######## clkdiv_prog_flat ########
### Cell outlines without signal wires, clkdiv_prog_flat

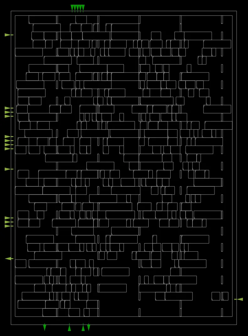

## config.mk

```make
export PLATFORM = sky130hd
export DESIGN_NAME = clkdiv_prog_flat
export DESIGN_NICKNAME = d
export VERILOG_FILES = /design/src/rtl/clkdiv_prog_if.sv /design/src/rtl/clkdiv_prog.sv /design/src/flat_wrapper.sv
export SDC_FILE = /design/constraint.sdc
export NUM_CORES = 1
export LEC_CHECK = 0
export CAP_MARGIN = 20
export CORE_ASPECT_RATIO = 1.4
export CORE_UTILIZATION = 45
export DETAILED_ROUTE_END_ITERATION = 10
export PLACE_DENSITY_LB_ADDON = 0.1
export SLEW_MARGIN = 20
export SYNTH_ARGS = -nofsm -noshare
export SYNTH_HDL_FRONTEND = slang
export SYNTH_SLANG_ARGS = --single-unit
export TNS_END_PERCENT = 100
```

## constraint.sdc

```tcl
create_clock -name clk -period 6.4 [get_ports clk]
set_input_delay 1.28 -clock clk [delete_from_list [all_inputs] [get_ports clk]]
set_output_delay 1.28 -clock clk [all_outputs]
set_load 0.02 [all_outputs]
```

## src/rtl/clkdiv_prog_if.sv

```systemverilog
// Purpose : control/status bundle for the programmable clock divider.
// Latency : n/a (signal grouping only).
// Backpr. : none; div_ld is a fire-and-forget strobe, div_ack reports when it takes effect.
//
// Signals: en (run request), div_ld/div_in (half-period load strobe and value),
// div_ack (load became active), clk_div (divided clock), running (RUN or DRAIN),
// tick (rise-coincident enable pulse, only with CLKDIV_PROG_TICK_EN defined).
// master = controller side, slave = divider side.
interface clkdiv_prog_if #(
   parameter int DIV_W = 16
);
   logic             en;
   logic             div_ld;
   logic [DIV_W-1:0] div_in;
   logic             div_ack;
   logic             clk_div;
   logic             running;
`ifdef CLKDIV_PROG_TICK_EN
   logic             tick;

   modport master (output en, div_ld, div_in, input div_ack, clk_div, running, tick);
   modport slave  (input en, div_ld, div_in, output div_ack, clk_div, running, tick);
`else
   modport master (output en, div_ld, div_in, input div_ack, clk_div, running);
   modport slave  (input en, div_ld, div_in, output div_ack, clk_div, running);
`endif
endinterface

```

## src/rtl/clkdiv_prog.sv

```systemverilog
// Purpose : runtime-programmable 50%-duty clock divider, glitch-free ratio change, drain-to-low stop.
// Latency : first clk_div rise H clk cycles after RUN entry; div_ack one cycle after the load takes effect.
// Backpr. : none; loads while running are held in a shadow (latest wins) until the next half-period boundary.
//
// Ports:
//   clk         system clock, rising edge
//   rst         asynchronous active-low reset
//   bus (slave) en, div_ld, div_in -> div_ack, clk_div, running [, tick]
// Optional feature macro: CLKDIV_PROG_TICK_EN adds bus.tick, a registered pulse
// on every rising transition of clk_div.
// Parameters: DIV_W (counter/half-period width), DEFAULT_HALF (half-period after reset, >= 1).
module clkdiv_prog #(
   parameter int DIV_W        = 16,
   parameter int DEFAULT_HALF = 50
) (
   input  logic         clk,
   input  logic         rst,
   clkdiv_prog_if.slave bus
);

   typedef enum logic [1:0] {
      IDLE  = 2'd0,
      RUN   = 2'd1,
      DRAIN = 2'd2
   } state_t;

   localparam logic [DIV_W-1:0] ONE      = DIV_W'(1);
   localparam logic [DIV_W-1:0] DEF_HALF = DIV_W'(DEFAULT_HALF);

   state_t           state;
   logic [DIV_W-1:0] cnt;
   logic [DIV_W-1:0] active;
   logic [DIV_W-1:0] shadow;
   logic             pending;
   logic             clk_div_q;
   logic             div_ack_q;
   logic             running_q;

   logic [DIV_W-1:0] h_eff;
   logic             terminal;
   logic             ld_any;
   logic [DIV_W-1:0] ld_val;

   // A zero request would never reach terminal; clamp it to the minimum ratio.
   assign h_eff    = (bus.div_in == '0) ? ONE : bus.div_in;
   assign terminal = (cnt == (active - ONE));
   // A strobe arriving on a boundary cycle beats whatever is parked in the shadow.
   assign ld_any   = bus.div_ld | pending;
   assign ld_val   = bus.div_ld ? h_eff : shadow;

`ifdef CLKDIV_PROG_TICK_EN
   logic tick_q;
`endif

   always_ff @(posedge clk or negedge rst) begin
      if (!rst) begin
         state     <= IDLE;
         cnt       <= '0;
         active    <= DEF_HALF;
         shadow    <= '0;
         pending   <= 1'b0;
         clk_div_q <= 1'b0;
         div_ack_q <= 1'b0;
         running_q <= 1'b0;
`ifdef CLKDIV_PROG_TICK_EN
         tick_q    <= 1'b0;
`endif
      end else begin
         div_ack_q <= 1'b0;
`ifdef CLKDIV_PROG_TICK_EN
         tick_q    <= 1'b0;
`endif
         case (state)
            IDLE: begin
               cnt       <= '0;
               clk_div_q <= 1'b0;
               pending   <= 1'b0;
               if (bus.div_ld) begin
                  active    <= h_eff;
                  div_ack_q <= 1'b1;
               end
               if (bus.en) begin
                  state     <= RUN;
                  running_q <= 1'b1;
               end
            end

            RUN, DRAIN: begin
               if (state == RUN && !bus.en && !clk_div_q) begin
                  // Output already low: stop at once, flushing any parked load.
                  state     <= IDLE;
                  running_q <= 1'b0;
                  cnt       <= '0;
                  if (ld_any) begin
                     active    <= ld_val;
                     pending   <= 1'b0;
                     div_ack_q <= 1'b1;
                  end
               end else if (terminal) begin
                  // Half-period boundary: the only place the ratio may change.
                  cnt <= '0;
                  if (ld_any) begin
                     active    <= ld_val;
                     pending   <= 1'b0;
                     div_ack_q <= 1'b1;
                  end
                  if (!bus.en && clk_div_q) begin
                     // High half completed while stopping: land low in IDLE.
                     clk_div_q <= 1'b0;
                     state     <= IDLE;
                     running_q <= 1'b0;
                  end else begin
                     clk_div_q <= ~clk_div_q;
                     state     <= RUN;
                     running_q <= 1'b1;
`ifdef CLKDIV_PROG_TICK_EN
                     tick_q    <= ~clk_div_q;
`endif
                  end
               end else begin
                  cnt       <= cnt + ONE;
                  running_q <= 1'b1;
                  if (bus.div_ld) begin
                     shadow  <= h_eff;
                     pending <= 1'b1;
                  end
                  // Reaching here with en low implies clk_div is high: hold it until terminal.
                  state <= bus.en ? RUN : DRAIN;
               end
            end

            default: begin
               state     <= IDLE;
               cnt       <= '0;
               clk_div_q <= 1'b0;
               running_q <= 1'b0;
               pending   <= 1'b0;
            end
         endcase
      end
   end

   assign bus.clk_div = clk_div_q;
   assign bus.div_ack = div_ack_q;
   assign bus.running = running_q;
`ifdef CLKDIV_PROG_TICK_EN
   assign bus.tick    = tick_q;
`endif

endmodule

```

## src/flat_wrapper.sv

```systemverilog
// flat-port wrapper written by rule: the top's interface ports become plain ports
module clkdiv_prog_flat 
#(
   parameter int DIV_W        = 16,
   parameter int DEFAULT_HALF = 50
)
  (clk, rst, bus_en, bus_div_ld, bus_div_in, bus_div_ack, bus_clk_div, bus_running);
  clkdiv_prog_if #(.DIV_W(DIV_W)) bus_i ();
  input  logic clk;
  input  logic rst;
  input wire logic [$bits(bus_i.en)-1:0] bus_en;
  input wire logic [$bits(bus_i.div_ld)-1:0] bus_div_ld;
  input wire logic [$bits(bus_i.div_in)-1:0] bus_div_in;
  output wire logic [$bits(bus_i.div_ack)-1:0] bus_div_ack;
  output wire logic [$bits(bus_i.clk_div)-1:0] bus_clk_div;
  output wire logic [$bits(bus_i.running)-1:0] bus_running;
  assign bus_i.en = bus_en;
  assign bus_i.div_ld = bus_div_ld;
  assign bus_i.div_in = bus_div_in;
  assign bus_div_ack = bus_i.div_ack;
  assign bus_clk_div = bus_i.clk_div;
  assign bus_running = bus_i.running;
  clkdiv_prog #(.DIV_W(DIV_W), .DEFAULT_HALF(DEFAULT_HALF)) u_core (.clk(clk), .rst(rst), .bus(bus_i));
endmodule
```

######## seq_scan_ctrl ########
**src/rtl/seq_det_pkg.sv**
```systemverilog
// Shared definitions for the bit-serial pattern detector path.
package seq_det_pkg;

    typedef enum logic {
        StIdle,
        StShift
    } scan_state_e;

    localparam int unsigned DEF_PAT_LEN = 4;
    // Pattern right-aligned; the low DEF_PAT_LEN bits are used.
    localparam logic [7:0]  DEF_PATTERN = 8'b0000_0110;

endpackage

```
**src/rtl/seq_match_core.sv**
```systemverilog
// Overlapping pattern matcher: keeps the last PAT_LEN-1 bits plus a fill count,
// and flags a hit combinationally in the cycle the completing bit is presented.
module seq_match_core
    import seq_det_pkg::*;
#(
    parameter int unsigned          PAT_LEN = DEF_PAT_LEN,
    parameter logic [PAT_LEN-1:0]   PATTERN = PAT_LEN'(DEF_PATTERN)
) (
    input  logic clk,
    input  logic reset,
    input  logic clear,
    input  logic bit_in,
    input  logic bit_en,
    output logic match
);

    localparam int unsigned        FILL_W = (PAT_LEN > 2) ? $clog2(PAT_LEN) : 1;
    localparam logic [FILL_W-1:0]  PRIMED = FILL_W'(PAT_LEN - 1);

    logic [PAT_LEN-2:0] prev_q, prev_d;
    logic [FILL_W-1:0]  fill_q, fill_d;
    logic [PAT_LEN-1:0] window;

    always_comb begin
        window = {prev_q, bit_in};
        prev_d = window[PAT_LEN-2:0];
        fill_d = fill_q;
        if (fill_q != PRIMED) begin
            fill_d = fill_q + 1'b1;
        end
        // A hit needs PAT_LEN real bits: PAT_LEN-1 stored plus the current one.
        match = bit_en & ~clear & (fill_q == PRIMED) & (window == PATTERN);
    end

    always_ff @(posedge clk or posedge reset) begin
        if (reset) begin
            prev_q <= '0;
            fill_q <= '0;
        end else if (clear) begin
            prev_q <= '0;
            fill_q <= '0;
        end else if (bit_en) begin
            prev_q <= prev_d;
            fill_q <= fill_d;
        end
    end

endmodule

```
**src/rtl/seq_scan_ctrl.sv**
```systemverilog
// Byte-stream scan controller: valid/ready byte intake, MSB-first serialiser,
// pattern matcher, saturating hit counter and sticky threshold interrupt.
module seq_scan_ctrl
    import seq_det_pkg::*;
#(
    parameter int unsigned          PAT_LEN = DEF_PAT_LEN,
    parameter logic [PAT_LEN-1:0]   PATTERN = PAT_LEN'(DEF_PATTERN),
    parameter int unsigned          CNT_W   = 8
) (
    input  logic             clk,
    input  logic             reset,
    input  logic             enable,
    input  logic             clear,
    input  logic             in_valid,
    input  logic [7:0]       in_data,
    output logic             in_ready,
    input  logic [CNT_W-1:0] threshold,
    output logic             bit_out,
    output logic             bit_valid,
    output logic             match_pulse,
    output logic [CNT_W-1:0] match_count,
    output logic             irq,
    output logic             busy
);

    scan_state_e      state_q, state_d;
    logic [2:0]       bit_idx_q, bit_idx_d;
    logic [7:0]       byte_q, byte_d;
    logic [CNT_W-1:0] count_q, count_d;
    logic             irq_q, irq_d;
    logic             pulse_q;
    logic             accept;
    logic             match;

    // Reset gating keeps in_ready low while reset is held, regardless of enable.
    assign in_ready = enable & ~clear & ~reset &
                      ((state_q == StIdle) | (bit_idx_q == 3'd0));
    assign accept    = in_valid & in_ready;
    assign bit_valid = (state_q == StShift);
    assign busy      = bit_valid;
    assign bit_out   = bit_valid & byte_q[bit_idx_q];

    always_comb begin
        state_d   = state_q;
        bit_idx_d = bit_idx_q;
        byte_d    = byte_q;
        unique case (state_q)
            StIdle: begin
                if (accept) begin
                    state_d   = StShift;
                    bit_idx_d = 3'd7;
                    byte_d    = in_data;
                end
            end
            StShift: begin
                if (bit_idx_q != 3'd0) begin
                    bit_idx_d = bit_idx_q - 3'd1;
                end else if (accept) begin
                    // Back-to-back byte: reload without an idle bubble.
                    bit_idx_d = 3'd7;
                    byte_d    = in_data;
                end else begin
                    state_d = StIdle;
                end
            end
        endcase
        if (clear) begin
            state_d = StIdle;
        end
    end

    always_comb begin
        count_d = count_q;
        if (match && (count_q != '1)) begin
            count_d = count_q + 1'b1;
        end
        irq_d = irq_q | ((threshold != '0) && (count_d >= threshold));
        if (clear) begin
            count_d = '0;
            irq_d   = 1'b0;
        end
    end

    always_ff @(posedge clk or posedge reset) begin
        if (reset) begin
            state_q   <= StIdle;
            bit_idx_q <= 3'd0;
            byte_q    <= 8'd0;
            count_q   <= '0;
            irq_q     <= 1'b0;
            pulse_q   <= 1'b0;
        end else begin
            state_q   <= state_d;
            bit_idx_q <= bit_idx_d;
            byte_q    <= byte_d;
            count_q   <= count_d;
            irq_q     <= irq_d;
            pulse_q   <= match & ~clear;
        end
    end

    assign match_pulse = pulse_q;
    assign match_count = count_q;
    assign irq         = irq_q;

    seq_match_core #(
        .PAT_LEN (PAT_LEN),
        .PATTERN (PATTERN)
    ) u_match_core (
        .clk    (clk),
        .reset  (reset),
        .clear  (clear),
        .bit_in (bit_out),
        .bit_en (bit_valid),
        .match  (match)
    );

endmodule
```
**config.mk**
```make
export PLATFORM = sky130hd
export DESIGN_NAME = seq_scan_ctrl
export DESIGN_NICKNAME = d
export VERILOG_FILES = /design/src/rtl/seq_det_pkg.sv /design/src/rtl/seq_match_core.sv /design/src/rtl/seq_scan_ctrl.sv
export SDC_FILE = /design/constraint.sdc
export NUM_CORES = 1
export LEC_CHECK = 0
export CORE_ASPECT_RATIO = 0.5
export CORE_MARGIN = 2
export CORE_UTILIZATION = 45
export DETAILED_ROUTE_END_ITERATION = 8
export GPL_ROUTABILITY_DRIVEN = 1
export PLACE_DENSITY = 0.75
export REMOVE_ABC_BUFFERS = 1
export SYNTH_ARGS = -nofsm -noshare
export SYNTH_HDL_FRONTEND = slang
export SYNTH_SLANG_ARGS = --single-unit
```
**constraint.sdc**
```tcl
create_clock -name clk -period 3.1 [get_ports clk]
set_input_delay 0.775 -clock clk [delete_from_list [all_inputs] [get_ports clk]]
set_output_delay 0.775 -clock clk [all_outputs]
set_load 0.05 [all_outputs]
```
### Placed cells, one colour a class, clkdiv_prog_flat

Scale bar: 20 um. Fill, decap, tap and diode cells in grey.
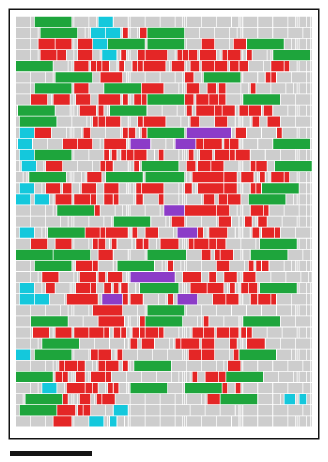
- clock drivers and dummy loads: purple (cells 8; share of their area 3.9%)
- registers: green (cells 54; share of their area 37%)
- remaining logic cells: red (cells 272; share of their area 53%)
- remaining buffers and delay cells: cyan (cells 23; share of their area 5.9%)
sequential fraction of total cell area: 0.356
fin area: 0.00381 mm2
final core utilization: 0.521

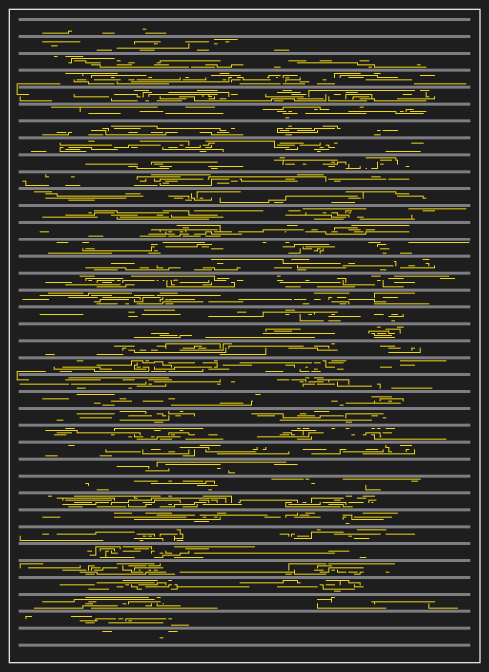
*The metal 1 layer, clkdiv_prog_flat*
Supply wires on this layer in grey.
- wire length on this layer: 3350 um
- nets with wire on the layer: 338
- longest straight run: 22.5 um
- share of all routed wire: 47%
- main direction: horizontal
WL final: 7.14 mm
routing usage on met1: 0.273

About 'Cell outlines without signal wires' of clkdiv_prog_flat:
Flops: 54
core area: 0.00731 mm2
Cell Count, Final, Fillers Out: 454
Site Rows: 37
filler cell count: 708

==> impl_metrics.env, clkdiv_prog_flat <==
# source this file to load flow results
export IMPL_largestClassByArea="combinational gates"
export IMPL_grt_pass1_wl_mm=12.5
export IMPL_setup_violations=0
export IMPL_max_clock_freq_mhz=286
export IMPL_synth_edff_count=0
export IMPL_ys_sh_mux=0.103
export IMPL_grt_overflow_total=0
export IMPL_fp_util=0.465
export IMPL_logic_family="simple AND/OR/NAND/NOR gates"
export IMPL_seq_area_mm2=0.00136
export IMPL_drc_errors=0
export IMPL_slowest_delay_ps=560
export IMPL_die_x_um=75.5
export IMPL_arrival_ps=3680
export IMPL_dr_first_iter_drc_count=107
export IMPL_io_pins=23
export IMPL_p_seq_w=0.000614
export IMPL_htreeDepth=2
export IMPL_cp_max_fo=19
export IMPL_async_reset_ff_frac=1.00
export IMPL_ys_flop_type="dfrtp_1"
export IMPL_cp_cell_sequence="inv_1 -> ha_1 -> nor3b_2 -> nand3_1 -> nor3b_1 -> o32a_1 -> nand3_4 -> nand3_1 -> o311ai_0"
export IMPL_p_per_area_mw_per_mm2=439
export IMPL_first_pass_iters=5
export IMPL_placed_cell_area_mm2=0.00367
export IMPL_hp_class="reg -> reg"
export IMPL_grt_usage=0.203
export IMPL_p_clk_w=0.000279
export IMPL_cp_top_family="simple AND/OR/NAND/NOR gates"
export IMPL_met3_usage=0.0260
export IMPL_grt_pass1_vias=2563
export IMPL_dr_max_layer_used="met4"
export IMPL_hold_end="u_core.shadow[10]"
export IMPL_buffers=23
export IMPL_comb_power_share=0.465
export IMPL_clkCellAreaFrac=0.0375
export IMPL_ys_flops=54
export IMPL_nonClkBufAreaFrac=0.0572
export IMPL_status="completed"
export IMPL_peakVddDrop_v=0.000277
export IMPL_die_height_um=105
export IMPL_fin_ws_ps=2900
export IMPL_p_sw_w=0.000690
export IMPL_post_place_ws_ps=2470
export IMPL_top_cells_by_area="dfrtp_1 38%, nor2_1 5.8%, mux2_2 5.3%, mux2i_1 4.7%, xor2_1 4.6%"
export IMPL_worst_path_buf_inv=1
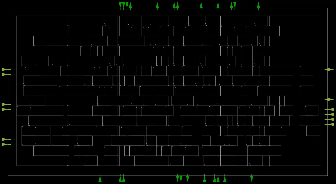
*Cell outlines without signal wires, seq_scan_ctrl*
sequential fraction of total cell area: 0.326
final core utilization: 0.613
Flops: 27
Cell Count, Final, Fillers Out: 228

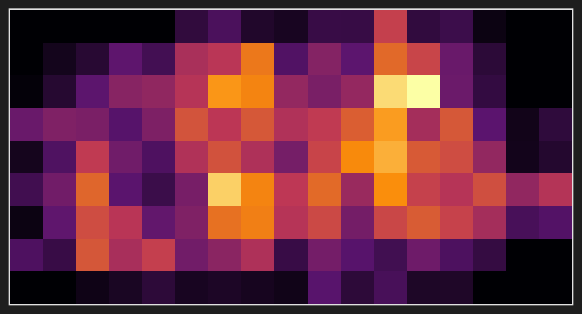
*Wire density map, seq_scan_ctrl*
17 x 9 tiles, from black (low) to pale yellow (high), scaled to the fullest tile. Values are wire area over tile area, all layers added.
- emptiest ninth of the die: north-west
- nearly empty tiles: 13%
- fullest tile: 0.38
- tiles over half the peak: 25%
- densest ninth of the die: centre
- mean over tiles: 0.12
drt wl/cell: 13.4 um
Total GRT Usage: 0.171
WL final: 3.05 mm
total number of vias: 1209

==> impl_metrics.env, seq_scan_ctrl <==
# source this file to load flow results
export IMPL_htreeDepth=1
export IMPL_worst_ep_required_time_ps=3280
export IMPL_hold_violations=0
export IMPL_p_per_area_mw_per_mm2=393
export IMPL_arrival_ps=3090
export IMPL_yosysSeqAreaShare=0.434
export IMPL_die_x_um=87.2
export IMPL_drv_cap=0
export IMPL_ys_sh_simple=0.199
export IMPL_worst_path_buf_inv=1
export IMPL_status="completed"
export IMPL_tool_warnings=26
export IMPL_worst_path_stages=11
export IMPL_ys_flops=27
export IMPL_period_used=0.940
export IMPL_post_place_ws_ps=-149
export IMPL_grt_max_degree=28
export IMPL_hold_buffers=0
export IMPL_comb_power_share=0.226
export IMPL_hold_end="byte_q[3]"
export IMPL_largestClassByArea="combinational gates"
export IMPL_ys_warn_count=0
export IMPL_slowest_delay_ps=440
export IMPL_cts_tree="yes"
export IMPL_switching_share=0.285
export IMPL_dr_first_iter_drc_count=25
export IMPL_cp_max_fo=5
export IMPL_path_class="in -> reg"
export IMPL_top_cell_area_share=0.434
export IMPL_hp_class="reg -> reg"
export IMPL_fin_skew_ps=3.33

## Gallery

Metal layers overlaid.
picture 1
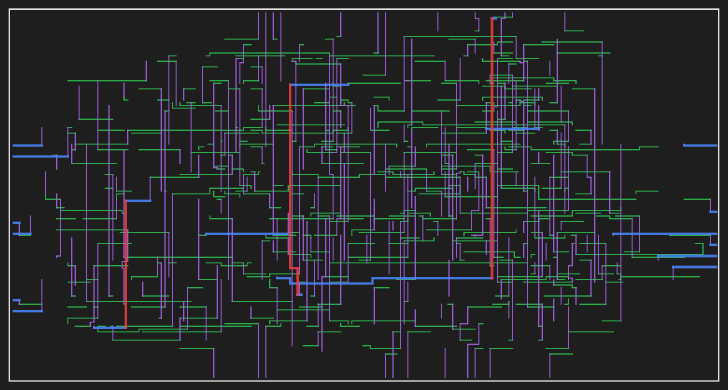
picture 2
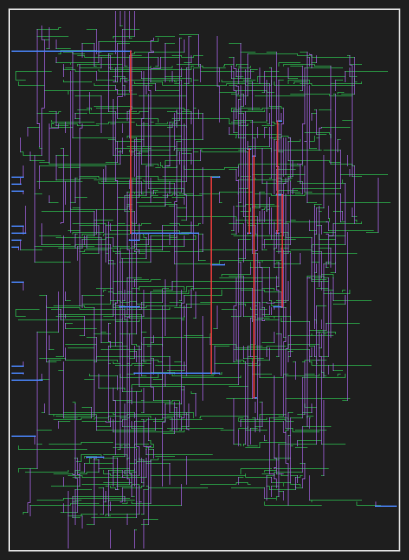
Picture 2 is clkdiv_prog_flat.
Picture 1 is seq_scan_ctrl.
Of these, most wire: picture 2

Key to picture 2:
- M3: blue (wire length 104 um)
- M4: red (wire length 180 um)
- M2: purple (wire length 3500 um)
- M1: green (wire length 3350 um)


######## grf_wb_arbiter_flat ########
### Wire density map, grf_wb_arbiter_flat

27 x 27 tiles, from black (low) to pale yellow (high), scaled to the fullest tile. Values are wire area over tile area, all layers added.
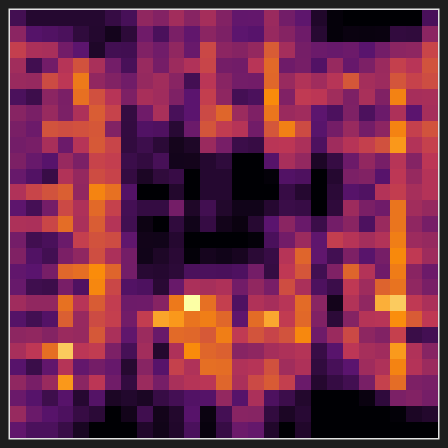

==> config.mk <==
export PLATFORM = sky130hd
export DESIGN_NAME = grf_wb_arbiter_flat
export DESIGN_NICKNAME = d
export VERILOG_FILES = /design/src/rtl/grf_wb_arbiter_if.sv /design/src/rtl/grf_wb_arbiter.sv /design/src/flat_wrapper.sv
export SDC_FILE = /design/constraint.sdc
export NUM_CORES = 1
export LEC_CHECK = 0
export CAP_MARGIN = 20
export CORE_MARGIN = 8
export CORE_UTILIZATION = 36
export CTS_CLUSTER_DIAMETER = 50
export DETAILED_ROUTE_END_ITERATION = 12
export GPL_ROUTABILITY_DRIVEN = 0
export PLACE_DENSITY = 0.78
export SLEW_MARGIN = 25
export SYNTH_ARGS = -nofsm -noshare
export SYNTH_HDL_FRONTEND = slang
export SYNTH_SLANG_ARGS = --single-unit
==> constraint.sdc <==
create_clock -name clk -period 2.9 [get_ports clk]
set_clock_uncertainty 0.1 [all_clocks]
set_input_delay 0.435 -clock clk [delete_from_list [all_inputs] [get_ports clk]]
set_output_delay 0.435 -clock clk [all_outputs]
set_load 0.05 [all_outputs]
==> src/rtl/grf_wb_arbiter_if.sv <==
// Writeback bus between the requesters, the arbiter and the GRF write port.
// The arbiter takes the slave view; sources and the GRF together form the master view.
interface grf_wb_arbiter_if #(
  parameter int unsigned NREQ = 3
);
  logic [NREQ-1:0]      req;
  logic [5*NREQ-1:0]    wa_in;
  logic [32*NREQ-1:0]   wd_in;
  logic [32*NREQ-1:0]   pc_in;
  logic [NREQ-1:0]      gnt;
  logic                 RWE;
  logic [4:0]           WA;
  logic [31:0]          WD;
  logic [31:0]          PC;
  logic                 busy;

  modport master (
    output req, wa_in, wd_in, pc_in,
    input  gnt, RWE, WA, WD, PC, busy
  );

  modport slave (
    input  req, wa_in, wd_in, pc_in,
    output gnt, RWE, WA, WD, PC, busy
  );
endinterface

==> src/rtl/grf_wb_arbiter.sv <==
// Round-robin arbiter owning the GRF write port; after reset it sweeps $1..$31 to zero
// before serving requesters. Grant is combinational, the GRF write is registered.
module grf_wb_arbiter #(
  parameter int unsigned NREQ           = 3,
  parameter bit          CLEAR_ON_RESET = 1'b1
) (
  input  logic              clk,
  input  logic              Reset,
  grf_wb_arbiter_if.slave   bus
);

  localparam int unsigned PW = 2;

  typedef enum logic {S_CLEAR, S_RUN} state_e;
  localparam state_e RST_STATE = CLEAR_ON_RESET ? S_CLEAR : S_RUN;

  state_e          state_q, state_d;
  logic [4:0]      clr_cnt_q, clr_cnt_d;
  logic [PW-1:0]   ptr_q, ptr_d;
  logic            rwe_q, rwe_d;
  logic [4:0]      wa_q, wa_d;
  logic [31:0]     wd_q, wd_d;
  logic [31:0]     pc_q, pc_d;

  logic            found;
  logic [PW-1:0]   win;
  int unsigned     idx;
  logic [4:0]      wa_sel;
  logic [NREQ-1:0] gnt_d;

  // Rotating priority search starting at ptr_q
  always_comb begin
    found = 1'b0;
    win   = '0;
    idx   = 0;
    for (int unsigned i = 0; i < NREQ; i++) begin
      idx = (int'(ptr_q) + i) % NREQ;
      if (!found && bus.req[idx]) begin
        found = 1'b1;
        win   = PW'(idx);
      end
    end
  end

  assign wa_sel = bus.wa_in[int'(win)*5 +: 5];

  always_comb begin
    gnt_d = '0;
    if (Reset && state_q == S_RUN && found) begin
      gnt_d[win] = 1'b1;
    end
  end

  always_comb begin
    state_d   = state_q;
    clr_cnt_d = clr_cnt_q;
    ptr_d     = ptr_q;
    rwe_d     = 1'b0;
    wa_d      = wa_q;
    wd_d      = wd_q;
    pc_d      = pc_q;
    case (state_q)
      S_CLEAR: begin
        rwe_d     = 1'b1;
        wa_d      = clr_cnt_q;
        wd_d      = '0;
        pc_d      = '0;
        clr_cnt_d = clr_cnt_q + 5'd1;
        if (clr_cnt_q == 5'd31) begin
          state_d = S_RUN;
        end
      end
      S_RUN: begin
        if (found) begin
          ptr_d = (int'(win) == NREQ - 1) ? '0 : win + PW'(1);
          // A $0 destination is still granted but never reaches the port
          if (wa_sel != '0) begin
            rwe_d = 1'b1;
            wa_d  = wa_sel;
            wd_d  = bus.wd_in[int'(win)*32 +: 32];
            pc_d  = bus.pc_in[int'(win)*32 +: 32];
          end
        end
      end
      default: state_d = RST_STATE;
    endcase
  end

  always_ff @(posedge clk or negedge Reset) begin
    if (!Reset) begin
      state_q   <= RST_STATE;
      clr_cnt_q <= 5'd1;
      ptr_q     <= '0;
      rwe_q     <= 1'b0;
      wa_q      <= '0;
      wd_q      <= '0;
      pc_q      <= '0;
    end else begin
      state_q   <= state_d;
      clr_cnt_q <= clr_cnt_d;
      ptr_q     <= ptr_d;
      rwe_q     <= rwe_d;
      wa_q      <= wa_d;
      wd_q      <= wd_d;
      pc_q      <= pc_d;
    end
  end

  assign bus.gnt  = gnt_d;
  assign bus.RWE  = rwe_q;
  assign bus.WA   = wa_q;
  assign bus.WD   = wd_q;
  assign bus.PC   = pc_q;
  assign bus.busy = (state_q == S_CLEAR);

endmodule

==> src/flat_wrapper.sv <==
// flat-port wrapper written by rule: the top's interface ports become plain ports
module grf_wb_arbiter_flat 
#(
  parameter int unsigned NREQ           = 3,
  parameter bit          CLEAR_ON_RESET = 1'b1
)
  (clk, Reset, bus_req, bus_wa_in, bus_wd_in, bus_pc_in, bus_gnt, bus_RWE, bus_WA, bus_WD, bus_PC, bus_busy);
  grf_wb_arbiter_if #(.NREQ(NREQ)) bus_i ();
  input  logic clk;
  input  logic Reset;
  input wire logic [$bits(bus_i.req)-1:0] bus_req;
  input wire logic [$bits(bus_i.wa_in)-1:0] bus_wa_in;
  input wire logic [$bits(bus_i.wd_in)-1:0] bus_wd_in;
  input wire logic [$bits(bus_i.pc_in)-1:0] bus_pc_in;
  output wire logic [$bits(bus_i.gnt)-1:0] bus_gnt;
  output wire logic [$bits(bus_i.RWE)-1:0] bus_RWE;
  output wire logic [$bits(bus_i.WA)-1:0] bus_WA;
  output wire logic [$bits(bus_i.WD)-1:0] bus_WD;
  output wire logic [$bits(bus_i.PC)-1:0] bus_PC;
  output wire logic [$bits(bus_i.busy)-1:0] bus_busy;
  assign bus_i.req = bus_req;
  assign bus_i.wa_in = bus_wa_in;
  assign bus_i.wd_in = bus_wd_in;
  assign bus_i.pc_in = bus_pc_in;
  assign bus_gnt = bus_i.gnt;
  assign bus_RWE = bus_i.RWE;
  assign bus_WA = bus_i.WA;
  assign bus_WD = bus_i.WD;
  assign bus_PC = bus_i.PC;
  assign bus_busy = bus_i.busy;
  grf_wb_arbiter #(.NREQ(NREQ), .CLEAR_ON_RESET(CLEAR_ON_RESET)) u_core (.clk(clk), .Reset(Reset), .bus(bus_i));
endmodule
######## apb_reg_slave ########
--- src/rtl/apb_reg_slave.sv ---
// APB completer with an ID word, a transfer counter and six read/write words.
// Programmable wait states; pslverr_o flags address misses and writes to read-only words.
module apb_reg_slave #(
    parameter logic [31:0] BASE_ADDR   = 32'hDEAD_C000,
    parameter int unsigned WAIT_CYCLES = 2,
    parameter logic [31:0] ID_VALUE    = 32'hA9B0_0016
) (
    input  logic        clk,
    input  logic        reset,
    input  logic        psel_i,
    input  logic        penable_i,
    input  logic [31:0] paddr_i,
    input  logic        pwrite_i,
    input  logic [31:0] pwdata_i,
    output logic        pready_o,
    output logic [31:0] prdata_o,
    output logic        pslverr_o
);

    typedef enum logic {
        IDLE   = 1'b0,
        ACCESS = 1'b1
    } state_t;

    state_t      state, state_next;
    logic [3:0]  wait_cnt;
    logic        cap_hit;
    logic [2:0]  cap_idx;
    logic        cap_write;
    logic [31:0] cap_wdata;
    logic [31:0] xfer_cnt;
    logic [31:0] rw_regs [6];

    logic        setup;
    logic        ready;
    logic        err;
    logic [2:0]  rw_idx;
    logic [31:0] rd_value;
    logic        unused_addr_bits;

    assign unused_addr_bits = ^{paddr_i[11:5], paddr_i[1:0]};

    assign setup  = (state == IDLE) && psel_i && !penable_i;
    assign ready  = (state == ACCESS) && psel_i && penable_i && (wait_cnt == 4'd0);
    assign err    = !cap_hit || (cap_write && (cap_idx < 3'd2));
    assign rw_idx = 3'(cap_idx - 3'd2);

    always_ff @(posedge clk) begin
        if (reset) begin
            state <= IDLE;
        end else begin
            state <= state_next;
        end
    end

    always_comb begin
        state_next = state;
        case (state)
            IDLE: begin
                if (setup) begin
                    state_next = ACCESS;
                end
            end
            ACCESS: begin
                if (!psel_i || ready) begin
                    state_next = IDLE;
                end
            end
            default: state_next = IDLE;
        endcase
    end

    // Address decode is reduced to hit/index at setup so later bus changes cannot leak in.
    always_ff @(posedge clk) begin
        if (reset) begin
            wait_cnt  <= '0;
            cap_hit   <= 1'b0;
            cap_idx   <= '0;
            cap_write <= 1'b0;
            cap_wdata <= '0;
            xfer_cnt  <= '0;
            for (int unsigned i = 0; i < 6; i++) begin
                rw_regs[i] <= '0;
            end
        end else begin
            if (setup) begin
                wait_cnt  <= 4'(WAIT_CYCLES);
                cap_hit   <= (paddr_i[31:12] == BASE_ADDR[31:12]);
                cap_idx   <= paddr_i[4:2];
                cap_write <= pwrite_i;
                cap_wdata <= pwdata_i;
            end else if ((state == ACCESS) && psel_i && penable_i && (wait_cnt != 4'd0)) begin
                wait_cnt <= wait_cnt - 4'd1;
            end
            if (ready) begin
                xfer_cnt <= xfer_cnt + 32'd1;
                if (cap_write && !err) begin
                    rw_regs[rw_idx] <= cap_wdata;
                end
            end
        end
    end

    always_comb begin
        rd_value = '0;
        case (cap_idx)
            3'd0:    rd_value = ID_VALUE;
            3'd1:    rd_value = xfer_cnt;
            default: rd_value = rw_regs[rw_idx];
        endcase
    end

    always_comb begin
        pready_o  = 1'b0;
        pslverr_o = 1'b0;
        prdata_o  = '0;
        if (ready) begin
            pready_o  = 1'b1;
            pslverr_o = err;
            if (!err && !cap_write) begin
                prdata_o = rd_value;
            end
        end
    end

endmodule

--- config.mk ---
export PLATFORM = sky130hd
export DESIGN_NAME = apb_reg_slave
export DESIGN_NICKNAME = d
export VERILOG_FILES = /design/src/rtl/apb_reg_slave.sv
export SDC_FILE = /design/constraint.sdc
export NUM_CORES = 1
export LEC_CHECK = 0
export ABC_CLOCK_PERIOD_IN_PS = 6400
export CORE_AREA = 4 4 170 172
export CTS_CLUSTER_SIZE = 12
export DETAILED_ROUTE_END_ITERATION = 16
export DIE_AREA = 0 0 174 176
export GPL_TIMING_DRIVEN = 1
export PLACE_DENSITY = 0.8
export SYNTH_ARGS = -nofsm -noshare
export SYNTH_HDL_FRONTEND = slang
export SYNTH_SLANG_ARGS = --single-unit
--- constraint.sdc ---
create_clock -name clk -period 6.4 [get_ports clk]
set_input_delay 0.96 -clock clk [delete_from_list [all_inputs] [get_ports clk]]
set_output_delay 0.96 -clock clk [all_outputs]
set_load 0.02 [all_outputs]
######## csa_accum_ctrl_flat ########
## src/rtl/csa_accum_ctrl_if.sv

```systemverilog
// Operand stream, result stream and abort for csa_accum_ctrl.
// The slave side is the controller; the master side is the producer and consumer.
interface csa_accum_ctrl_if #(
    parameter int IN_W  = 14,
    parameter int ACC_W = 20
);
    logic             clear;
    logic             in_valid;
    logic             in_ready;
    logic [IN_W-1:0]  in_data;
    logic             in_last;
    logic             out_valid;
    logic             out_ready;
    logic [ACC_W-1:0] out_sum;
    logic [7:0]       out_count;

    modport master (
        output clear, in_valid, in_data, in_last, out_ready,
        input  in_ready, out_valid, out_sum, out_count
    );

    modport slave (
        input  clear, in_valid, in_data, in_last, out_ready,
        output in_ready, out_valid, out_sum, out_count
    );
endinterface

```

## src/rtl/csa_accum_ctrl.sv

```systemverilog
// Multi-operand accumulator: one 3:2 carry-save fold per accepted beat,
// a single carry-propagate add at packet end, result held until taken.
//
// state   | meaning
// IDLE    | waiting for the first beat of a packet
// ACCUM   | folding beats into sum/carry until in_last
// RESOLVE | adding sum and carry into the result register
// DONE    | result presented, waiting for out_ready
module csa_accum_ctrl #(
    parameter int IN_W  = 14,
    parameter int ACC_W = 20
) (
    input  logic clk,
    input  logic rst,
    csa_accum_ctrl_if.slave bus
);
    typedef enum logic [1:0] {IDLE, ACCUM, RESOLVE, DONE} state_t;

    state_t           state_q;
    logic [ACC_W-1:0] sum_q;
    logic [ACC_W-1:0] carry_q;
    logic [ACC_W-1:0] res_q;
    logic [7:0]       cnt_q;
    logic [7:0]       count_q;
    logic             in_ready_q;
    logic             out_valid_q;

    logic [ACC_W-1:0] data_ext;
    logic [ACC_W-1:0] maj;
    logic [ACC_W-1:0] csa_sum_d;
    logic [ACC_W-1:0] csa_carry_d;
    logic [7:0]       cnt_inc_d;

    assign data_ext    = {{(ACC_W-IN_W){1'b0}}, bus.in_data};
    assign maj         = (sum_q & carry_q) | (sum_q & data_ext) | (carry_q & data_ext);
    assign csa_sum_d   = sum_q ^ carry_q ^ data_ext;
    assign csa_carry_d = maj << 1;
    assign cnt_inc_d   = (cnt_q == 8'hFF) ? cnt_q : cnt_q + 8'd1;

    assign bus.in_ready  = in_ready_q;
    assign bus.out_valid = out_valid_q;
    assign bus.out_sum   = res_q;
    assign bus.out_count = count_q;

    // in_ready/out_valid are registered alongside the state so they never
    // depend combinationally on in_valid or out_ready.
    always_ff @(posedge clk or posedge rst) begin
        if (rst) begin
            state_q     <= IDLE;
            sum_q       <= '0;
            carry_q     <= '0;
            res_q       <= '0;
            cnt_q       <= '0;
            count_q     <= '0;
            in_ready_q  <= 1'b1;
            out_valid_q <= 1'b0;
        end else if (bus.clear) begin
            state_q     <= IDLE;
            sum_q       <= '0;
            carry_q     <= '0;
            cnt_q       <= '0;
            in_ready_q  <= 1'b1;
            out_valid_q <= 1'b0;
        end else begin
            case (state_q)
                IDLE: begin
                    if (bus.in_valid) begin
                        sum_q      <= data_ext;
                        carry_q    <= '0;
                        cnt_q      <= 8'd1;
                        state_q    <= bus.in_last ? RESOLVE : ACCUM;
                        in_ready_q <= ~bus.in_last;
                    end
                end
                ACCUM: begin
                    if (bus.in_valid) begin
                        sum_q   <= csa_sum_d;
                        carry_q <= csa_carry_d;
                        cnt_q   <= cnt_inc_d;
                        if (bus.in_last) begin
                            state_q    <= RESOLVE;
                            in_ready_q <= 1'b0;
                        end
                    end
                end
                RESOLVE: begin
                    res_q       <= sum_q + carry_q;
                    count_q     <= cnt_q;
                    state_q     <= DONE;
                    out_valid_q <= 1'b1;
                end
                DONE: begin
                    if (bus.out_ready) begin
                        state_q     <= IDLE;
                        in_ready_q  <= 1'b1;
                        out_valid_q <= 1'b0;
                    end
                end
                default: begin
                    state_q     <= IDLE;
                    in_ready_q  <= 1'b1;
                    out_valid_q <= 1'b0;
                end
            endcase
        end
    end
endmodule
```

## src/flat_wrapper.sv

```systemverilog
// flat-port wrapper written by rule: the top's interface ports become plain ports
module csa_accum_ctrl_flat 
#(
    parameter int IN_W  = 14,
    parameter int ACC_W = 20
)
  (clk, rst, bus_clear, bus_in_valid, bus_in_data, bus_in_last, bus_out_ready, bus_in_ready, bus_out_valid, bus_out_sum, bus_out_count);
  csa_accum_ctrl_if #(.IN_W(IN_W), .ACC_W(ACC_W)) bus_i ();
  input  logic clk;
  input  logic rst;
  input wire logic [$bits(bus_i.clear)-1:0] bus_clear;
  input wire logic [$bits(bus_i.in_valid)-1:0] bus_in_valid;
  input wire logic [$bits(bus_i.in_data)-1:0] bus_in_data;
  input wire logic [$bits(bus_i.in_last)-1:0] bus_in_last;
  input wire logic [$bits(bus_i.out_ready)-1:0] bus_out_ready;
  output wire logic [$bits(bus_i.in_ready)-1:0] bus_in_ready;
  output wire logic [$bits(bus_i.out_valid)-1:0] bus_out_valid;
  output wire logic [$bits(bus_i.out_sum)-1:0] bus_out_sum;
  output wire logic [$bits(bus_i.out_count)-1:0] bus_out_count;
  assign bus_i.clear = bus_clear;
  assign bus_i.in_valid = bus_in_valid;
  assign bus_i.in_data = bus_in_data;
  assign bus_i.in_last = bus_in_last;
  assign bus_i.out_ready = bus_out_ready;
  assign bus_in_ready = bus_i.in_ready;
  assign bus_out_valid = bus_i.out_valid;
  assign bus_out_sum = bus_i.out_sum;
  assign bus_out_count = bus_i.out_count;
  csa_accum_ctrl #(.IN_W(IN_W), .ACC_W(ACC_W)) u_core (.clk(clk), .rst(rst), .bus(bus_i));
endmodule
```

## config.mk

```make
export PLATFORM = sky130hd
export DESIGN_NAME = csa_accum_ctrl_flat
export DESIGN_NICKNAME = d
export VERILOG_FILES = /design/src/rtl/csa_accum_ctrl_if.sv /design/src/rtl/csa_accum_ctrl.sv /design/src/flat_wrapper.sv
export SDC_FILE = /design/constraint.sdc
export NUM_CORES = 1
export LEC_CHECK = 0
export ABC_AREA = 0
export CORE_ASPECT_RATIO = 1.25
export CORE_MARGIN = 2
export CORE_UTILIZATION = 40
export DETAILED_ROUTE_END_ITERATION = 12
export PLACE_DENSITY = 0.74
export SLEW_MARGIN = 20
export SYNTH_ARGS = -nofsm -noshare
export SYNTH_HDL_FRONTEND = slang
export SYNTH_SLANG_ARGS = --single-unit
```

## constraint.sdc

```tcl
create_clock -name clk -period 2.3 [get_ports clk]
set_input_delay 0.345 -clock clk [delete_from_list [all_inputs] [get_ports clk]]
set_output_delay 0.345 -clock clk [all_outputs]
set_load 0.1 [all_outputs]
```

######## tour_script_player ########
`config.mk`:
```
export PLATFORM = sky130hd
export DESIGN_NAME = tour_script_player
export DESIGN_NICKNAME = d
export VERILOG_FILES = /design/src/rtl/tour_pkg.sv /design/src/rtl/tmo_counter.sv /design/src/rtl/tour_script_player.sv
export SDC_FILE = /design/constraint.sdc
export NUM_CORES = 1
export LEC_CHECK = 0
export ABC_AREA = 1
export CAP_MARGIN = 30
export CORE_MARGIN = 2
export CORE_UTILIZATION = 65
export DETAILED_ROUTE_END_ITERATION = 12
export HOLD_SLACK_MARGIN = 0.1
export PLACE_DENSITY = 0.85
export SLEW_MARGIN = 25
export SYNTH_ARGS = -nofsm -noshare
export SYNTH_HDL_FRONTEND = slang
export SYNTH_HIERARCHICAL = 1
export SYNTH_SLANG_ARGS = --single-unit
```
`constraint.sdc`:
```
create_clock -name clk_i -period 3.68 [get_ports clk_i]
set_input_delay 0.736 -clock clk_i [delete_from_list [all_inputs] [get_ports clk_i]]
set_output_delay 0.736 -clock clk_i [all_outputs]
set_load 0.02 [all_outputs]
```
`src/rtl/tour_pkg.sv`:
```
// Shared types and constants for the tour script player.
//   state_e    : playback sequencer states
//   err_code_e : failure cause reported on err_code_o
//   OPC_W      : width of the opcode field at the top of each command
//   POS_ACK_DEFAULT / CAL_GYRO etc. : standard Knight bytes and commands
package tour_pkg;

    localparam int unsigned OPC_W = 4;

    localparam logic [7:0]  POS_ACK_DEFAULT = 8'hA5;

    localparam logic [15:0] CAL_GYRO     = 16'h2000;
    localparam logic [15:0] MOVE_N1      = 16'h4001;
    localparam logic [15:0] MOVE_FANFARE = 16'h5BF1;
    localparam logic [15:0] TOUR_START   = 16'h6022;

    typedef enum logic [2:0] {
        ST_IDLE,
        ST_ISSUE,
        ST_WAIT_SNT,
        ST_WAIT_RESP,
        ST_DONE,
        ST_ERR
    } state_e;

    typedef enum logic [1:0] {
        ERR_NONE  = 2'd0,
        ERR_NAK   = 2'd1,
        ERR_TMO   = 2'd2,
        ERR_ABORT = 2'd3
    } err_code_e;

    function automatic int unsigned max_u(input int unsigned a, input int unsigned b);
        return (a > b) ? a : b;
    endfunction

endpackage

```
`src/rtl/tmo_counter.sv`:
```
// Loadable down-counter used as a per-command watchdog.
//   clk_i, rst_i : clock, async active-high reset
//   load_i       : load load_val_i (has priority over counting)
//   en_i         : decrement while nonzero
//   expire_c_o   : combinational; high in the enabled cycle in which the count reaches 0
module tmo_counter #(
    parameter int unsigned W = 8
) (
    input  logic         clk_i,
    input  logic         rst_i,
    input  logic         load_i,
    input  logic [W-1:0] load_val_i,
    input  logic         en_i,
    output logic         expire_c_o
);

    logic [W-1:0] cnt_q, cnt_d;

    // Next count: load wins, otherwise count down and saturate at zero
    always_comb begin
        cnt_d = cnt_q;
        if (load_i) begin
            cnt_d = load_val_i;
        end else if (en_i && (cnt_q != '0)) begin
            cnt_d = cnt_q - W'(1);
        end
    end

    always_ff @(posedge clk_i or posedge rst_i) begin
        if (rst_i) begin
            cnt_q <= '0;
        end else begin
            cnt_q <= cnt_d;
        end
    end

    // A count of 1 becomes 0 on this edge; <= also catches a zero load
    assign expire_c_o = en_i && (cnt_q <= W'(1));

endmodule

```
`src/rtl/tour_script_player.sv`:
```
// Replays a stored script of Knight commands through RemoteComm, checking
// every response for positive acknowledge under a per-command timeout.
//   clk_i, rst_i            : clock, async active-high reset
//   wr_en_i/wr_data_i/clr_i : append to / empty the script (only while not playing)
//   start_i/abort_i         : begin playback from entry 0 / stop playback
//   snd_cmd_o/cmd_o         : command handshake towards RemoteComm
//   cmd_snt_i/resp_rdy_i/resp_i : RemoteComm progress and response byte
//   full_o/len_o            : script occupancy
//   busy_o/done_o/err_o     : playback status; err_code_o/err_idx_o give failure cause and entry
//   last_resp_o             : most recent response byte
module tour_script_player
    import tour_pkg::*;
#(
    parameter int unsigned DEPTH         = 16,
    parameter int unsigned CMD_W         = 16,
    parameter bit          FAST_SIM      = 1'b1,
    parameter int unsigned TMO_SHORT     = 32'd1 << 20,
    parameter int unsigned TMO_LONG      = 32'd1 << 28,
    parameter int unsigned TMO_SHORT_SIM = 32'd1 << 16,
    parameter int unsigned TMO_LONG_SIM  = 32'd1 << 24,
    parameter logic [15:0] LONG_OPC_MASK = 16'h00C0,
    parameter logic [7:0]  POS_ACK       = POS_ACK_DEFAULT
) (
    input  logic                       clk_i,
    input  logic                       rst_i,
    input  logic                       wr_en_i,
    input  logic [CMD_W-1:0]           wr_data_i,
    input  logic                       clr_i,
    input  logic                       start_i,
    input  logic                       abort_i,
    output logic                       snd_cmd_o,
    output logic [CMD_W-1:0]           cmd_o,
    input  logic                       cmd_snt_i,
    input  logic                       resp_rdy_i,
    input  logic [7:0]                 resp_i,
    output logic                       full_o,
    output logic [$clog2(DEPTH):0]     len_o,
    output logic                       busy_o,
    output logic                       done_o,
    output logic                       err_o,
    output logic [1:0]                 err_code_o,
    output logic [$clog2(DEPTH)-1:0]   err_idx_o,
    output logic [7:0]                 last_resp_o
);

    localparam int unsigned PTR_W = $clog2(DEPTH);
    localparam int unsigned LEN_W = PTR_W + 1;
    localparam int unsigned TMO_S = FAST_SIM ? TMO_SHORT_SIM : TMO_SHORT;
    localparam int unsigned TMO_L = FAST_SIM ? TMO_LONG_SIM : TMO_LONG;
    localparam int unsigned TMO_W = $clog2(max_u(TMO_S, TMO_L) + 1);

    state_e               state_q, state_d;
    logic [CMD_W-1:0]     script_q [DEPTH];
    logic [LEN_W-1:0]     len_q, len_d;
    logic [PTR_W-1:0]     rd_ptr_q, rd_ptr_d;
    logic [CMD_W-1:0]     cmd_q, cmd_d;
    logic                 snd_cmd_q, snd_cmd_d;
    logic                 busy_q, busy_d;
    logic                 done_q, done_d;
    logic                 err_q, err_d;
    err_code_e            err_code_q, err_code_d;
    logic [PTR_W-1:0]     err_idx_q, err_idx_d;
    logic [7:0]           last_resp_q, last_resp_d;
    logic                 full_q, full_d;
    logic                 wr_fire;
    logic                 fail;
    err_code_e            fail_code;
    logic [OPC_W-1:0]     opcode;
    logic [TMO_W-1:0]     tmo_val;
    logic                 tmo_expire;

    // Watchdog reload value chosen by the opcode of the command being issued
    assign opcode  = cmd_q[CMD_W-1 -: OPC_W];
    assign tmo_val = LONG_OPC_MASK[opcode] ? TMO_W'(TMO_L) : TMO_W'(TMO_S);

    tmo_counter #(.W(TMO_W)) u_tmo (
        .clk_i      (clk_i),
        .rst_i      (rst_i),
        .load_i     (state_q == ST_ISSUE),
        .load_val_i (tmo_val),
        .en_i       ((state_q == ST_WAIT_SNT) || (state_q == ST_WAIT_RESP)),
        .expire_c_o (tmo_expire)
    );

    // Next-state and registered-output logic
    always_comb begin
        state_d     = state_q;
        len_d       = len_q;
        rd_ptr_d    = rd_ptr_q;
        cmd_d       = cmd_q;
        done_d      = done_q;
        err_d       = err_q;
        err_code_d  = err_code_q;
        err_idx_d   = err_idx_q;
        last_resp_d = last_resp_q;
        wr_fire     = 1'b0;
        fail        = 1'b0;
        fail_code   = ERR_NONE;

        unique case (state_q)
            ST_IDLE, ST_DONE, ST_ERR: begin
                if (clr_i) begin
                    len_d      = '0;
                    done_d     = 1'b0;
                    err_d      = 1'b0;
                    err_code_d = ERR_NONE;
                    state_d    = ST_IDLE;
                end else if (wr_en_i && !full_q) begin
                    wr_fire = 1'b1;
                    len_d   = len_q + LEN_W'(1);
                end
                if (start_i) begin
                    done_d     = 1'b0;
                    err_d      = 1'b0;
                    err_code_d = ERR_NONE;
                    rd_ptr_d   = '0;
                    if (len_d == '0) begin
                        state_d = ST_DONE;
                        done_d  = 1'b1;
                    end else begin
                        state_d = ST_ISSUE;
                        // Entry 0 may be the one being written this very cycle
                        cmd_d   = (wr_fire && (len_q == '0)) ? wr_data_i : script_q[0];
                    end
                end
            end
            ST_ISSUE: begin
                if (abort_i) begin
                    fail      = 1'b1;
                    fail_code = ERR_ABORT;
                end else begin
                    state_d = ST_WAIT_SNT;
                end
            end
            ST_WAIT_SNT, ST_WAIT_RESP: begin
                // Priority: abort, then response, then timeout, then cmd_snt
                if (abort_i) begin
                    fail      = 1'b1;
                    fail_code = ERR_ABORT;
                end else if (resp_rdy_i) begin
                    last_resp_d = resp_i;
                    if (resp_i != POS_ACK) begin
                        fail      = 1'b1;
                        fail_code = ERR_NAK;
                    end else if ((LEN_W'(rd_ptr_q) + LEN_W'(1)) == len_q) begin
                        state_d = ST_DONE;
                        done_d  = 1'b1;
                    end else begin
                        rd_ptr_d = rd_ptr_q + PTR_W'(1);
                        cmd_d    = script_q[rd_ptr_q + PTR_W'(1)];
                        state_d  = ST_ISSUE;
                    end
                end else if (tmo_expire) begin
                    fail      = 1'b1;
                    fail_code = ERR_TMO;
                end else if ((state_q == ST_WAIT_SNT) && cmd_snt_i) begin
                    state_d = ST_WAIT_RESP;
                end
            end
            default: state_d = ST_IDLE;
        endcase

        if (fail) begin
            state_d    = ST_ERR;
            err_d      = 1'b1;
            err_code_d = fail_code;
            err_idx_d  = rd_ptr_q;
        end

        snd_cmd_d = (state_d == ST_ISSUE);
        busy_d    = (state_d == ST_ISSUE) || (state_d == ST_WAIT_SNT) || (state_d == ST_WAIT_RESP);
        full_d    = (len_d == LEN_W'(DEPTH));
    end

    always_ff @(posedge clk_i or posedge rst_i) begin
        if (rst_i) begin
            state_q     <= ST_IDLE;
            len_q       <= '0;
            rd_ptr_q    <= '0;
            cmd_q       <= '0;
            snd_cmd_q   <= 1'b0;
            busy_q      <= 1'b0;
            done_q      <= 1'b0;
            err_q       <= 1'b0;
            err_code_q  <= ERR_NONE;
            err_idx_q   <= '0;
            last_resp_q <= '0;
            full_q      <= 1'b0;
        end else begin
            state_q     <= state_d;
            len_q       <= len_d;
            rd_ptr_q    <= rd_ptr_d;
            cmd_q       <= cmd_d;
            snd_cmd_q   <= snd_cmd_d;
            busy_q      <= busy_d;
            done_q      <= done_d;
            err_q       <= err_d;
            err_code_q  <= err_code_d;
            err_idx_q   <= err_idx_d;
            last_resp_q <= last_resp_d;
            full_q      <= full_d;
        end
    end

    // Script storage; emptied logically through len_q, so no reset needed
    always_ff @(posedge clk_i) begin
        if (wr_fire) begin
            script_q[len_q[PTR_W-1:0]] <= wr_data_i;
        end
    end

    assign snd_cmd_o   = snd_cmd_q;
    assign cmd_o       = cmd_q;
    assign full_o      = full_q;
    assign len_o       = len_q;
    assign busy_o      = busy_q;
    assign done_o      = done_q;
    assign err_o       = err_q;
    assign err_code_o  = err_code_q;
    assign err_idx_o   = err_idx_q;
    assign last_resp_o = last_resp_q;

endmodule
```
### Wire density map, apb_reg_slave

35 x 35 tiles, from black (low) to pale yellow (high), scaled to the fullest tile. Values are wire area over tile area, all layers added.
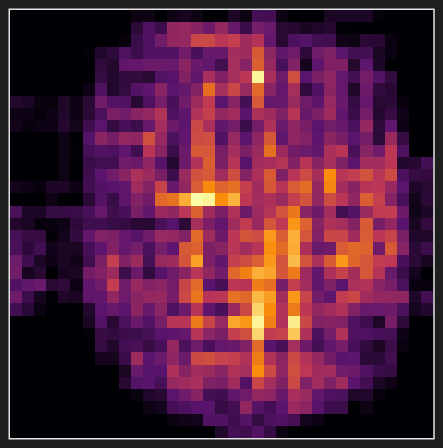
- emptiest ninth of the die: south-west
- densest ninth of the die: centre
- mean over tiles: 0.19
- nearly empty tiles: 23%
- fullest tile: 0.76
- tiles over half the peak: 13%
drt wl/cell: 22.2 um
total number of vias: 9214
Total GRT Usage: 0.224
WL final: 34.7 mm

==> impl_metrics.env, apb_reg_slave <==
# source this file to load flow results
export IMPL_status="completed"
export IMPL_xor_area_frac=0.0178
export IMPL_nClkBuffers=57
export IMPL_path_clk_slew_ps=60
export IMPL_comb_power_share=0.053
export IMPL_largest_reg_flops=256
export IMPL_ys_flops=330
export IMPL_met2_usage=0.374
export IMPL_p_per_area_mw_per_mm2=267
export IMPL_crit_top_cell="buf_4"
export IMPL_dr_first_iter_drc_count=1029
export IMPL_mi_logic_area_mm2=0.00476
export IMPL_area_growth_pct=16.5
export IMPL_instances_no_fill=1559
export IMPL_lay_top_count="edfxtp_1"
export IMPL_clockBufferDepth=3
export IMPL_p_seq_w=0.00239
export IMPL_seq_power_share=0.537
export IMPL_die_x_um=174
export IMPL_seq_share=0.551
export IMPL_cts_setup_buffers=0
export IMPL_hold_violations=0
export IMPL_diodes=0
export IMPL_rows=61
export IMPL_layout_nets=1263
export IMPL_yosysMostFrequentCell="edfxtp_1"
export IMPL_slowest_delay_ps=910
export IMPL_post_place_ws_ps=1830
export IMPL_grt_pass1_vias=9353
export IMPL_largestClassByArea="flip-flops and latches"
export IMPL_met2_length_mm=17.0
export IMPL_grt_max_degree=78
export IMPL_power_frac_clock=0.409
export IMPL_tool_warnings=37
export IMPL_cts_tree="yes"
export IMPL_hold_end="cap_wdata[9]"
export IMPL_buffers=118
export IMPL_endpoint_kind="primary output"
export IMPL_die_height_um=176
export IMPL_p_total_w=0.00444
export IMPL_io_buffers=93
export IMPL_fin_ws_ps=1300
export IMPL_seq_area_mm2=0.00917
export IMPL_r2r_start="cap_idx[1]"
export IMPL_clkSinkCount=330
export IMPL_p_sw_w=0.000930
export IMPL_hold_ws_ps=490
export IMPL_rrSetupSlack_ps=2020
export IMPL_setup_tns_final_ps=0
export IMPL_clkCellAreaFrac=0.0604
export IMPL_syn_num_nets=1181
export IMPL_regMostFlops="rw_regs"
export IMPL_max_slew_worst_pin_slew_ps=1220
export IMPL_drtAntennaViolNets=0
export IMPL_largest_registers="rw_regs (256), cap_wdata (32), xfer_cnt (32)"
export IMPL_grt_pass1_wl_mm=52.8
export IMPL_ys_sh_mux=0.117
export IMPL_path_class="reg -> out"
export IMPL_worst_path_stages=8
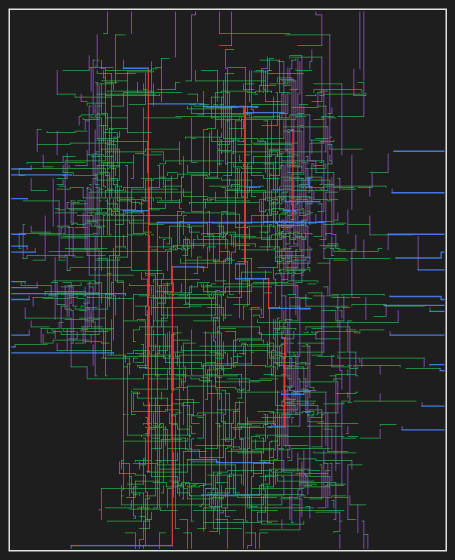
*Metal layers overlaid, csa_accum_ctrl_flat*
- M3: blue (wire length 425 um)
- M4: red (wire length 240 um)
- M1: green (wire length 4500 um)
- M2: purple (wire length 4990 um)
WL final: 10.2 mm
drt wl/cell: 15.0 um

==> impl_metrics.env, csa_accum_ctrl_flat <==
# source this file to load flow results
export IMPL_cp_start_kind="flop"
export IMPL_synth_cells_most_frequent="91 x nand2_1, 78 x dfrtp_1, 54 x o21ai_0"
export IMPL_leakagePower_nw=2.55
export IMPL_nClkBuffers=10
export IMPL_fillers=995
export IMPL_cp_max_fo=5
export IMPL_ys_flop_type="dfrtp_1"
export IMPL_nonClkBufAreaFrac=0.112
export IMPL_antenna_found_initial=0
export IMPL_peakVddDrop_v=0.000621
export IMPL_dr_first_iter_drc_count=199
export IMPL_lay_top_count="nand2_1"
export IMPL_buffers=71
export IMPL_drv_slew=0
export IMPL_comb_power_share=0.438
export IMPL_via_per_inst=5.30
export IMPL_die_height_um=124
export IMPL_htreeDepth=3
export IMPL_rr_endpoint="u_core.bus.out_sum[17]"
export IMPL_yosysSeqAreaShare=0.430
export IMPL_postCtsResizedCells=3
export IMPL_hold_violations=0
export IMPL_dr_max_layer_used="met4"
export IMPL_rows=43
export IMPL_status="completed"
export IMPL_power_frac_clock=0.257
export IMPL_vias=3587
export IMPL_hp_class="in -> async"
export IMPL_ys_flops=79
export IMPL_n_all_inverters=24
export IMPL_io_pins=50
export IMPL_io_buffers=49
export IMPL_worst_path_stages=8
export IMPL_period_needed_ps=2270
export IMPL_setup_violations=0
export IMPL_hold_buffers=0
export IMPL_grt_util_met1=0.228
export IMPL_p_sw_w=0.00263
export IMPL_fin_area_mm2=0.00563
export IMPL_synth_distinct_cells=49
export IMPL_drc_errors=0
export IMPL_worst_ep_required_time_ps=2530
export IMPL_p_per_area_mw_per_mm2=1060
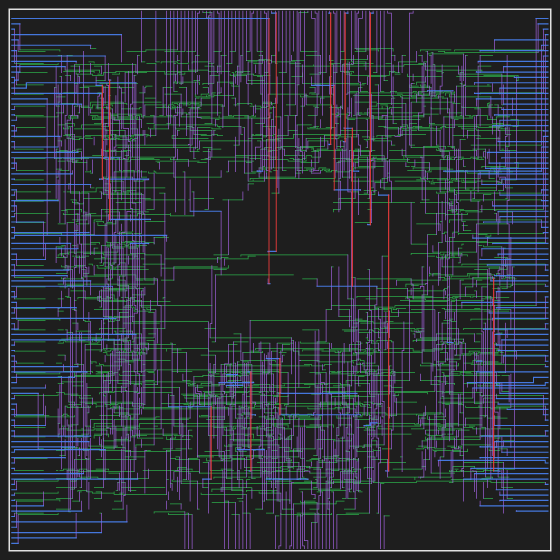
*Metal layers overlaid, grf_wb_arbiter_flat*
- M3: blue (wire length 2300 um)
- M1: green (wire length 8120 um)
- M4: red (wire length 550 um)
- M2: purple (wire length 10100 um)
Total GRT Usage: 0.209
drt wl/cell: 18.6 um
total number of vias: 6003

## Picture notes: 'Wire density map' of grf_wb_arbiter_flat
- fullest tile: 0.57
- tiles over half the peak: 20%
- nearly empty tiles: 7.0%
- mean over tiles: 0.19
WL final: 21.1 mm

==> impl_metrics.env, grf_wb_arbiter_flat <==
# source this file to load flow results
export IMPL_status="finished, violations left"
export IMPL_violations="setup timing"
export IMPL_largest_area_cell="dfrtp_1"
export IMPL_fin_ws_ps=-42.5
export IMPL_rsz0062_at_grt="true"
export IMPL_dr_first_iter_drc_count=258
export IMPL_async_reset_ff_frac=1.00
export IMPL_comb_area_frac=0.345
export IMPL_crit_path_start="u_core.ptr_q[1]"
export IMPL_lay_top_count="clkdlybuf4s50_1"
export IMPL_top_cells_by_area="dfrtp_1 36%, mux2i_1 13%, o21ai_0 11%, nand2_1 10%, nand4_1 7.6%"
export IMPL_max_clock_freq_mhz=340
export IMPL_drtAntennaViolNets=0
export IMPL_comb_multi_input_count=495
export IMPL_antenna_found_initial=0
export IMPL_nonClkBufAreaFrac=0.385
export IMPL_instances_no_fill=1132
export IMPL_switching_share=0.499
export IMPL_ys_sh_simple=0.221
export IMPL_seq_area_mm2=0.00196
export IMPL_slowest_delay_ps=440
export IMPL_io_pins=286
export IMPL_setup_violations=8
export IMPL_first_pass_iters=4
export IMPL_clockBufferDepth=2
export IMPL_xor_area_frac=0.00497
export IMPL_layout_top_cells="281 x clkdlybuf4s50_1, 139 x nand2_1, 75 x o21ai_0, 75 x dfrtp_1, 66 x mux2i_1"
export IMPL_clkSinkCount=78
export IMPL_syn_avg_cell_area_um2=8.22
export IMPL_p_seq_w=0.00200
export IMPL_seq_power_share=0.148
export IMPL_power_frac_clock=0.084
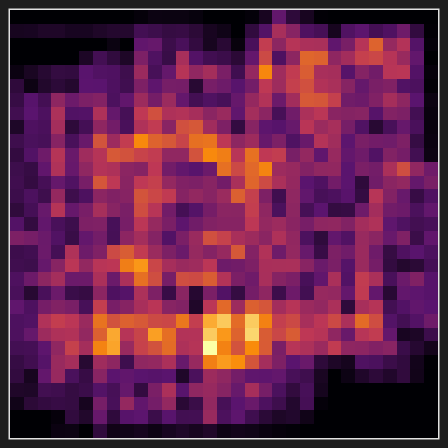
*Wire density map, tour_script_player*
31 x 31 tiles, from black (low) to pale yellow (high), scaled to the fullest tile. Values are wire area over tile area, all layers added.
- nearly empty tiles: 9.5%
- tiles over half the peak: 13%
- fullest tile: 0.87
total number of vias: 11700
drt wl/cell: 19.0 um

==> impl_metrics.env, tour_script_player <==
# source this file to load flow results
export IMPL_reg2regPathDepth=8
export IMPL_postCtsResizedCells=0
export IMPL_crit_path_start="wr_en_i"
export IMPL_io_pins=72
export IMPL_worst_path_stages=6
export IMPL_synth_cells=1543
export IMPL_cp_cell_sequence="clkdlybuf4s50_1 -> nand2_1 -> nor3_1 -> nand2_1 -> nor2_1 -> buf_4"
export IMPL_fp_coreArea_mm2=0.0228
export IMPL_leakagePower_nw=6.95
export IMPL_p_clk_w=0.00313
export IMPL_buffers=117
export IMPL_critPathSlowestCell="nor3_1"
export IMPL_busiest_layer="met2"
export IMPL_diodes=0
export IMPL_cp_max_fo=10
export IMPL_io_buffers=71
export IMPL_p_total_w=0.0117
export IMPL_seq_area_mm2=0.00949
export IMPL_p_int_w=0.00746
export IMPL_setup_tns_final_ps=0
export IMPL_grt_pass1_wl_mm=59.1
export IMPL_power_frac_clock=0.268
export IMPL_comb_multi_input_count=1060
export IMPL_path_class="in -> reg"
export IMPL_nClkBuffers=45
export IMPL_peakVddDrop_v=0.000471
export IMPL_relSlewSlack=0.403
export IMPL_grt_usage=0.314
export IMPL_tapCellCount=313
export IMPL_drv_cap=0
export IMPL_rsz0062_at_grt="false"
export IMPL_met2_usage=0.532
export IMPL_place_hpwl_mm=23.7
export IMPL_status="completed"
export IMPL_htreeDepth=2
export IMPL_top_cell_area_share=0.507


==> layout pictures side by side <==
Placed cells, one colour a class.
image #1
Scale bar: 20 um. Fill, decap, tap and diode cells in grey.
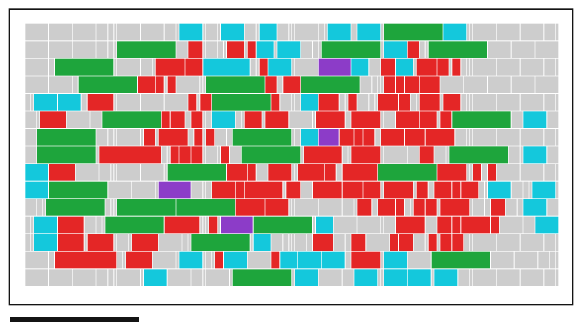
image #2
Scale bar: 20 um. Fill, decap, tap and diode cells in grey.
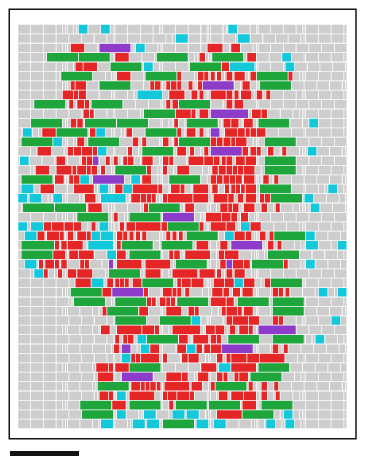
image #3
Scale bar: 50 um. Fill, decap, tap and diode cells in grey.
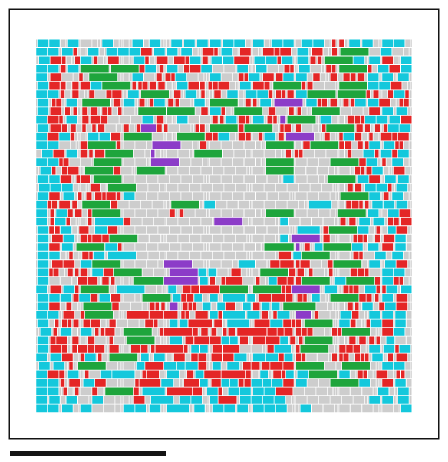
image #4
Scale bar: 50 um. Fill, decap, tap and diode cells in grey.
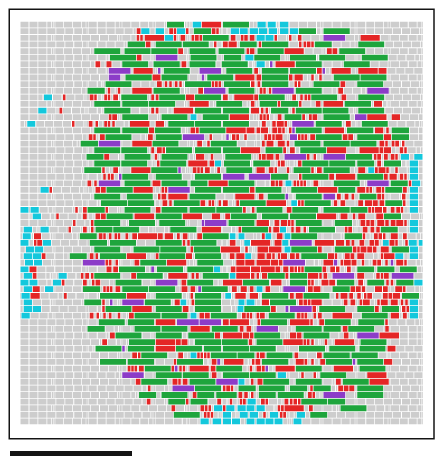
image #5
Scale bar: 50 um. Fill, decap, tap and diode cells in grey.
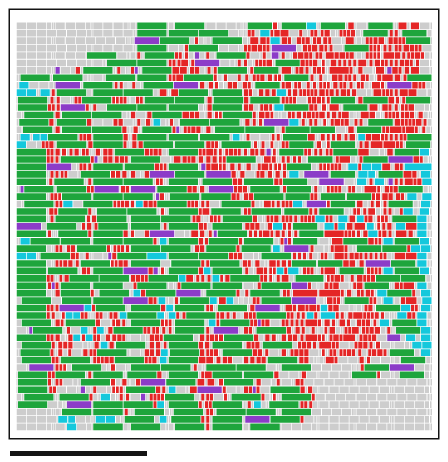
The one with the smallest die is image #1.
image #2 -> csa_accum_ctrl_flat
image #3 -> grf_wb_arbiter_flat
image #4 -> apb_reg_slave
image #5 -> tour_script_player
image #1 -> seq_scan_ctrl


==> notes/layouts.md <==
Pictures saved along the way, in no particular order.

The metal 1 layer.
Supply wires on this layer in grey.
(a)
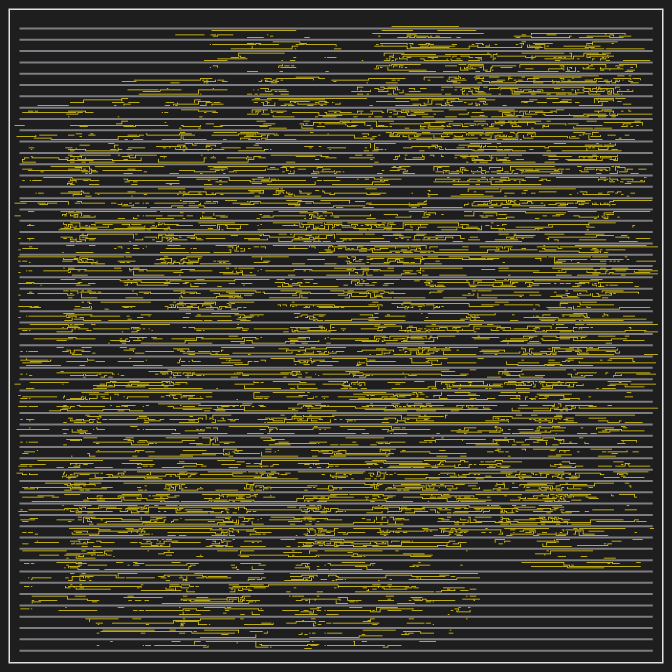
(b)
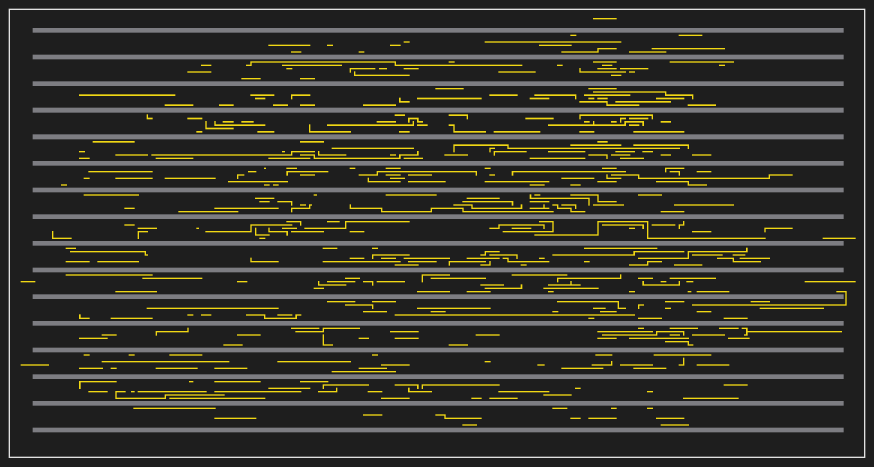
(c)
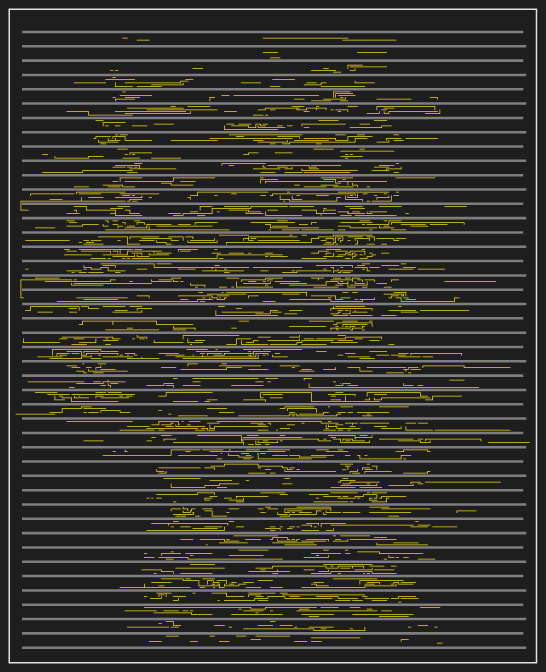
(d)
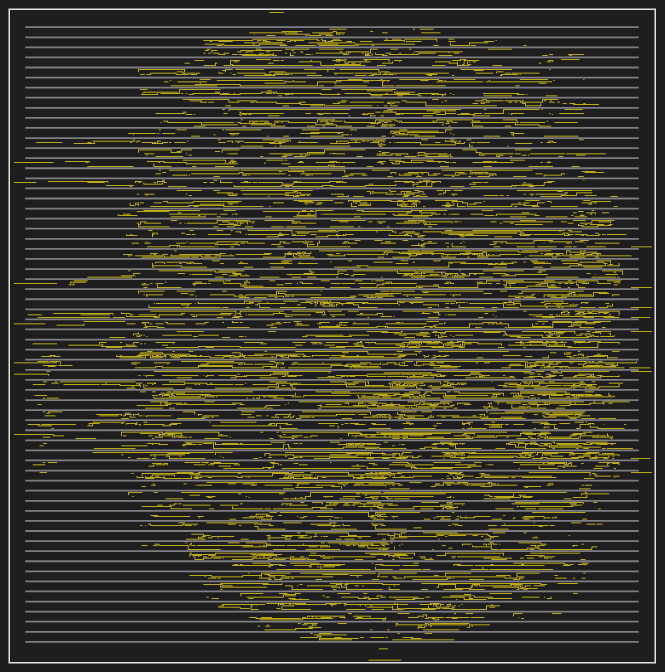
(e)
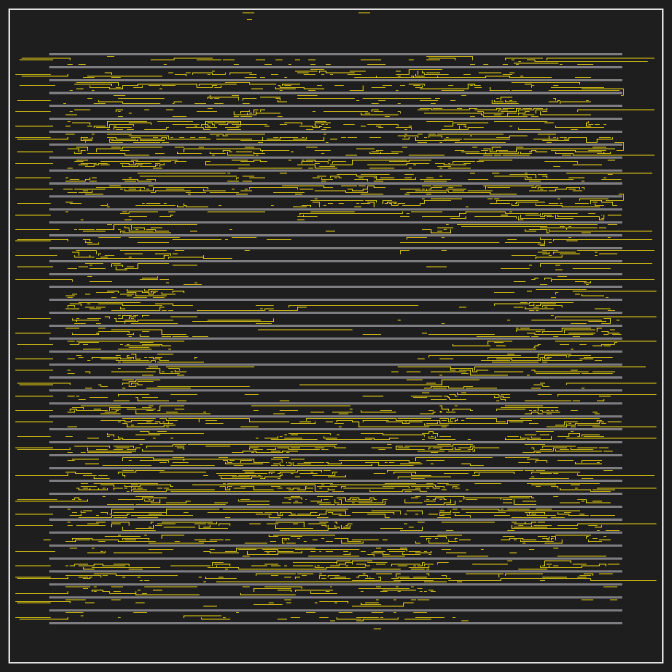
- (c) = csa_accum_ctrl_flat
- (d) = apb_reg_slave
- (b) = seq_scan_ctrl
- (a) = tour_script_player
- (e) = grf_wb_arbiter_flat

